# ---- count_decoder3 ----
Figure 1. Congestion heat map (count_decoder3).
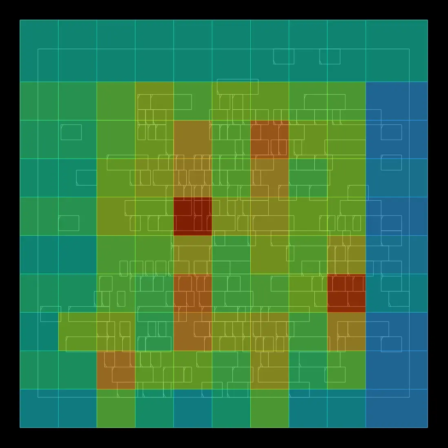

### config.mk
export PLATFORM = sky130hd
export DESIGN_NAME = count_decoder3
export DESIGN_NICKNAME = d
export VERILOG_FILES = /design/src/rtl/count_decoder3.sv
export SDC_FILE = /design/constraint.sdc
export NUM_CORES = 1
export LEC_CHECK = 0
export ABC_AREA = 1
export CAP_MARGIN = 40
export CORE_MARGIN = 3
export CORE_UTILIZATION = 30
export DETAILED_ROUTE_END_ITERATION = 10
export SLEW_MARGIN = 20
export SYNTH_ARGS = -nofsm -noshare
export SYNTH_HDL_FRONTEND = slang
export SYNTH_SLANG_ARGS = --single-unit
### constraint.sdc
create_clock -name clk -period 5.7 [get_ports clk]
set_input_delay 1.71 -clock clk [delete_from_list [all_inputs] [get_ports clk]]
set_output_delay 1.71 -clock clk [all_outputs]
set_load 0.05 [all_outputs]
### src/rtl/count_decoder3.sv
// Decoder for a mod-8 counter that steps by +3/-3: tracks direction, net position
// and a saturating count of illegal transitions, with resynchronisation after an error.
module count_decoder3 #(
    parameter int POS_W = 8,
    parameter int ERR_W = 4
) (
    input  logic                    clk,
    input  logic                    reset,
    input  logic                    valid,
    input  logic [2:0]              count,
    input  logic                    clr,
    output logic                    step,
    output logic                    dir,
    output logic                    hold,
    output logic                    err,
    output logic                    locked,
    output logic signed [POS_W-1:0] position,
    output logic [ERR_W-1:0]        err_cnt
);

    typedef enum logic [1:0] {
        IDLE   = 2'd0,
        TRACK  = 2'd1,
        RESYNC = 2'd2
    } state_t;

    localparam logic [ERR_W-1:0] ERR_MAX = '1;

    state_t                  state, state_next;
    logic [2:0]              prev, prev_next, diff;
    logic signed [POS_W-1:0] pos_next;
    logic [ERR_W-1:0]        err_cnt_next;
    logic                    dir_next, step_next, hold_next, err_next;

    // Mod-8 wraparound of the 3-bit subtraction gives the forward distance directly.
    always_comb begin
        diff         = count - prev;
        state_next   = state;
        prev_next    = prev;
        pos_next     = position;
        err_cnt_next = err_cnt;
        dir_next     = dir;
        step_next    = 1'b0;
        hold_next    = 1'b0;
        err_next     = 1'b0;

        if (clr) begin
            state_next   = IDLE;
            pos_next     = '0;
            err_cnt_next = '0;
            dir_next     = 1'b0;
        end else if (valid) begin
            case (state)
                IDLE: begin
                    prev_next  = count;
                    state_next = TRACK;
                end
                TRACK: begin
                    case (diff)
                        3'd3: begin
                            step_next = 1'b1;
                            dir_next  = 1'b1;
                            pos_next  = position + POS_W'(1);
                            prev_next = count;
                        end
                        3'd5: begin
                            step_next = 1'b1;
                            dir_next  = 1'b0;
                            pos_next  = position - POS_W'(1);
                            prev_next = count;
                        end
                        3'd0: begin
                            hold_next = 1'b1;
                        end
                        default: begin
                            // The pulse still fires once the counter has saturated.
                            err_next   = 1'b1;
                            prev_next  = count;
                            state_next = RESYNC;
                            if (err_cnt != ERR_MAX) begin
                                err_cnt_next = err_cnt + ERR_W'(1);
                            end
                        end
                    endcase
                end
                RESYNC: begin
                    prev_next  = count;
                    state_next = TRACK;
                end
                default: begin
                    state_next = IDLE;
                end
            endcase
        end
    end

    always_ff @(posedge clk) begin
        if (!reset) begin
            state    <= IDLE;
            prev     <= '0;
            position <= '0;
            err_cnt  <= '0;
            dir      <= 1'b0;
            step     <= 1'b0;
            hold     <= 1'b0;
            err      <= 1'b0;
            locked   <= 1'b0;
        end else begin
            state    <= state_next;
            prev     <= prev_next;
            position <= pos_next;
            err_cnt  <= err_cnt_next;
            dir      <= dir_next;
            step     <= step_next;
            hold     <= hold_next;
            err      <= err_next;
            locked   <= (state_next == TRACK);
        end
    end

endmodule

# ---- traffic_light_monitor ----
**config.mk**
```make
export PLATFORM = sky130hd
export DESIGN_NAME = traffic_light_monitor
export DESIGN_NICKNAME = d
export VERILOG_FILES = /design/src/rtl/traffic_light_monitor.sv
export SDC_FILE = /design/constraint.sdc
export NUM_CORES = 1
export LEC_CHECK = 0
export CORE_ASPECT_RATIO = 0.6
export CORE_UTILIZATION = 56
export DETAILED_ROUTE_END_ITERATION = 7
export PLACE_DENSITY_LB_ADDON = 0.3
export SLEW_MARGIN = 40
export SYNTH_ARGS = -nofsm -noshare
export SYNTH_HDL_FRONTEND = slang
export SYNTH_SLANG_ARGS = --single-unit
```
**constraint.sdc**
```tcl
create_clock -name clk -period 5.8 [get_ports clk]
set_input_delay 1.16 -clock clk [delete_from_list [all_inputs] [get_ports clk]]
set_output_delay 1.16 -clock clk [all_outputs]
set_load 0.01 [all_outputs]
```
**src/rtl/traffic_light_monitor.sv**
```systemverilog
// Passive checker for the traffic_controller lamp bus: decodes phase, checks sequence and dwell.
// Optional upper dwell limit enabled by defining TLM_TIMEOUT_EN.
module traffic_light_monitor #(
    parameter int unsigned MIN_GREEN  = 4,
    parameter int unsigned MIN_YELLOW = 2,
    parameter int unsigned MAX_DWELL  = 64,
    parameter int unsigned CNT_W      = 8
) (
    input  logic             clk,
    input  logic             res,
    input  logic             en,
    input  logic [3:0]       lamp,
    input  logic             clr_fault,
    output logic [1:0]       phase,
    output logic             valid,
    output logic [CNT_W-1:0] dwell,
    output logic [7:0]       cycles,
    output logic             fault,
    output logic [1:0]       fault_code
);

    localparam logic [CNT_W-1:0] MIN_G_C   = CNT_W'(MIN_GREEN);
    localparam logic [CNT_W-1:0] MIN_Y_C   = CNT_W'(MIN_YELLOW);
    localparam logic [1:0]       CODE_ENC   = 2'b01;
    localparam logic [1:0]       CODE_TRANS = 2'b10;
    localparam logic [1:0]       CODE_DWELL = 2'b11;

    // The timeout compare needs MAX_DWELL+1 to be reachable before saturation.
    if (64'(MAX_DWELL) >= (64'(1) << CNT_W)) begin : g_bad_cfg
        $error("traffic_light_monitor: MAX_DWELL must be below 2**CNT_W");
    end

    typedef enum logic {
        SYNC  = 1'b0,
        TRACK = 1'b1
    } state_e;

    state_e           state_q, state_d;
    logic [3:0]       prev_q, prev_d;
    logic [CNT_W-1:0] dwell_q, dwell_d;
    logic [1:0]       phase_q, phase_d;
    logic [7:0]       cycles_q, cycles_d;
    logic             fault_q, fault_d;
    logic [1:0]       code_q, code_d;

    logic             lamp_oh;
    logic [3:0]       succ;
    logic             short_dwell;
    logic             viol;
    logic [1:0]       viol_code;
    logic [1:0]       lamp_phase;

    assign lamp_oh = $onehot(lamp);
    // Legal order NSG->NSY->EWG->EWY->NSG is a left rotate of the one-hot lamp.
    assign succ    = {prev_q[2:0], prev_q[3]};
    assign short_dwell = ((prev_q[0] | prev_q[2]) && (dwell_q < MIN_G_C)) ||
                         ((prev_q[1] | prev_q[3]) && (dwell_q < MIN_Y_C));

    always_comb begin
        lamp_phase = 2'd0;
        unique case (lamp)
            4'b0010: lamp_phase = 2'd1;
            4'b0100: lamp_phase = 2'd2;
            4'b1000: lamp_phase = 2'd3;
            default: lamp_phase = 2'd0;
        endcase
    end

    // Next-state, sequence and dwell checks.
    always_comb begin
        state_d   = state_q;
        prev_d    = prev_q;
        dwell_d   = dwell_q;
        phase_d   = phase_q;
        cycles_d  = cycles_q;
        viol      = 1'b0;
        viol_code = 2'b00;

        if (en) begin
            prev_d = lamp;
            if (lamp == prev_q) begin
                dwell_d = (dwell_q == '1) ? dwell_q : dwell_q + CNT_W'(1);
            end else begin
                dwell_d = CNT_W'(1);
            end
            if (lamp_oh) begin
                phase_d = lamp_phase;
            end

            if ((lamp != 4'b0000) && !lamp_oh) begin
                viol      = 1'b1;
                viol_code = CODE_ENC;
                state_d   = SYNC;
            end else if (state_q == SYNC) begin
                if (lamp_oh) begin
                    state_d = TRACK;
                end
            end else if (lamp == 4'b0000) begin
                state_d = SYNC;
            end else if (lamp != prev_q) begin
                if (lamp != succ) begin
                    viol      = 1'b1;
                    viol_code = CODE_TRANS;
                end else if (short_dwell) begin
                    viol      = 1'b1;
                    viol_code = CODE_DWELL;
                end
                if ((lamp == succ) && (prev_q == 4'b1000)) begin
                    cycles_d = cycles_q + 8'd1;
                end
            end
`ifdef TLM_TIMEOUT_EN
            else if (dwell_q == CNT_W'(MAX_DWELL)) begin
                viol      = 1'b1;
                viol_code = CODE_DWELL;
            end
`endif
        end
    end

    // Sticky fault: first cause wins; a violation on a clear edge overrides the clear.
    always_comb begin
        fault_d = fault_q & ~clr_fault;
        code_d  = clr_fault ? 2'b00 : code_q;
        if (viol) begin
            fault_d = 1'b1;
            if (!fault_q || clr_fault) begin
                code_d = viol_code;
            end
        end
    end

    always_ff @(posedge clk) begin
        if (res) begin
            state_q  <= SYNC;
            prev_q   <= 4'b0000;
            dwell_q  <= '0;
            phase_q  <= 2'd0;
            cycles_q <= 8'd0;
            fault_q  <= 1'b0;
            code_q   <= 2'b00;
        end else begin
            state_q  <= state_d;
            prev_q   <= prev_d;
            dwell_q  <= dwell_d;
            phase_q  <= phase_d;
            cycles_q <= cycles_d;
            fault_q  <= fault_d;
            code_q   <= code_d;
        end
    end

    assign phase      = phase_q;
    assign valid      = (state_q == TRACK);
    assign dwell      = dwell_q;
    assign cycles     = cycles_q;
    assign fault      = fault_q;
    assign fault_code = code_q;

endmodule

```
# ---- membus_sequencer ----
==> src/rtl/as2650_bus_pkg.sv <==
// rtl/as2650_bus_pkg.sv - shared state type and constants for the multiplexed bus sequencer
package as2650_bus_pkg;

  typedef enum logic [1:0] {
    IDLE    = 2'd0,
    ADDR_HI = 2'd1,
    ADDR_LO = 2'd2,
    DATA    = 2'd3
  } seq_state_t;

  // Width of the data-phase wait-state down-counter (covers 0..7 extra cycles)
  localparam int WS_CNT_W = 3;

  // A memory cycle needs the high address byte unless the latched page is known and matches;
  // I/O cycles only ever drive the low byte (the port number).
  function automatic logic need_addr_hi(input logic io, input logic hi_valid,
                                        input logic [7:0] hi_last, input logic [7:0] page);
    return !io && (!hi_valid || (page != hi_last));
  endfunction

endpackage

==> src/rtl/membus_le_gate.sv <==
// rtl/membus_le_gate.sv - clk-high gating of the address latch enables
module membus_le_gate (
  input  logic clk,
  input  logic rst_n,
  input  logic hi_phase,
  input  logic lo_phase,
  output logic le_hi,
  output logic le_lo
);

  logic hi_seen;
  logic lo_seen;

  // Record at the falling edge that a phase has used its high half, so the late fall of the
  // phase flag after the next rising edge cannot leak a sliver of enable.
  always_ff @(negedge clk or negedge rst_n) begin
    if (!rst_n) begin
      hi_seen <= 1'b0;
      lo_seen <= 1'b0;
    end else begin
      hi_seen <= hi_phase;
      lo_seen <= lo_phase;
    end
  end

  assign le_hi = hi_phase & ~hi_seen & clk;
  assign le_lo = lo_phase & ~lo_seen & clk;

endmodule

==> src/rtl/membus_sequencer.sv <==
// rtl/membus_sequencer.sv - multiplexed address/data bus sequencer with high-byte page caching
module membus_sequencer
  import as2650_bus_pkg::*;
#(
  parameter int WAIT_STATES = 0
) (
  input  logic        clk,
  input  logic        rst_n,
  input  logic        req_valid,
  output logic        req_ready,
  input  logic [15:0] req_addr,
  input  logic        req_we,
  input  logic        req_io,
  input  logic        req_iod,
  input  logic [7:0]  req_wdata,
  output logic        resp_valid,
  output logic [7:0]  resp_rdata,
  output logic [7:0]  bus_out,
  input  logic [7:0]  bus_in,
  output logic        bus_dir,
  output logic        le_hi,
  output logic        le_lo,
  output logic        oe_n,
  output logic        we_n,
  output logic        ioc,
  output logic        iod
);

  localparam logic [WS_CNT_W-1:0] WS_LOAD = WS_CNT_W'(WAIT_STATES);

  seq_state_t          state;
  seq_state_t          state_nxt;
  logic [WS_CNT_W-1:0] cnt;
  logic [15:0]         addr_l;
  logic                we_l;
  logic                io_l;
  logic                iod_l;
  logic [7:0]          wdata_l;
  logic                hi_valid;
  logic [7:0]          hi_last;
  logic                last_data;
  logic                accept;

  assign last_data = (state == DATA) && (cnt == '0);
  assign req_ready = (state == IDLE) || last_data;
  assign accept    = req_valid && req_ready;

  // Phase sequencing; a request taken in the last data cycle starts its address phase at once
  always_comb begin
    state_nxt = state;
    case (state)
      ADDR_HI: state_nxt = ADDR_LO;
      ADDR_LO: state_nxt = DATA;
      default: begin
        if (req_ready) begin
          if (!accept)
            state_nxt = IDLE;
          else if (need_addr_hi(req_io, hi_valid, hi_last, req_addr[15:8]))
            state_nxt = ADDR_HI;
          else
            state_nxt = ADDR_LO;
        end
      end
    endcase
  end

  // State, wait-state counter, page cache and completion response
  always_ff @(posedge clk or negedge rst_n) begin
    if (!rst_n) begin
      state      <= IDLE;
      cnt        <= '0;
      hi_valid   <= 1'b0;
      hi_last    <= '0;
      resp_valid <= 1'b0;
      resp_rdata <= '0;
    end else begin
      state      <= state_nxt;
      resp_valid <= last_data;
      if (last_data && !we_l)
        resp_rdata <= bus_in;
      if (state == ADDR_HI) begin
        hi_last  <= addr_l[15:8];
        hi_valid <= 1'b1;
      end
      if (state == ADDR_LO)
        cnt <= WS_LOAD;
      else if ((state == DATA) && (cnt != '0))
        cnt <= cnt - 1'b1;
    end
  end

  // Request capture so the requester may change its inputs right after acceptance
  always_ff @(posedge clk or negedge rst_n) begin
    if (!rst_n) begin
      addr_l  <= '0;
      we_l    <= 1'b0;
      io_l    <= 1'b0;
      iod_l   <= 1'b0;
      wdata_l <= '0;
    end else if (accept) begin
      addr_l  <= req_addr;
      we_l    <= req_we;
      io_l    <= req_io;
      iod_l   <= req_iod;
      wdata_l <= req_wdata;
    end
  end

  // Pad and strobe decode from the current phase; pads float except when this side drives
  always_comb begin
    bus_out = '0;
    bus_dir = 1'b1;
    oe_n    = 1'b1;
    we_n    = 1'b1;
    ioc     = 1'b0;
    iod     = 1'b0;
    case (state)
      ADDR_HI: begin
        bus_out = addr_l[15:8];
        bus_dir = 1'b0;
      end
      ADDR_LO: begin
        bus_out = addr_l[7:0];
        bus_dir = 1'b0;
      end
      DATA: begin
        ioc = io_l & ~iod_l;
        iod = io_l & iod_l;
        if (we_l) begin
          we_n    = 1'b0;
          bus_out = wdata_l;
          bus_dir = 1'b0;
        end else begin
          oe_n = 1'b0;
        end
      end
      default: ;
    endcase
  end

  membus_le_gate u_le_gate (
    .clk      (clk),
    .rst_n    (rst_n),
    .hi_phase (state == ADDR_HI),
    .lo_phase (state == ADDR_LO),
    .le_hi    (le_hi),
    .le_lo    (le_lo)
  );

endmodule

==> config.mk <==
export PLATFORM = sky130hd
export DESIGN_NAME = membus_sequencer
export DESIGN_NICKNAME = d
export VERILOG_FILES = /design/src/rtl/as2650_bus_pkg.sv /design/src/rtl/membus_le_gate.sv /design/src/rtl/membus_sequencer.sv
export SDC_FILE = /design/constraint.sdc
export NUM_CORES = 1
export LEC_CHECK = 0
export CORE_MARGIN = 4
export CORE_UTILIZATION = 38
export CTS_BUF_LIST = sky130_fd_sc_hd__clkbuf_2
export CTS_CLUSTER_SIZE = 28
export DETAILED_ROUTE_END_ITERATION = 16
export PLACE_DENSITY = 0.62
export SLEW_MARGIN = 20
export SYNTH_ARGS = -nofsm -noshare
export SYNTH_HDL_FRONTEND = slang
export SYNTH_SLANG_ARGS = --single-unit
==> constraint.sdc <==
create_clock -name clk -period 2.7 [get_ports clk]
set_clock_uncertainty 0.2 [all_clocks]
set_input_delay 0.405 -clock clk [delete_from_list [all_inputs] [get_ports clk]]
set_output_delay 0.405 -clock clk [all_outputs]
set_load 0.05 [all_outputs]
# ---- vga_scan_generator ----
**config.mk**
```make
export PLATFORM = sky130hd
export DESIGN_NAME = vga_scan_generator
export DESIGN_NICKNAME = d
export VERILOG_FILES = /design/src/rtl/vga_scan_generator.sv
export SDC_FILE = /design/constraint.sdc
export NUM_CORES = 1
export LEC_CHECK = 0
export CAP_MARGIN = 15
export CORE_MARGIN = 8
export CORE_UTILIZATION = 41
export DETAILED_ROUTE_END_ITERATION = 12
export GPL_ROUTABILITY_DRIVEN = 1
export PLACE_DENSITY = 0.76
export SKIP_LAST_GASP = 1
export SYNTH_ARGS = -nofsm -noshare
export SYNTH_HDL_FRONTEND = slang
export SYNTH_SLANG_ARGS = --single-unit
```
**constraint.sdc**
```tcl
create_clock -name Clk -period 1.7 [get_ports Clk]
set_clock_uncertainty 0.05 [all_clocks]
set_input_delay 0.34 -clock Clk [delete_from_list [all_inputs] [get_ports Clk]]
set_output_delay 0.34 -clock Clk [all_outputs]
set_load 0.05 [all_outputs]
```
**src/rtl/vga_scan_generator.sv**
```systemverilog
// VGA scan generator: half-rate pixel enable, horizontal/vertical raster
// counters, active-low syncs, blanking and a registered colour output stage.
// All VGA_* outputs are registered one pixel tick behind DrawX/DrawY so that
// sync, blank and colour from the colour mapper line up at the connector.
module vga_scan_generator #(
  parameter int H_VIS  = 640,
  parameter int H_FP   = 16,
  parameter int H_SYNC = 96,
  parameter int H_BP   = 48,
  parameter int V_VIS  = 480,
  parameter int V_FP   = 10,
  parameter int V_SYNC = 2,
  parameter int V_BP   = 33
) (
  input  logic       Clk,
  input  logic       Reset,
  input  logic [7:0] Red,
  input  logic [7:0] Green,
  input  logic [7:0] Blue,
  output logic [9:0] DrawX,
  output logic [9:0] DrawY,
  output logic       pix_en,
  output logic       VGA_HS,
  output logic       VGA_VS,
  output logic       VGA_BLANK_N,
  output logic [7:0] VGA_R,
  output logic [7:0] VGA_G,
  output logic [7:0] VGA_B,
  output logic       frame_start
);

  localparam int H_TOT = H_VIS + H_FP + H_SYNC + H_BP;
  localparam int V_TOT = V_VIS + V_FP + V_SYNC + V_BP;

  // Raster boundaries as 10-bit constants so every compare is width-matched
  localparam logic [9:0] H_LAST       = 10'(H_TOT - 1);
  localparam logic [9:0] V_LAST       = 10'(V_TOT - 1);
  localparam logic [9:0] H_VIS_C      = 10'(H_VIS);
  localparam logic [9:0] V_VIS_C      = 10'(V_VIS);
  localparam logic [9:0] H_SYNC_START = 10'(H_VIS + H_FP);
  localparam logic [9:0] H_SYNC_END   = 10'(H_VIS + H_FP + H_SYNC);
  localparam logic [9:0] V_SYNC_START = 10'(V_VIS + V_FP);
  localparam logic [9:0] V_SYNC_END   = 10'(V_VIS + V_FP + V_SYNC);

  logic       r_pixEn;
  logic [9:0] r_hc;
  logic [9:0] r_vc;
  logic       r_hs;
  logic       r_vs;
  logic       r_blankN;
  logic [7:0] r_red;
  logic [7:0] r_green;
  logic [7:0] r_blue;
  logic       r_frameStart;

  logic w_hWrap;
  logic w_vWrap;
  logic w_visible;
  logic w_hsRaw;
  logic w_vsRaw;

  // Wrap detection uses >= so a counter can never run past its last value
  assign w_hWrap   = (r_hc >= H_LAST);
  assign w_vWrap   = (r_vc >= V_LAST);
  assign w_visible = (r_hc < H_VIS_C) && (r_vc < V_VIS_C);
  assign w_hsRaw   = !((r_hc >= H_SYNC_START) && (r_hc < H_SYNC_END));
  assign w_vsRaw   = !((r_vc >= V_SYNC_START) && (r_vc < V_SYNC_END));

  // Pixel enable toggles every clock, giving one pixel tick per two clocks
  always_ff @(posedge Clk or posedge Reset) begin
    if (Reset) begin
      r_pixEn <= 1'b0;
    end else begin
      r_pixEn <= ~r_pixEn;
    end
  end

  // Raster counters; both wrap together in one tick at the end of a frame
  always_ff @(posedge Clk or posedge Reset) begin
    if (Reset) begin
      r_hc <= '0;
      r_vc <= '0;
    end else if (r_pixEn) begin
      if (w_hWrap) begin
        r_hc <= '0;
        if (w_vWrap) begin
          r_vc <= '0;
        end else begin
          r_vc <= r_vc + 10'd1;
        end
      end else begin
        r_hc <= r_hc + 10'd1;
      end
    end
  end

  // Output stage samples the current position and colour one tick behind the counters
  always_ff @(posedge Clk or posedge Reset) begin
    if (Reset) begin
      r_hs     <= 1'b1;
      r_vs     <= 1'b1;
      r_blankN <= 1'b0;
      r_red    <= '0;
      r_green  <= '0;
      r_blue   <= '0;
    end else if (r_pixEn) begin
      r_hs     <= w_hsRaw;
      r_vs     <= w_vsRaw;
      r_blankN <= w_visible;
      r_red    <= w_visible ? Red   : 8'd0;
      r_green  <= w_visible ? Green : 8'd0;
      r_blue   <= w_visible ? Blue  : 8'd0;
    end
  end

  // Frame pulse is raised on the tick that wraps to (0,0) and cleared on the next clock
  always_ff @(posedge Clk or posedge Reset) begin
    if (Reset) begin
      r_frameStart <= 1'b0;
    end else begin
      r_frameStart <= r_pixEn && w_hWrap && w_vWrap;
    end
  end

  assign pix_en      = r_pixEn;
  assign DrawX       = r_hc;
  assign DrawY       = r_vc;
  assign VGA_HS      = r_hs;
  assign VGA_VS      = r_vs;
  assign VGA_BLANK_N = r_blankN;
  assign VGA_R       = r_red;
  assign VGA_G       = r_green;
  assign VGA_B       = r_blue;
  assign frame_start = r_frameStart;

endmodule
```

## Gallery

Drive-strength map.
image #1
Scale: 6 px per um.
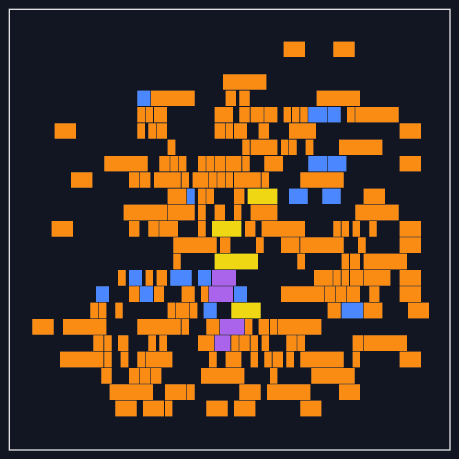
image #2
Scale: 8 px per um.
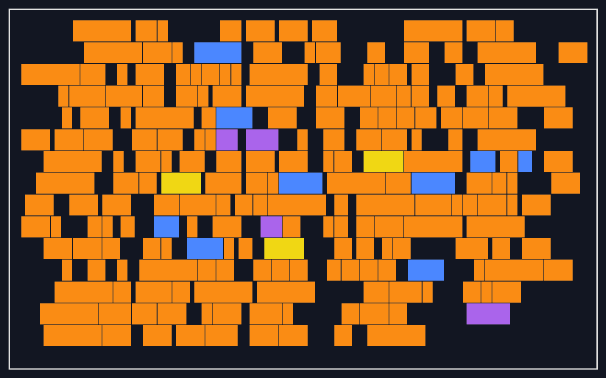
image #3
Scale: 6 px per um.
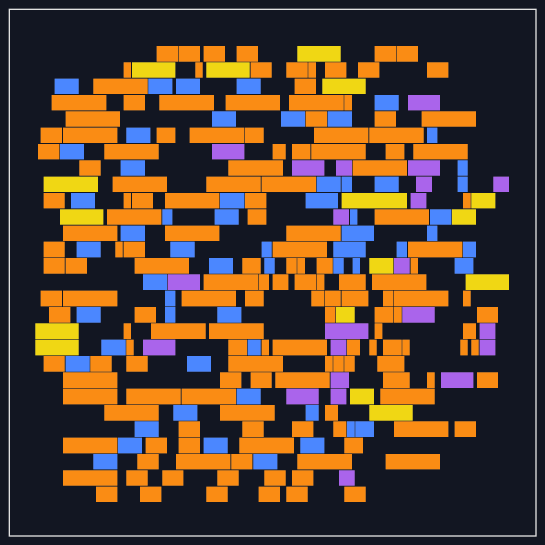
image #4
Scale: 6 px per um.
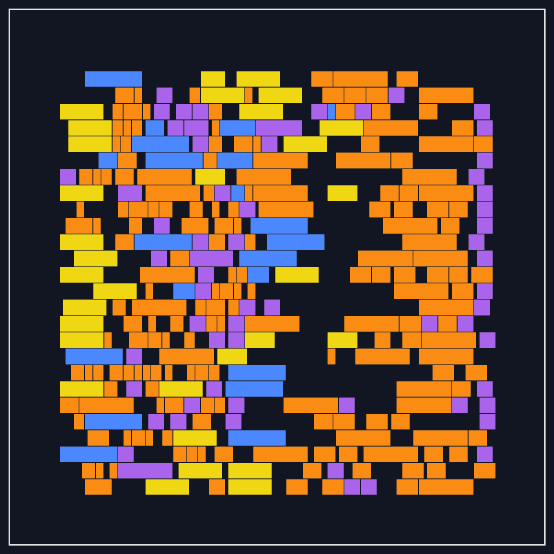
- vga_scan_generator = image #4
- membus_sequencer = image #3
- count_decoder3 = image #1
- traffic_light_monitor = image #2
The one with the smallest die is image #2.

Figure 2. Congestion heat map (membus_sequencer).
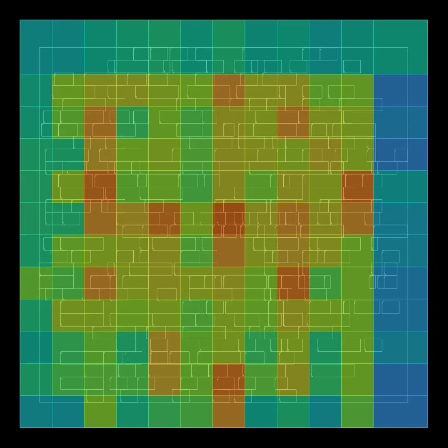
GRT Max-Usage Layer: met2
GR Layer Usage met3: 3.10%
total track usage: 14.0%

==> flow_summary_export.csv, membus_sequencer <==
group,metric,value,unit
finish,flops,52,
final_timing,setup_violations,4,
worst_setup_path,max_stage_delay,420,ps
status,violations,"setup timing",
power,ir_drop,773,uV
drt,via_per_inst,4.91,
logic_synthesis,synth.largest_area_cell,"dfrtp_1",
drt,drc,0,
final_timing,fin_ws,-462,ps
worst_setup_path,setup.worst_path.end,"le_hi",
power,pg_comb,2.52,mW
drt,vias,1621,
global_routing,antenna_found_initial,0,
drt,firstDrtPassIters,6,
finish,synthToLayoutAreaGrowth,39.2,%
power,p_seq,1.36,mW
finish,dominant_cells,"sequential cells",
worst_setup_path,r2r_setup_slack,220,ps
drt,antenna_left,0,
power,p_int,2.62,mW
power,total_power,4.46,mW
drt,wl_met3,219,um
job,tool_warnings,39,
finish,antenna_cells,0,
power,clock_net_power,0.576,mW
power,p_sw,1.84,mW
status,status,"complete, but fails checks",
finish,comb_cells,109,
global_routing,grt-ovfl-total,0,
logic_synthesis,syn_area_per_cell,13.5,um2
-- membus_sequencer: kinds of logic after synthesis --
| family | Yosys count | synth area share [%] |
|---|---|---|
| XOR/XNOR | 9 | 3.28 |
| AND/OR/NAND/NOR | 32 | 6.98 |
| AND-OR/OR-AND | 18 | 6.25 |
| flip-flops | 52 | 54.1 |
| multiplexers | 43 | 21.6 |
| buffers and inverters | 17 | 4.16 |
| adder cells (fa/ha/maj) | 7 | 3.64 |
-- membus_sequencer: worst min-delay path: stages --
cell and delay (ps):
dlygate4sd3_1 530, buf_2 150, buf_4 240
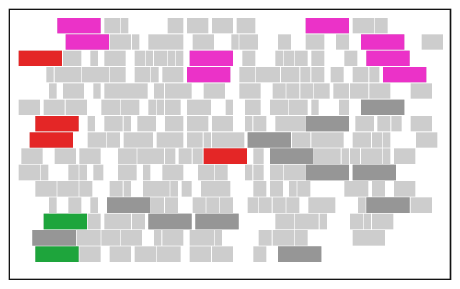
Figure 3: traffic_light_monitor, sequential cells colored by netlist name.
Scale: 6 px per um. Other sequential cells in the stronger gray, the rest of the logic in the fainter gray.
name in the netlist	color	sequential cells
`dwell`	magenta	8
`phase`	green	2
`prev_q`	red	4

==> flow_summary_export.csv, traffic_light_monitor <==
group,metric,value,unit
logic_synthesis,ys.flops,26,
global_routing,grtUsageTotal,26.1,%
drt,drc,0,
final_timing,setup_violations,0,
drt,firstDrtPassIters,5,
job,tool_warnings,28,
global_routing,antenna_found_initial,0,
finish,antenna_cells,0,
place,dp_hpwl,2940,um
logic_synthesis,ys.warnings.count,0,
finish,layout.cells.non_filler,260,
status,status,"finished, final reports clean",
final_timing,fin_ws,1740,ps
logic_synthesis,area_leaders,"dfxtp_1 (30%), mux2i_1 (6.4%), ha_1 (4.4%)",
logic_synthesis,ys_sh_xor,4.62,%
final_timing,min_period,4060,ps
clock_tree,cts.path.max_buffers,2,
logic_synthesis,simple_gate_area_share,31.2,%
drt,wl_per_cell,15.4,um
logic_synthesis,syn_area_per_cell,8.80,um2
logic_synthesis,synth_cells,194,
global_routing,grt_pass1_vias,1395,
clock_tree,insertion_delay,270,ps
drt,dr.first_iter.drc_count,127,
[traffic_light_monitor: routing by layer]
metal	track usage, %	part of all wire, %
met5	0	0
met2	42.0	45
met3	6.47	7.6
met4	6.92	0.47
met1	35.6	47
[traffic_light_monitor: sequential cells by signal (all words and copies together) (netlist names)]
register and count:
phase 2, cycles 8, fault 1, prev_q 4, fault_code 2, dwell 8
valid 1
[traffic_light_monitor: area by class of cell]
class,instances,area share [%]
repair buffers,31,14.7
multi-input cells,151,54.0
flip-flops and latches,26,25.4
inverters,7,1.28
clock buffers,3,2.02
well taps,42,2.57
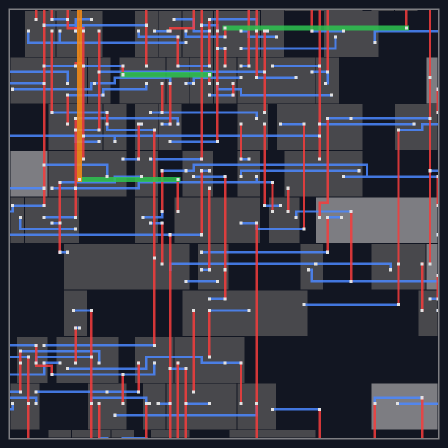
Figure 4: count_decoder3, close-up of the layout.
Region (24, 24) to (49, 49) um. Cells in gray, sequential cells in the stronger gray; small squares are vias.
layer	color
M3	green
M4	orange
M1	blue
M2	red
most frequent	inv_1 (10), nand2_1 (7), nand3_1 (5)
netlist names of flops here include	`err_cnt` (1), `position` (1)
cells with their middle in the window	51
sequential cells in the window	2

About Figure 1:
WL per Instance: 10.1 um
Final Util: 40.2%

==> flow_summary_export.csv, count_decoder3 <==
group,metric,value,unit
status,status,"finished, final reports clean",
worst_setup_path,r2r_setup_slack,3070,ps
finish,n_fill_cell,443,
power,pg_comb,0.0558,mW
global_routing,grt_use_met3,1.65,%
clock_tree,cts_tree,"built",
place,dp_hpwl,2020,um
clock_tree,cts_setup_buffers,0,
logic_synthesis,aoi_share,13.1,%
logic_synthesis,mux_area_share,0,%
die,die_height,73.2,um
worst_setup_path,max_stage_delay,470,ps
worst_setup_path,cp_num_cells,18,
hold_path,hold_end,"prev[1]",
place,place_inst,250,
die,ios,24,
place,place_ws,1100,ps
logic_synthesis,synthAdderAreaFrac,10.3,%
finish,layout.cells.non_filler,253,
logic_synthesis,simple_gate_area_share,29.7,%
drt,via_per_inst,4.52,
place,dpl_cell_area,0.00164,mm2
final_timing,min_period,4300,ps
power,p_int,0.224,mW
count_decoder3: flip-flops by register name (all words and copies together), names as in the netlist:
name      flops
step          1
dir           1
hold          1
state         2
locked        1
prev          3
err_cnt       4
err           1
position      8
count_decoder3: cell type report:
cell class	instances	area, um2	area share [%]
clock buffer	3	41.3	2.46
tap	50	62.6	3.73
inverter	30	113	6.72
multi-input combinational	124	782	46.6
sequential	22	440	26.3
timing repair buffer	24	238	14.2
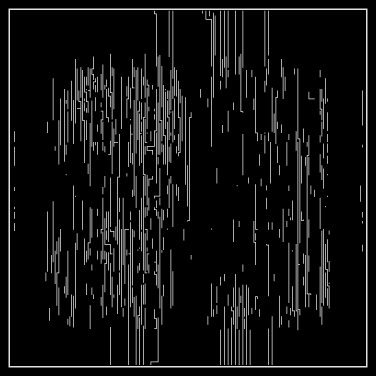
Figure 5: vga_scan_generator, metal 2.
Scale: 4 px per um.
share of all routed wire	46%
wire length on this layer	2850 um

==> flow_summary_export.csv, vga_scan_generator <==
group,metric,value,unit
global_routing,grt_use_met3,4.04,%
power,p_int,1.59,mW
logic_synthesis,synthAdderAreaFrac,2.29,%
final_timing,hold_viol_final,0,
final_timing,grt_setup_unrepaired,"yes",
finish,antenna_cells,0,
power,p_seq,1.21,mW
final_timing,setup_violations,9,
logic_synthesis,syn_nets,222,
job,drv_cap,0,
clock_tree,cts-root-buf,"clkbuf_8",
finish,buffers,106,
die,nWellTaps,70,
die,core-area,0.00514,mm2
drt,wl_per_cell,16.6,um
global_routing,grt_max_degree,50,
worst_setup_path,cp-startpoint,"DrawY[6]",
logic_synthesis,ys.warnings.count,0,
place,portBuffers,74,
drt,highest_layer,"met4",
final_timing,fin_ws,-132,ps
finish,comb_cells,128,
finish,layout-drive-gt1-share,38.0,%
status,violations,"setup timing",
status,status,"complete, but fails checks",
worst_setup_path,path_max_fanout,4,
logic_synthesis,area_leaders,"dfrtp_1 (54%), a22o_1 (12%), dfstp_2 (2.4%)",
-- vga_scan_generator: tightest hold or removal path, cell delays in order --
cell,delay (ps)
clkdlybuf4s50_1,410
inv_2,70
buf_12,250
-- vga_scan_generator: state kept, by name, indices dropped and copies added (netlist names) --
| register | flops |
|---|---|
| pix_en | 1 |
| VGA_G | 8 |
| frame_start | 1 |
| VGA_R | 8 |
| VGA_BLANK_N | 1 |
| VGA_HS | 1 |
| DrawX | 10 |
| VGA_B | 8 |
| DrawY | 10 |
| VGA_VS | 1 |

# ---- egress_read_scheduler ----
Figure 6. Metal 2 (egress_read_scheduler).
Scale: 1 px per um.
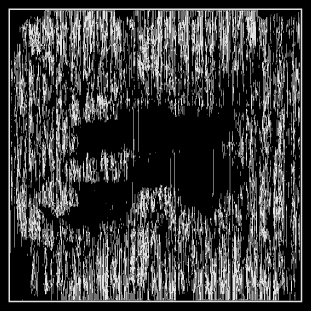

## src/rtl/switch_pkg.sv

```systemverilog
// ----------------------------------------------------------------------------
// switch_pkg
// Shared definitions for the shared-memory switch fabric egress side.
//   - Default fabric dimensions: PORT_NUB, DATA_WIDTH, PKT_LEN, WIDTH_SEL.
//   - lane_state_t: per-output read lane FSM states (IDLE, READ).
//   - fifo_entry_t: one egress FIFO entry {src, sop, eop, data} at the
//     default dimensions.
// ----------------------------------------------------------------------------
package switch_pkg;

    localparam int PORT_NUB   = 8;
    localparam int DATA_WIDTH = 32;
    localparam int PKT_LEN    = 16;
    localparam int WIDTH_SEL  = $clog2(PORT_NUB);

    typedef enum logic {
        IDLE = 1'b0,
        READ = 1'b1
    } lane_state_t;

    typedef struct packed {
        logic [WIDTH_SEL-1:0]  src;
        logic                  sop;
        logic                  eop;
        logic [DATA_WIDTH-1:0] data;
    } fifo_entry_t;

endpackage

```

## src/rtl/egress_lane.sv

```systemverilog
// ----------------------------------------------------------------------------
// egress_lane
// One output lane of the egress read scheduler: picks a source packet,
// reads it word by word out of the fabric and re-times the returned words
// onto a valid/ready stream through a 2-entry FIFO.
//
// Configuration macro: EGRESS_READ_SCHEDULER_STRICT_PRIO_EN
//   defined   -> lowest-index non-empty source always wins, ptr stays 0
//   undefined -> round-robin starting at ptr
//
// Ports:
//   clk, rst      clock, synchronous active-high reset
//   empty         per-source "no complete packet" flags for this output
//   data_in       fabric read data, valid 1 cycle after rd_en
//   rd_sel        source select into the fabric (held in IDLE)
//   rd_en         word read strobe
//   rd_done       1-cycle pulse with the last word's rd_en
//   tx_valid/ready egress handshake
//   tx_data/sop/eop/src egress word and its tags
// ----------------------------------------------------------------------------
module egress_lane #(
    parameter int PORT_NUB   = switch_pkg::PORT_NUB,
    parameter int DATA_WIDTH = switch_pkg::DATA_WIDTH,
    parameter int PKT_LEN    = switch_pkg::PKT_LEN,
    parameter int WIDTH_SEL  = switch_pkg::WIDTH_SEL
) (
    input  logic                  clk,
    input  logic                  rst,
    input  logic [PORT_NUB-1:0]   empty,
    input  logic [DATA_WIDTH-1:0] data_in,
    output logic [WIDTH_SEL-1:0]  rd_sel,
    output logic                  rd_en,
    output logic                  rd_done,
    output logic                  tx_valid,
    input  logic                  tx_ready,
    output logic [DATA_WIDTH-1:0] tx_data,
    output logic                  tx_sop,
    output logic                  tx_eop,
    output logic [WIDTH_SEL-1:0]  tx_src
);
    import switch_pkg::*;

    localparam int WCNT_W = $clog2(PKT_LEN + 1);
    localparam logic [WCNT_W-1:0] LAST_WORD = WCNT_W'(PKT_LEN - 1);

    typedef struct packed {
        logic [WIDTH_SEL-1:0]  src;
        logic                  sop;
        logic                  eop;
        logic [DATA_WIDTH-1:0] data;
    } lane_entry_t;

    lane_state_t          state, state_nxt;
    logic [WIDTH_SEL-1:0] ptr, gnt, pick, idx;
    logic                 found;
    logic [WCNT_W-1:0]    wcnt;
    logic                 last_word;
    logic                 inflight;
    logic [WIDTH_SEL-1:0] tag_src;
    logic                 tag_sop, tag_eop;
    lane_entry_t          fifo_mem [2];
    logic                 wr_idx, rd_idx;
    logic [1:0]           fifo_cnt;
    logic [1:0]           credit_used;
    logic                 push, pop;
    logic [PORT_NUB-1:0]  req;

    assign req         = ~empty;
    assign last_word   = (wcnt == LAST_WORD);
    assign credit_used = fifo_cnt + {1'b0, inflight};
    assign push        = inflight;
    assign pop         = tx_valid && tx_ready;

    // Arbiter: first requesting source at or after ptr, wrapping at the top.
    // PORT_NUB is a power of two so the index addition wraps by itself. In the
    // strict-priority build ptr never moves off 0, which makes this search a
    // plain lowest-index pick.
    always_comb begin
        found = 1'b0;
        pick  = '0;
        idx   = '0;
        for (int k = 0; k < PORT_NUB; k++) begin
            idx = ptr + WIDTH_SEL'(k);
            if (!found && req[idx]) begin
                found = 1'b1;
                pick  = idx;
            end
        end
    end

    // Next-state and strobes. A read is issued only while the FIFO plus the
    // word still in flight from the fabric leave room, so two entries suffice.
    always_comb begin
        state_nxt = state;
        rd_en     = 1'b0;
        rd_done   = 1'b0;
        case (state)
            IDLE: begin
                if (found) state_nxt = READ;
            end
            READ: begin
                rd_en = (credit_used < 2'd2);
                if (rd_en && last_word) begin
                    rd_done   = 1'b1;
                    state_nxt = IDLE;
                end
            end
            default: state_nxt = IDLE;
        endcase
    end

    // FSM state, grant, round-robin pointer and word counter.
    always_ff @(posedge clk) begin
        if (rst) begin
            state <= IDLE;
            ptr   <= '0;
            gnt   <= '0;
            wcnt  <= '0;
        end else begin
            state <= state_nxt;
            if (state == IDLE && found) begin
                gnt  <= pick;
                wcnt <= '0;
`ifndef EGRESS_READ_SCHEDULER_STRICT_PRIO_EN
                ptr  <= pick + WIDTH_SEL'(1);
`endif
            end else if (rd_en) begin
                wcnt <= wcnt + WCNT_W'(1);
            end
        end
    end

    // Word tags travel one cycle behind rd_en so they line up with data_in.
    always_ff @(posedge clk) begin
        if (rst) begin
            inflight <= 1'b0;
            tag_src  <= '0;
            tag_sop  <= 1'b0;
            tag_eop  <= 1'b0;
        end else begin
            inflight <= rd_en;
            if (rd_en) begin
                tag_src <= gnt;
                tag_sop <= (wcnt == '0);
                tag_eop <= last_word;
            end
        end
    end

    // 2-entry egress FIFO; entries are cleared on reset so the outputs read 0.
    always_ff @(posedge clk) begin
        if (rst) begin
            wr_idx      <= 1'b0;
            rd_idx      <= 1'b0;
            fifo_cnt    <= 2'd0;
            fifo_mem[0] <= '0;
            fifo_mem[1] <= '0;
        end else begin
            if (push) begin
                fifo_mem[wr_idx] <= '{src: tag_src, sop: tag_sop,
                                      eop: tag_eop, data: data_in};
                wr_idx <= ~wr_idx;
            end
            if (pop) rd_idx <= ~rd_idx;
            fifo_cnt <= fifo_cnt + {1'b0, push} - {1'b0, pop};
        end
    end

    assign rd_sel   = gnt;
    assign tx_valid = (fifo_cnt != 2'd0);
    assign tx_data  = fifo_mem[rd_idx].data;
    assign tx_sop   = fifo_mem[rd_idx].sop;
    assign tx_eop   = fifo_mem[rd_idx].eop;
    assign tx_src   = fifo_mem[rd_idx].src;

endmodule

```

## src/rtl/egress_read_scheduler.sv

```systemverilog
// ----------------------------------------------------------------------------
// egress_read_scheduler
// Per-output read scheduler for the shared-memory switch fabric. Slices the
// fabric and egress buses and instantiates one egress_lane per output port.
//
// Configuration macro: EGRESS_READ_SCHEDULER_STRICT_PRIO_EN (see egress_lane)
//
// Ports:
//   clk, rst   clock, synchronous active-high reset
//   empty_in   [i*PORT_NUB +: PORT_NUB] empty flags of output i, bit j = src j
//   data_in    fabric read data, one DATA_WIDTH slice per output
//   rd_sel     per-output source select (WIDTH_SEL slices)
//   rd_en      per-output word read strobe
//   rd_done    per-output end-of-packet read pulse
//   tx_*       per-output valid/ready egress stream with sop/eop/src tags
// ----------------------------------------------------------------------------
module egress_read_scheduler #(
    parameter int PORT_NUB   = switch_pkg::PORT_NUB,
    parameter int DATA_WIDTH = switch_pkg::DATA_WIDTH,
    parameter int PKT_LEN    = switch_pkg::PKT_LEN,
    parameter int WIDTH_SEL  = switch_pkg::WIDTH_SEL
) (
    input  logic                           clk,
    input  logic                           rst,
    input  logic [PORT_NUB*PORT_NUB-1:0]   empty_in,
    input  logic [PORT_NUB*DATA_WIDTH-1:0] data_in,
    output logic [PORT_NUB*WIDTH_SEL-1:0]  rd_sel,
    output logic [PORT_NUB-1:0]            rd_en,
    output logic [PORT_NUB-1:0]            rd_done,
    output logic [PORT_NUB-1:0]            tx_valid,
    input  logic [PORT_NUB-1:0]            tx_ready,
    output logic [PORT_NUB*DATA_WIDTH-1:0] tx_data,
    output logic [PORT_NUB-1:0]            tx_sop,
    output logic [PORT_NUB-1:0]            tx_eop,
    output logic [PORT_NUB*WIDTH_SEL-1:0]  tx_src
);
    import switch_pkg::*;

    // Lanes are fully independent; each sees only its own bus slices.
    for (genvar i = 0; i < PORT_NUB; i++) begin : g_lane
        egress_lane #(
            .PORT_NUB   (PORT_NUB),
            .DATA_WIDTH (DATA_WIDTH),
            .PKT_LEN    (PKT_LEN),
            .WIDTH_SEL  (WIDTH_SEL)
        ) u_lane (
            .clk      (clk),
            .rst      (rst),
            .empty    (empty_in[i*PORT_NUB +: PORT_NUB]),
            .data_in  (data_in[i*DATA_WIDTH +: DATA_WIDTH]),
            .rd_sel   (rd_sel[i*WIDTH_SEL +: WIDTH_SEL]),
            .rd_en    (rd_en[i]),
            .rd_done  (rd_done[i]),
            .tx_valid (tx_valid[i]),
            .tx_ready (tx_ready[i]),
            .tx_data  (tx_data[i*DATA_WIDTH +: DATA_WIDTH]),
            .tx_sop   (tx_sop[i]),
            .tx_eop   (tx_eop[i]),
            .tx_src   (tx_src[i*WIDTH_SEL +: WIDTH_SEL])
        );
    end

endmodule

```

## config.mk

```make
export PLATFORM = sky130hd
export DESIGN_NAME = egress_read_scheduler
export DESIGN_NICKNAME = d
export VERILOG_FILES = /design/src/rtl/switch_pkg.sv /design/src/rtl/egress_lane.sv /design/src/rtl/egress_read_scheduler.sv
export SDC_FILE = /design/constraint.sdc
export NUM_CORES = 1
export LEC_CHECK = 0
export CAP_MARGIN = 5
export CORE_MARGIN = 4
export CORE_UTILIZATION = 50
export DETAILED_ROUTE_END_ITERATION = 10
export PLACE_DENSITY = 0.81
export SLEW_MARGIN = 20
export SYNTH_ARGS = -nofsm -noshare
export SYNTH_HDL_FRONTEND = slang
export SYNTH_SLANG_ARGS = --single-unit
```

## constraint.sdc

```tcl
create_clock -name clk -period 4.35 [get_ports clk]
set_input_delay 0.87 -clock clk [delete_from_list [all_inputs] [get_ports clk]]
set_output_delay 0.87 -clock clk [all_outputs]
set_load 0.005 [all_outputs]
```

# ---- edge_timing_counter_flat ----
--- src/rtl/edge_timing_counter_if.sv ---
// Bundle of channel inputs, global controls and measurement outputs
// for edge_timing_counter.
interface edge_timing_counter_if #(
  parameter int CH = 2,
  parameter int W  = 16
);
  logic [CH-1:0]   X;
  logic            EN;
  logic            CLR;
  logic            SAT;
  logic [1:0]      MODE;
  logic [CH-1:0]   Q;
  logic [CH-1:0]   EDGE;
  logic [CH*W-1:0] CNT;
  logic [CH*W-1:0] PER;
  logic [CH-1:0]   PV;
  logic [CH-1:0]   OVF;

  modport master (
    output X, EN, CLR, SAT, MODE,
    input  Q, EDGE, CNT, PER, PV, OVF
  );

  modport slave (
    input  X, EN, CLR, SAT, MODE,
    output Q, EDGE, CNT, PER, PV, OVF
  );
endinterface

--- src/rtl/edge_timing_counter.sv ---
// Multi-channel synchronise / edge-qualify / count / period-measure
// unit for asynchronous external strobes.
module edge_timing_counter #(
  parameter int CH   = 2,
  parameter int W    = 16,
  parameter int SYNC = 2
) (
  input logic CLK,
  input logic R,
  edge_timing_counter_if.slave bus
);

  localparam logic [W-1:0] MAX = '1;

  logic [CH-1:0]   q_w;
  logic [CH-1:0]   edge_w;
  logic [CH-1:0]   pv_w;
  logic [CH-1:0]   ovf_w;
  logic [CH*W-1:0] cnt_w;
  logic [CH*W-1:0] per_w;

  for (genvar i = 0; i < CH; i++) begin : g_ch
    logic [SYNC-1:0] sync_q;
    logic            prev_q;
    logic [W-1:0]    cnt_q;
    logic [W-1:0]    cnt_d;
    logic [W-1:0]    tmr_q;
    logic [W-1:0]    tmr_d;
    logic [W-1:0]    per_q;
    logic [W-1:0]    per_d;
    logic            seen_q;
    logic            seen_d;
    logic            pv_q;
    logic            pv_d;
    logic            ovf_q;
    logic            ovf_d;
    logic            q;
    logic            rise;
    logic            fall;
    logic            ev;

    assign q    = sync_q[SYNC-1];
    assign rise = q & ~prev_q;
    assign fall = ~q & prev_q;

    always_comb begin
      ev = 1'b0;
      unique case (bus.MODE)
        2'b00: ev = rise;
        2'b01: ev = fall;
        2'b10: ev = rise | fall;
        2'b11: ev = q;
      endcase
    end

    // Sync chain and prev reg run free of EN/CLR/MODE.
    always_ff @(posedge CLK or negedge R) begin
      if (!R) begin
        sync_q <= '0;
        prev_q <= 1'b0;
      end else begin
        sync_q <= {sync_q[SYNC-2:0], bus.X[i]};
        prev_q <= q;
      end
    end

    always_comb begin
      cnt_d  = cnt_q;
      tmr_d  = tmr_q;
      per_d  = per_q;
      seen_d = seen_q;
      pv_d   = pv_q;
      ovf_d  = ovf_q;
      if (bus.CLR) begin
        cnt_d  = '0;
        tmr_d  = '0;
        per_d  = '0;
        seen_d = 1'b0;
        pv_d   = 1'b0;
        ovf_d  = 1'b0;
      end else if (bus.EN) begin
        if (ev) begin
          if (cnt_q == MAX) begin
            ovf_d = 1'b1;
            cnt_d = bus.SAT ? MAX : '0;
          end else begin
            cnt_d = cnt_q + 1'b1;
          end
          // Timer counts idle cycles, so the event cycle adds one.
          per_d  = (tmr_q == MAX) ? MAX : tmr_q + 1'b1;
          tmr_d  = '0;
          seen_d = 1'b1;
          pv_d   = pv_q | seen_q;
        end else if (tmr_q != MAX) begin
          tmr_d = tmr_q + 1'b1;
        end
      end
    end

    always_ff @(posedge CLK or negedge R) begin
      if (!R) begin
        cnt_q  <= '0;
        tmr_q  <= '0;
        per_q  <= '0;
        seen_q <= 1'b0;
        pv_q   <= 1'b0;
        ovf_q  <= 1'b0;
      end else begin
        cnt_q  <= cnt_d;
        tmr_q  <= tmr_d;
        per_q  <= per_d;
        seen_q <= seen_d;
        pv_q   <= pv_d;
        ovf_q  <= ovf_d;
      end
    end

    assign q_w[i]            = q;
    assign edge_w[i]         = ev & bus.EN;
    assign pv_w[i]           = pv_q;
    assign ovf_w[i]          = ovf_q;
    assign cnt_w[i*W +: W]   = cnt_q;
    assign per_w[i*W +: W]   = per_q;
  end

  assign bus.Q    = q_w;
  assign bus.EDGE = edge_w;
  assign bus.PV   = pv_w;
  assign bus.OVF  = ovf_w;
  assign bus.CNT  = cnt_w;
  assign bus.PER  = per_w;

endmodule

--- src/flat_wrapper.sv ---
// flat-port wrapper written by rule: the top's interface ports become plain ports
module edge_timing_counter_flat 
#(
  parameter int CH   = 2,
  parameter int W    = 16,
  parameter int SYNC = 2
)
  (CLK, R, bus_X, bus_EN, bus_CLR, bus_SAT, bus_MODE, bus_Q, bus_EDGE, bus_CNT, bus_PER, bus_PV, bus_OVF);
  edge_timing_counter_if #(.CH(CH), .W(W)) bus_i ();
  input logic CLK;
  input logic R;
  input wire logic [$bits(bus_i.X)-1:0] bus_X;
  input wire logic [$bits(bus_i.EN)-1:0] bus_EN;
  input wire logic [$bits(bus_i.CLR)-1:0] bus_CLR;
  input wire logic [$bits(bus_i.SAT)-1:0] bus_SAT;
  input wire logic [$bits(bus_i.MODE)-1:0] bus_MODE;
  output wire logic [$bits(bus_i.Q)-1:0] bus_Q;
  output wire logic [$bits(bus_i.EDGE)-1:0] bus_EDGE;
  output wire logic [$bits(bus_i.CNT)-1:0] bus_CNT;
  output wire logic [$bits(bus_i.PER)-1:0] bus_PER;
  output wire logic [$bits(bus_i.PV)-1:0] bus_PV;
  output wire logic [$bits(bus_i.OVF)-1:0] bus_OVF;
  assign bus_i.X = bus_X;
  assign bus_i.EN = bus_EN;
  assign bus_i.CLR = bus_CLR;
  assign bus_i.SAT = bus_SAT;
  assign bus_i.MODE = bus_MODE;
  assign bus_Q = bus_i.Q;
  assign bus_EDGE = bus_i.EDGE;
  assign bus_CNT = bus_i.CNT;
  assign bus_PER = bus_i.PER;
  assign bus_PV = bus_i.PV;
  assign bus_OVF = bus_i.OVF;
  edge_timing_counter #(.CH(CH), .W(W), .SYNC(SYNC)) u_core (.CLK(CLK), .R(R), .bus(bus_i));
endmodule
--- config.mk ---
export PLATFORM = sky130hd
export DESIGN_NAME = edge_timing_counter_flat
export DESIGN_NICKNAME = d
export VERILOG_FILES = /design/src/rtl/edge_timing_counter_if.sv /design/src/rtl/edge_timing_counter.sv /design/src/flat_wrapper.sv
export SDC_FILE = /design/constraint.sdc
export NUM_CORES = 1
export LEC_CHECK = 0
export CAP_MARGIN = 20
export CORE_ASPECT_RATIO = 0.5
export CORE_MARGIN = 3
export CORE_UTILIZATION = 46
export DETAILED_ROUTE_END_ITERATION = 10
export GPL_TIMING_DRIVEN = 0
export PLACE_DENSITY = 0.69
export SLEW_MARGIN = 20
export SYNTH_ARGS = -nofsm -noshare
export SYNTH_HDL_FRONTEND = slang
export SYNTH_SLANG_ARGS = --single-unit
--- constraint.sdc ---
create_clock -name CLK -period 2.5 [get_ports CLK]
set_clock_uncertainty 0.15 [all_clocks]
set_input_delay 0.25 -clock CLK [delete_from_list [all_inputs] [get_ports CLK]]
set_output_delay 0.25 -clock CLK [all_outputs]
set_load 0.05 [all_outputs]
# ---- hazard_ctrl ----
[config.mk]
export PLATFORM = sky130hd
export DESIGN_NAME = hazard_ctrl
export DESIGN_NICKNAME = d
export VERILOG_FILES = /design/src/rtl/hazard_ctrl.sv
export SDC_FILE = /design/constraint.sdc
export NUM_CORES = 1
export LEC_CHECK = 0
export ABC_AREA = 1
export ABC_CLOCK_PERIOD_IN_PS = 1800
export CORE_ASPECT_RATIO = 0.75
export CORE_MARGIN = 4
export CORE_UTILIZATION = 40
export CTS_BUF_LIST = sky130_fd_sc_hd__clkbuf_4 sky130_fd_sc_hd__clkbuf_8
export CTS_CLUSTER_DIAMETER = 100
export DETAILED_ROUTE_END_ITERATION = 8
export GPL_TIMING_DRIVEN = 1
export PLACE_DENSITY = 0.67
export SETUP_SLACK_MARGIN = 0.3
export SYNTH_ARGS = -nofsm -noshare
export SYNTH_HDL_FRONTEND = slang
export SYNTH_SLANG_ARGS = --single-unit
export TNS_END_PERCENT = 5
[constraint.sdc]
create_clock -name clk -period 1.8 [get_ports clk]
set_input_delay 0.27 -clock clk [delete_from_list [all_inputs] [get_ports clk]]
set_output_delay 0.27 -clock clk [all_outputs]
set_load 0.05 [all_outputs]
[src/rtl/hazard_ctrl.sv]
// Pipeline hazard controller: load-use stalls with configurable bubble count,
// data-memory wait freeze, taken-branch flush and saturating perf counters.
module hazard_ctrl #(
    parameter int REG_AW   = 5,
    parameter int LOAD_LAT = 1,
    parameter int CNT_W    = 32
) (
    input  logic              clk,
    input  logic              rst,
    input  logic [REG_AW-1:0] rs1_ID,
    input  logic [REG_AW-1:0] rs2_ID,
    input  logic              rs1_used_ID,
    input  logic              rs2_used_ID,
    input  logic [REG_AW-1:0] rd_EX,
    input  logic              MemRead_EX,
    input  logic              mem_req_MEM,
    input  logic              mem_ready,
    input  logic              branch_taken_EX,
    input  logic              clr_cnt,
    output logic              PC_Write,
    output logic              IF_buffer_Write,
    output logic              NOP,
    output logic              flush_IF,
    output logic              flush_ID,
    output logic              pipe_freeze,
    output logic [1:0]        stall_state,
    output logic [CNT_W-1:0]  stall_cycles,
    output logic [CNT_W-1:0]  freeze_cycles,
    output logic [CNT_W-1:0]  flush_count
);

    typedef enum logic [1:0] {
        RUN      = 2'd0,
        LU_STALL = 2'd1,
        MEM_WAIT = 2'd2
    } state_t;

    localparam logic [3:0]       BCNT_INIT = 4'(LOAD_LAT - 1);
    localparam logic [CNT_W-1:0] CNT_ONE   = CNT_W'(1);

    state_t     state, state_nx;
    state_t     ret, ret_nx;
    logic [3:0] bcnt, bcnt_nx;
    logic       lu_hit, mem_wait;

    assign lu_hit = MemRead_EX && (rd_EX != '0) &&
                    ((rs1_used_ID && (rs1_ID == rd_EX)) ||
                     (rs2_used_ID && (rs2_ID == rd_EX)));
    assign mem_wait    = mem_req_MEM && !mem_ready;
    assign stall_state = state;

    always_comb begin
        // NOTE: every output and next-state value gets a default first so no
        // path through the case statement can infer a latch.
        PC_Write        = 1'b1;
        IF_buffer_Write = 1'b1;
        NOP             = 1'b0;
        flush_IF        = 1'b0;
        flush_ID        = 1'b0;
        pipe_freeze     = 1'b0;
        state_nx        = state;
        ret_nx          = ret;
        bcnt_nx         = bcnt;

        if (!rst) begin
            unique case (state)
                RUN: begin
                    if (mem_wait) begin
                        pipe_freeze     = 1'b1;
                        PC_Write        = 1'b0;
                        IF_buffer_Write = 1'b0;
                        ret_nx          = RUN;
                        state_nx        = MEM_WAIT;
                    end else if (branch_taken_EX) begin
                        flush_IF = 1'b1;
                        flush_ID = 1'b1;
                    end else if (lu_hit) begin
                        PC_Write        = 1'b0;
                        IF_buffer_Write = 1'b0;
                        NOP             = 1'b1;
                        if (LOAD_LAT > 1) begin
                            bcnt_nx  = BCNT_INIT;
                            state_nx = LU_STALL;
                        end
                    end
                end
                LU_STALL: begin
                    PC_Write        = 1'b0;
                    IF_buffer_Write = 1'b0;
                    if (mem_wait) begin
                        // Freeze holds bcnt so the remaining bubbles resume afterwards.
                        pipe_freeze = 1'b1;
                        ret_nx      = LU_STALL;
                        state_nx    = MEM_WAIT;
                    end else if (branch_taken_EX) begin
                        PC_Write        = 1'b1;
                        IF_buffer_Write = 1'b1;
                        flush_IF        = 1'b1;
                        flush_ID        = 1'b1;
                        bcnt_nx         = '0;
                        state_nx        = RUN;
                    end else begin
                        NOP     = 1'b1;
                        bcnt_nx = bcnt - 4'd1;
                        if (bcnt == 4'd1) state_nx = RUN;
                    end
                end
                MEM_WAIT: begin
                    pipe_freeze     = 1'b1;
                    PC_Write        = 1'b0;
                    IF_buffer_Write = 1'b0;
                    if (mem_ready) state_nx = ret;
                end
                default: state_nx = RUN;
            endcase
        end
    end

    // NOTE: sequential state uses non-blocking assignments so every register
    // samples the pre-edge values regardless of statement order.
    always_ff @(posedge clk) begin
        if (rst) begin
            state <= RUN;
            ret   <= RUN;
            bcnt  <= '0;
        end else begin
            state <= state_nx;
            ret   <= ret_nx;
            bcnt  <= bcnt_nx;
        end
    end

    // Counters saturate at all-ones; clear wins over increment.
    always_ff @(posedge clk) begin
        if (rst || clr_cnt) begin
            stall_cycles  <= '0;
            freeze_cycles <= '0;
            flush_count   <= '0;
        end else begin
            if (NOP && (stall_cycles != '1))
                stall_cycles <= stall_cycles + CNT_ONE;
            if (pipe_freeze && (freeze_cycles != '1))
                freeze_cycles <= freeze_cycles + CNT_ONE;
            if (flush_IF && (flush_count != '1))
                flush_count <= flush_count + CNT_ONE;
        end
    end

endmodule

# ---- pipe_hazard_ctrl_flat ----
[src/rtl/pipe_hazard_ctrl_pkg.sv]
// pipe_ctrl_pkg: shared encodings for the pipeline hazard controller
package pipe_ctrl_pkg;
    typedef enum logic [1:0] {RUN = 2'd0, DIV_WAIT = 2'd1, DIV_REL = 2'd2} state_t;
    localparam logic [1:0] LOAD_NONE = 2'b00;
    localparam logic [4:0] REG_ZERO = 5'd0;
endpackage

[src/rtl/pipe_hazard_ctrl_if.sv]
// pipe_hazard_ctrl_if: pipeline status in, stage enables/flushes out
interface pipe_hazard_ctrl_if #(parameter int CNT_W = 32);
    logic [4:0] id_rs, id_rt, ex_wreg;
    logic id_uses_rs, id_uses_rt, ex_div, ex_branch_taken, mem_req, mem_ready;
    logic [1:0] ex_memread;
    logic pc_we, if_id_we, if_id_flush, id_exe_we, id_exe_flush;
    logic exe_mem_we, exe_mem_flush, mem_wb_we, div_start, busy;
    logic [CNT_W-1:0] stall_cycles;
    modport master (
        input id_rs, id_rt, id_uses_rs, id_uses_rt, ex_memread, ex_wreg,
              ex_div, ex_branch_taken, mem_req, mem_ready,
        output pc_we, if_id_we, if_id_flush, id_exe_we, id_exe_flush,
               exe_mem_we, exe_mem_flush, mem_wb_we, div_start, busy, stall_cycles
    );
    modport slave (
        output id_rs, id_rt, id_uses_rs, id_uses_rt, ex_memread, ex_wreg,
               ex_div, ex_branch_taken, mem_req, mem_ready,
        input pc_we, if_id_we, if_id_flush, id_exe_we, id_exe_flush,
              exe_mem_we, exe_mem_flush, mem_wb_we, div_start, busy, stall_cycles
    );
endinterface

[src/rtl/pipe_hazard_ctrl_hazard_detect.sv]
// hazard_detect: load-use comparator between the ID sources and the EX load target
module hazard_detect
    import pipe_ctrl_pkg::*;
(
    input  logic [4:0] id_rs,
    input  logic [4:0] id_rt,
    input  logic       id_uses_rs,
    input  logic       id_uses_rt,
    input  logic [1:0] ex_memread,
    input  logic [4:0] ex_wreg,
    output logic       load_use
);
    assign load_use = ex_memread != LOAD_NONE && ex_wreg != REG_ZERO &&
                      ((id_uses_rs && id_rs == ex_wreg) || (id_uses_rt && id_rt == ex_wreg));
endmodule

[src/rtl/pipe_hazard_ctrl.sv]
// pipe_hazard_ctrl: stall/flush sequencer for load-use, branch, divide and memory waits
module pipe_hazard_ctrl
    import pipe_ctrl_pkg::*;
#(
    parameter int DIV_CYCLES = 8,
    parameter int CNT_W = 32
) (
    input logic clk,
    input logic reset,
    pipe_hazard_ctrl_if.master hz
);
    state_t state;
    logic [7:0] div_cnt;
    logic [CNT_W-1:0] stall_cycles;
    logic load_use, mem_stall, div_stall;
    logic pc_we, if_id_we, if_id_flush, id_exe_we, id_exe_flush;
    logic exe_mem_we, exe_mem_flush, mem_wb_we, div_start;

    hazard_detect u_hd (
        .id_rs(hz.id_rs), .id_rt(hz.id_rt),
        .id_uses_rs(hz.id_uses_rs), .id_uses_rt(hz.id_uses_rt),
        .ex_memread(hz.ex_memread), .ex_wreg(hz.ex_wreg),
        .load_use(load_use)
    );

    assign mem_stall = hz.mem_req & ~hz.mem_ready;
    assign div_stall = (state == RUN && hz.ex_div) || state == DIV_WAIT;

    always_comb begin
        {pc_we, if_id_we, id_exe_we, exe_mem_we, mem_wb_we} = '1;
        {if_id_flush, id_exe_flush, exe_mem_flush, div_start} = '0;
        if (reset) begin
            {pc_we, if_id_we, id_exe_we, exe_mem_we, mem_wb_we} = '0;
            {if_id_flush, id_exe_flush, exe_mem_flush} = '1;
        end else if (mem_stall) begin
            {pc_we, if_id_we, id_exe_we, exe_mem_we, mem_wb_we} = '0;
        end else if (div_stall) begin
            {pc_we, if_id_we, id_exe_we} = '0;
            exe_mem_flush = 1'b1;
            div_start = state == RUN;
        end else if (state == DIV_REL) begin
            pc_we = 1'b1;
        end else if (hz.ex_branch_taken) begin
            {if_id_flush, id_exe_flush} = '1;
        end else if (load_use) begin
            {pc_we, if_id_we} = '0;
            id_exe_flush = 1'b1;
        end
    end

    // divide countdown runs even while memory stalls; only leaving DIV_REL waits on memory
    always_ff @(posedge clk) begin
        if (reset) begin
            state <= RUN;
            div_cnt <= '0;
            stall_cycles <= '0;
        end else begin
            if (!pc_we && stall_cycles != '1) stall_cycles <= stall_cycles + 1'b1;
            case (state)
                RUN: if (div_start) begin
                    state <= DIV_WAIT;
                    div_cnt <= 8'(DIV_CYCLES - 1);
                end
                DIV_WAIT: begin
                    div_cnt <= div_cnt - 8'd1;
                    if (div_cnt == 8'd1) state <= DIV_REL;
                end
                DIV_REL: if (!mem_stall) state <= RUN;
                default: state <= RUN;
            endcase
        end
    end

    assign hz.pc_we = pc_we;
    assign hz.if_id_we = if_id_we;
    assign hz.if_id_flush = if_id_flush;
    assign hz.id_exe_we = id_exe_we;
    assign hz.id_exe_flush = id_exe_flush;
    assign hz.exe_mem_we = exe_mem_we;
    assign hz.exe_mem_flush = exe_mem_flush;
    assign hz.mem_wb_we = mem_wb_we;
    assign hz.div_start = div_start;
    assign hz.busy = ~reset & (state != RUN);
    assign hz.stall_cycles = stall_cycles;
endmodule

[src/flat_wrapper.sv]
// flat-port wrapper written by rule: the top's interface ports become plain ports
module pipe_hazard_ctrl_flat import pipe_ctrl_pkg::*;
#(
    parameter int DIV_CYCLES = 8,
    parameter int CNT_W = 32
)
  (clk, reset, hz_id_rs, hz_id_rt, hz_id_uses_rs, hz_id_uses_rt, hz_ex_memread, hz_ex_wreg, hz_ex_div, hz_ex_branch_taken, hz_mem_req, hz_mem_ready, hz_pc_we, hz_if_id_we, hz_if_id_flush, hz_id_exe_we, hz_id_exe_flush, hz_exe_mem_we, hz_exe_mem_flush, hz_mem_wb_we, hz_div_start, hz_busy, hz_stall_cycles);
  pipe_hazard_ctrl_if #(.CNT_W(CNT_W)) hz_i ();
  input logic clk;
  input logic reset;
  input wire logic [$bits(hz_i.id_rs)-1:0] hz_id_rs;
  input wire logic [$bits(hz_i.id_rt)-1:0] hz_id_rt;
  input wire logic [$bits(hz_i.id_uses_rs)-1:0] hz_id_uses_rs;
  input wire logic [$bits(hz_i.id_uses_rt)-1:0] hz_id_uses_rt;
  input wire logic [$bits(hz_i.ex_memread)-1:0] hz_ex_memread;
  input wire logic [$bits(hz_i.ex_wreg)-1:0] hz_ex_wreg;
  input wire logic [$bits(hz_i.ex_div)-1:0] hz_ex_div;
  input wire logic [$bits(hz_i.ex_branch_taken)-1:0] hz_ex_branch_taken;
  input wire logic [$bits(hz_i.mem_req)-1:0] hz_mem_req;
  input wire logic [$bits(hz_i.mem_ready)-1:0] hz_mem_ready;
  output wire logic [$bits(hz_i.pc_we)-1:0] hz_pc_we;
  output wire logic [$bits(hz_i.if_id_we)-1:0] hz_if_id_we;
  output wire logic [$bits(hz_i.if_id_flush)-1:0] hz_if_id_flush;
  output wire logic [$bits(hz_i.id_exe_we)-1:0] hz_id_exe_we;
  output wire logic [$bits(hz_i.id_exe_flush)-1:0] hz_id_exe_flush;
  output wire logic [$bits(hz_i.exe_mem_we)-1:0] hz_exe_mem_we;
  output wire logic [$bits(hz_i.exe_mem_flush)-1:0] hz_exe_mem_flush;
  output wire logic [$bits(hz_i.mem_wb_we)-1:0] hz_mem_wb_we;
  output wire logic [$bits(hz_i.div_start)-1:0] hz_div_start;
  output wire logic [$bits(hz_i.busy)-1:0] hz_busy;
  output wire logic [$bits(hz_i.stall_cycles)-1:0] hz_stall_cycles;
  assign hz_i.id_rs = hz_id_rs;
  assign hz_i.id_rt = hz_id_rt;
  assign hz_i.id_uses_rs = hz_id_uses_rs;
  assign hz_i.id_uses_rt = hz_id_uses_rt;
  assign hz_i.ex_memread = hz_ex_memread;
  assign hz_i.ex_wreg = hz_ex_wreg;
  assign hz_i.ex_div = hz_ex_div;
  assign hz_i.ex_branch_taken = hz_ex_branch_taken;
  assign hz_i.mem_req = hz_mem_req;
  assign hz_i.mem_ready = hz_mem_ready;
  assign hz_pc_we = hz_i.pc_we;
  assign hz_if_id_we = hz_i.if_id_we;
  assign hz_if_id_flush = hz_i.if_id_flush;
  assign hz_id_exe_we = hz_i.id_exe_we;
  assign hz_id_exe_flush = hz_i.id_exe_flush;
  assign hz_exe_mem_we = hz_i.exe_mem_we;
  assign hz_exe_mem_flush = hz_i.exe_mem_flush;
  assign hz_mem_wb_we = hz_i.mem_wb_we;
  assign hz_div_start = hz_i.div_start;
  assign hz_busy = hz_i.busy;
  assign hz_stall_cycles = hz_i.stall_cycles;
  pipe_hazard_ctrl #(.DIV_CYCLES(DIV_CYCLES), .CNT_W(CNT_W)) u_core (.clk(clk), .reset(reset), .hz(hz_i));
endmodule
[config.mk]
export PLATFORM = sky130hd
export DESIGN_NAME = pipe_hazard_ctrl_flat
export DESIGN_NICKNAME = d
export VERILOG_FILES = /design/src/rtl/pipe_hazard_ctrl_pkg.sv /design/src/rtl/pipe_hazard_ctrl_if.sv /design/src/rtl/pipe_hazard_ctrl_hazard_detect.sv /design/src/rtl/pipe_hazard_ctrl.sv /design/src/flat_wrapper.sv
export SDC_FILE = /design/constraint.sdc
export NUM_CORES = 1
export LEC_CHECK = 0
export ABC_AREA = 1
export CORE_UTILIZATION = 30
export CTS_CLUSTER_DIAMETER = 150
export DETAILED_ROUTE_END_ITERATION = 16
export GPL_TIMING_DRIVEN = 0
export SETUP_SLACK_MARGIN = 0.2
export SLEW_MARGIN = 20
export SYNTH_ARGS = -nofsm -noshare
export SYNTH_HDL_FRONTEND = slang
export SYNTH_SLANG_ARGS = --single-unit
[constraint.sdc]
create_clock -name clk -period 2.65 [get_ports clk]
set_input_delay 0.6625 -clock clk [delete_from_list [all_inputs] [get_ports clk]]
set_output_delay 0.6625 -clock clk [all_outputs]
set_load 0.05 [all_outputs]
Figure 7. Close-up of the layout (edge_timing_counter_flat).
Region (71, 31) to (96, 56) um. Cells in gray, sequential cells in the stronger gray; small squares are vias.
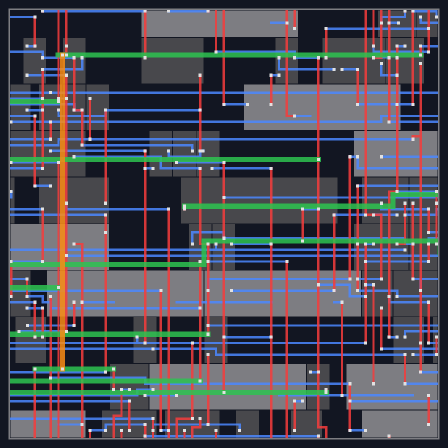
layer	color
M1	blue
M2	red
M3	green
M4	orange
cells with their middle in the window	45
most frequent	clkbuf_1 (9), dfrtp_1 (8), nand2_1 (4)
netlist names of flops here include	`u_core.g_ch.tmr_q` (4), `u_core.g_ch.per_q` (2)
sequential cells in the window	8

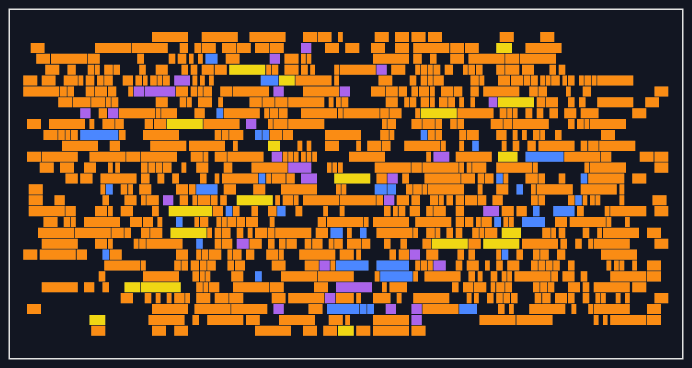
Figure 8: edge_timing_counter_flat, drive-strength map.
Scale: 4 px per um.
size	color	cells	share
x3 and x4	purple	30	3.8%
x6 and larger	yellow	19	2.4%
x2	blue	38	4.9%
x1 and smaller	orange	693	89%

==> flow_summary_export.csv, edge_timing_counter_flat <==
group,metric,value,unit
final_timing,slew_headroom,51.3,%
status,status,"finished, final reports clean",
logic_synthesis,async_flop_share,100,%
logic_synthesis,yosys_most_used_dff,"dfrtp_1",
power,power_frac_seq,48.3,%
job,tool_warnings,28,
logic_synthesis,ys_area,0.00604,mm2
logic_synthesis,syn_nets,689,
logic_synthesis,aoi_share,20.5,%
final_timing,min_period,2420,ps
power,total_power,3.72,mW
clock_tree,ctsHoldBuffers,1,
logic_synthesis,syn_area_per_cell,8.98,um2
drt,dr_wl_met2,7340,um
clock_tree,cts-root-buf,"clkbuf_16",
place,dp_hpwl,12000,um
==> edge_timing_counter_flat: critical path, stage by stage, from the launching register on <==
cell     delay, ps
dfrtp_1        350
inv_1           60
ha_1           280
inv_1           40
mux4_2         550
nand2_4        150
inv_4           90
buf_6          160
==> edge_timing_counter_flat: cell type report <==
cell class	count	area, um2
repair buffers	94	926
inverters	27	109
flip-flops and latches	108	2710
clock buffers	11	253
clock inverters	5	60.1
plain buffers	46	228
multi-input cells	489	3060
well taps	165	206
fillers	1080	4750
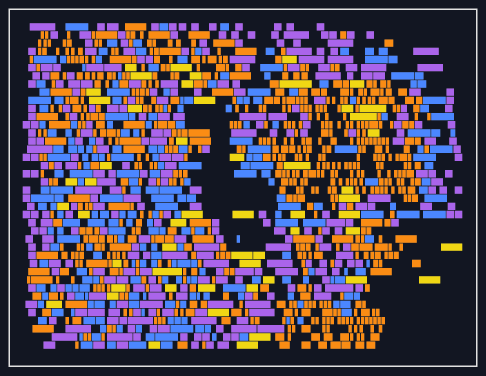
Figure 9: hazard_ctrl, drive-strength map.
Scale: 3 px per um.
size	color	cells	share
x3 and x4	purple	308	24%
x1 and smaller	orange	655	52%
x2	blue	251	20%
x6 and larger	yellow	53	4.2%

==> flow_summary_export.csv, hazard_ctrl <==
group,metric,value,unit
finish,seq_area_share,21.0,%
worst_setup_path,r2r_cells,9,
status,violations,"setup timing",
status,status,"complete, but fails checks",
power,pg_comb,0.497,mW
global_routing,grt_pass1_wl,34900,um
logic_synthesis,top_cell,"nand2_1",
finish,logic_area,0.00527,mm2
final_timing,fin_ws,-3.33,ps
clock_tree,cts_tree,"built",
final_timing,timing.final.crit_share,100,%
drt,wl_per_cell,15.6,um
clock_tree,insertion_delay,400,ps
place,place_ws,-296,ps
final_timing,setup_violations,2,
logic_synthesis,synth.largest_area_cell,"dfxtp_1",
-- hazard_ctrl: registers in the layout (all words and copies together) (netlist names) --
| register | count |
|---|---|
| flush_count | 32 |
| freeze_cycles | 32 |
| stall_state | 2 |
| stall_cycles | 32 |
| bcnt | 4 |
| ret | 1 |
-- hazard_ctrl: per-layer routing --
layer  vias up  routed length, um  part of all wire [%]  track usage [%]
met3        24               1510                   6.6             4.25
met4         0                282                   1.2             5.69
met1      3629              10400                    45             32.3
li1       3823                  -                     -                -
met5         -                  0                     0                0
met2       281              10800                    47             35.6
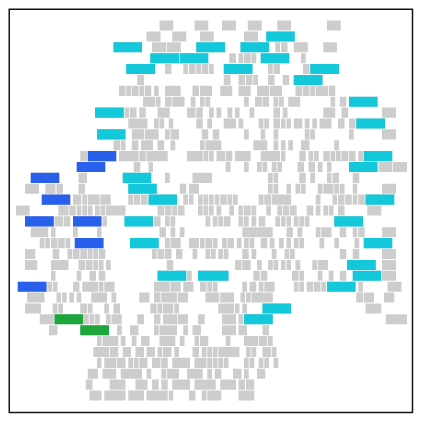
Figure 10: pipe_hazard_ctrl_flat, sequential cells colored by netlist name.
Scale: 4 px per um. Other cells in gray.
name in the netlist	color	sequential cells
`u_core.state`	green	2
`u_core.div_cnt`	blue	8
`u_core.hz.stall_cycles`	cyan	32

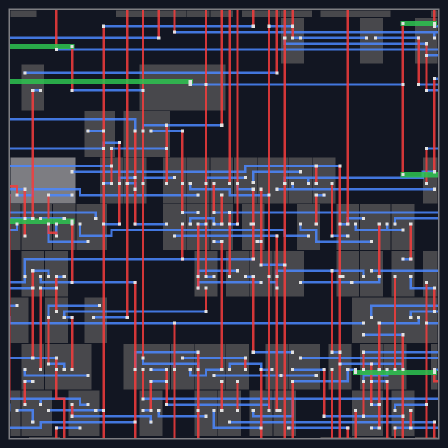
Figure 11: pipe_hazard_ctrl_flat, close-up of the layout.
Region (38, 38) to (63, 63) um. Cells in gray, sequential cells in the stronger gray; small squares are vias.
layer	color
M1	blue
M3	green
M2	red
sequential cells in the window	1
most frequent	nand2_1 (28), nor2_1 (9)
cells with their middle in the window	62
netlist names of flops here include	`u_core.hz.stall_cycles` (1)

==> flow_summary_export.csv, pipe_hazard_ctrl_flat <==
group,metric,value,unit
status,status,"finished, final reports clean",
logic_synthesis,ys_cells,490,
global_routing,grt_max_degree,13,
worst_setup_path,cp_slowest_cell,"or2_4",
finish,clock_area_share,2.28,%
logic_synthesis,synth.distinct_cells,29,
finish,largest_reg_flops,32,
power,power.density,361,mW/mm2
die,dieWidth,100,um
power,pg_comb,0.342,mW
worst_setup_path,max_stage_delay,260,ps
logic_synthesis,aoi_share,9.55,%
logic_synthesis,simple_gate_area_share,44.8,%
worst_setup_path,crit_type,"in2out",
die,ios,67,
hold_path,hold_start,"u_core.div_cnt[7]",
worst_setup_path,cp_num_cells,10,
worst_setup_path,crit_chain,"dlygate4sd2_1 -> inv_1 -> or2_4 -> nand2_4 -> nor2_4 -> nand2_4 -> buf_8 -> clkinvlp_4 -> buf_6 -> buf_8",
clock_tree,clk_pin_slew,80,ps
clock_tree,cts_buffers,5,
clock_tree,cts_tree,"built",
finish,n_fill_cell,999,
hold_path,hold_end,"u_core.div_cnt[7]",
place,place_ws,-1030,ps
worst_setup_path,worst_setup_path_start_kind,"input port",
logic_synthesis,synthAdderAreaFrac,1.29,%
finish,seq_area,842,um2
power,p_seq,0.670,mW
power,power_frac_seq,46.3,%
==> pipe_hazard_ctrl_flat: cells in the mapped netlist, drive strengths merged <==
cell,n
xor2,10
nor3,17
nand3b,7
ha,3
a211oi,2
o21ai,6
nand4,5
or2,2
nor2,59
nand3,52
inv,60
buf,9
o22ai,1
a221o,1
nand2,159
clkbuf,6
dfxtp,42
nor4,2
a21oi,40
a22oi,1
a311oi,1
xnor2,5
==> pipe_hazard_ctrl_flat: routing by layer <==
layer	track usage [%]	up-vias	wire, um
li1	-	1723	-
met1	24.5	1475	4280
met2	30.3	59	4350
met3	2.64	8	242
met4	4.46	0	82
met5	0	-	0
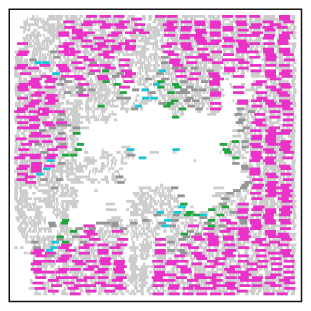
Figure 12: egress_read_scheduler, sequential cells colored by netlist name.
Scale: 1 px per um. Other sequential cells in the stronger gray, the rest of the logic in the fainter gray.
name in the netlist	color	sequential cells
`g_lane.u_lane.rd_sel`	cyan	24
`g_lane.u_lane.fifo_mem`	magenta	592
`g_lane.u_lane.wcnt`	green	40
not colored	120

Notes on Figure 6 above:
main direction	vertical
nets with wire on the layer	3697
wire length on this layer	50.3 mm
longest straight run	89.1 um
share of all routed wire	51%

==> flow_summary_export.csv, egress_read_scheduler <==
group,metric,value,unit
status,status,"finished, final reports clean",
power,p_seq,9.60,mW
hold_path,hold_end,"g_lane[4].u_lane.tag_src[0]",
drt,wl_met3,6800,um
worst_setup_path,r2r_setup_slack,590,ps
power,maxPowerGroup,"combinational cells",
drt,firstDrtPassIters,5,
final_timing,grt_setup_unrepaired,"no",
power,p_leak,19.0,nW
global_routing,grt_max_degree,88,
worst_setup_path,setup.worst_path.end,"rd_done[5]",
worst_setup_path,r2r_start,"g_lane[3].u_lane.ptr[1]",
final_timing,skew,29.7,ps
logic_synthesis,yosys_most_used_dff,"edfxtp_1",
logic_synthesis,ys.flops,776,
finish,layout.cells.non_filler,5005,
logic_synthesis,area_leaders,"edfxtp_1 (44%), and2_1 (9.5%), mux2_2 (9.4%)",
place,dp_hpwl,69900,um
final_timing,fin_ws,411,ps
finish,largest_reg_flops,592,
power,comb_power_share,40.0,%
hold_path,hold_path_class,"reg2reg",
global_routing,grt_pass1_wl,154000,um
clock_tree,ctsResizeCount,0,
worst_setup_path,cp_num_cells,7,
worst_setup_path,cp_slowest_cell,"clkdlybuf4s50_1",
## egress_read_scheduler: cells in the final DEF (no fill, tap or decap), drive strengths merged, types with 64 or more instances in the layout
| master | Yosys | routed |
|---|---|---|
| clkdlybuf4s50 | 0 | 672 |
| and2 | 608 | 608 |
| edfxtp | 592 | 592 |
| mux2 | 337 | 337 |
| nor2 | 185 | 185 |
| dfxtp | 184 | 184 |
| nand2 | 176 | 176 |
| clkbuf | 129 | 120 |
| inv | 115 | 117 |
| a21oi | 104 | 104 |
| mux4 | 82 | 82 |
| mux2i | 74 | 74 |
| o21ai | 68 | 68 |
| ha | 64 | 64 |

==> layout pictures side by side <==
Congestion heat map.
panel A
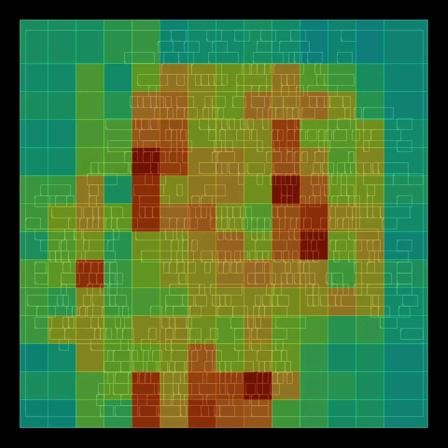
panel B
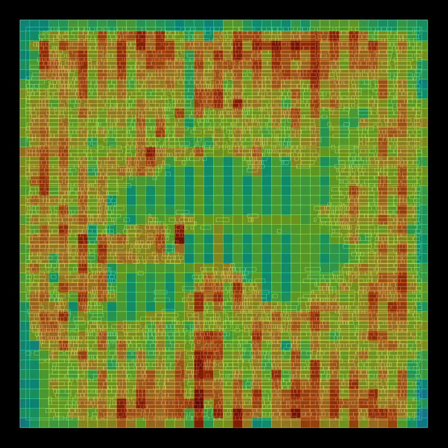
panel C
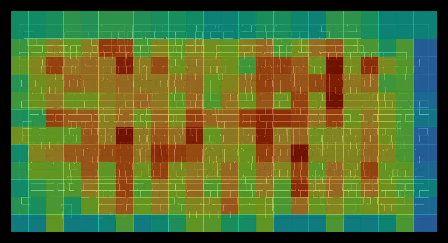
panel D
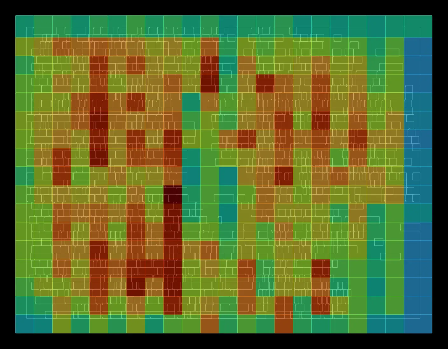
- pipe_hazard_ctrl_flat = panel A
- hazard_ctrl = panel D
- egress_read_scheduler = panel B
- edge_timing_counter_flat = panel C



==> layout pictures side by side <==
Metal 2.
shot_01.png
Scale: 4 px per um.
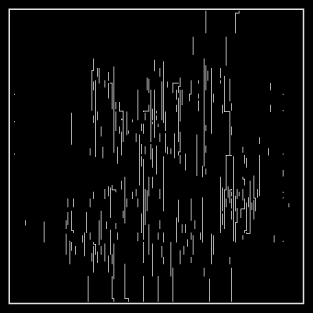
shot_02.png
Scale: 3 px per um.
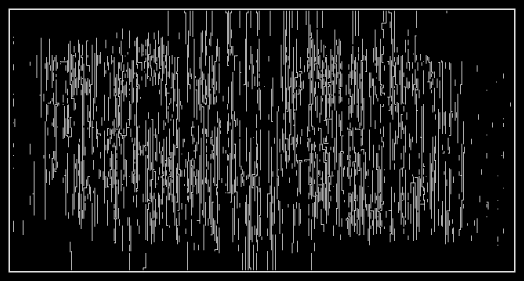
shot_03.png
Scale: 4 px per um.
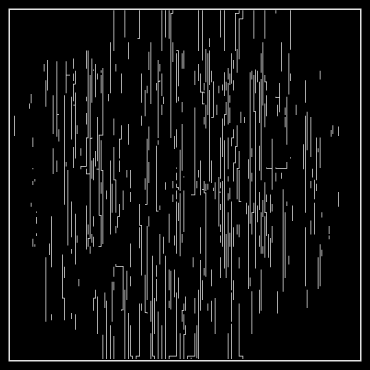
shot_04.png
Scale: 4 px per um.
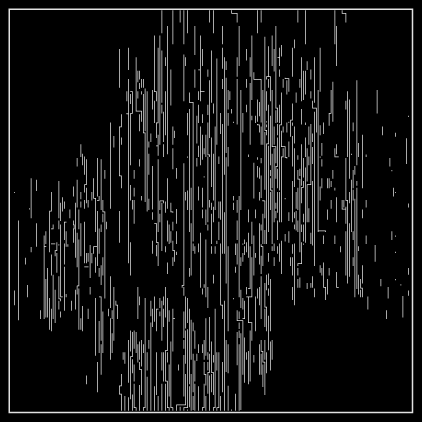
shot_05.png
Scale: 6 px per um.
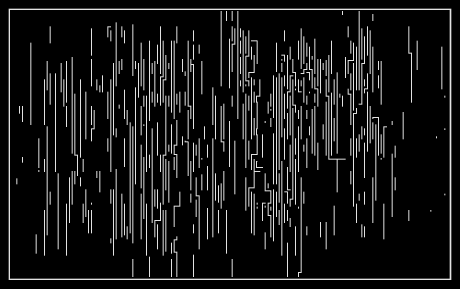
shot_06.png
Scale: 2 px per um.
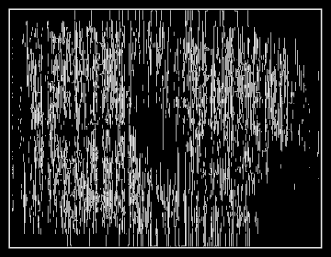
count_decoder3 is shot_01.png.
edge_timing_counter_flat is shot_02.png.
pipe_hazard_ctrl_flat is shot_04.png.
traffic_light_monitor is shot_05.png.
hazard_ctrl is shot_06.png.
membus_sequencer is shot_03.png.
The one with the smallest die is shot_05.png.

Key to shot_06.png:
main direction	vertical
wire length on this layer	10800 um
longest straight run	46.9 um
nets with wire on the layer	1089


## Gallery

Sequential cells colored by netlist name.
Plate I
Scale: 4 px per um. Other sequential cells in the stronger gray, the rest of the logic in the fainter gray.
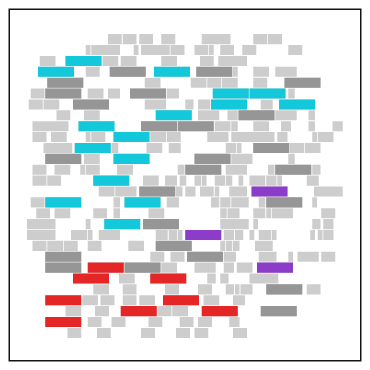
Plate II
Scale: 3 px per um. Other sequential cells in the stronger gray, the rest of the logic in the fainter gray.
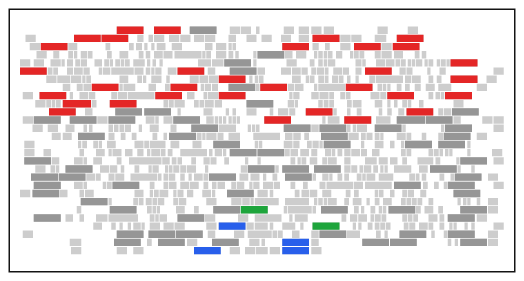
Plate III
Scale: 2 px per um. Other sequential cells in the stronger gray, the rest of the logic in the fainter gray.
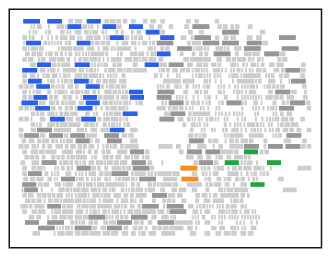
Plate IV
Scale: 4 px per um. Other sequential cells in the stronger gray, the rest of the logic in the fainter gray.
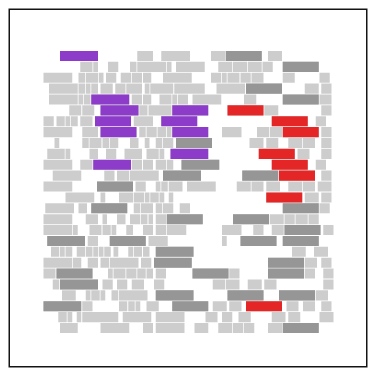
Plate V
Scale: 4 px per um. Other sequential cells in the stronger gray, the rest of the logic in the fainter gray.
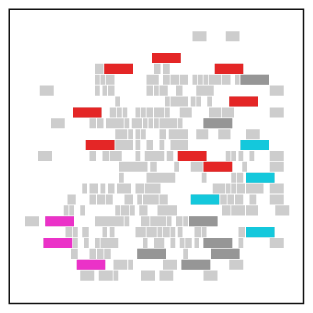
- Plate IV = vga_scan_generator
- Plate I = membus_sequencer
- Plate III = hazard_ctrl
- Plate V = count_decoder3
- Plate II = edge_timing_counter_flat
The one with the smallest die is Plate V.

Power and IR drop assume default switching activity.
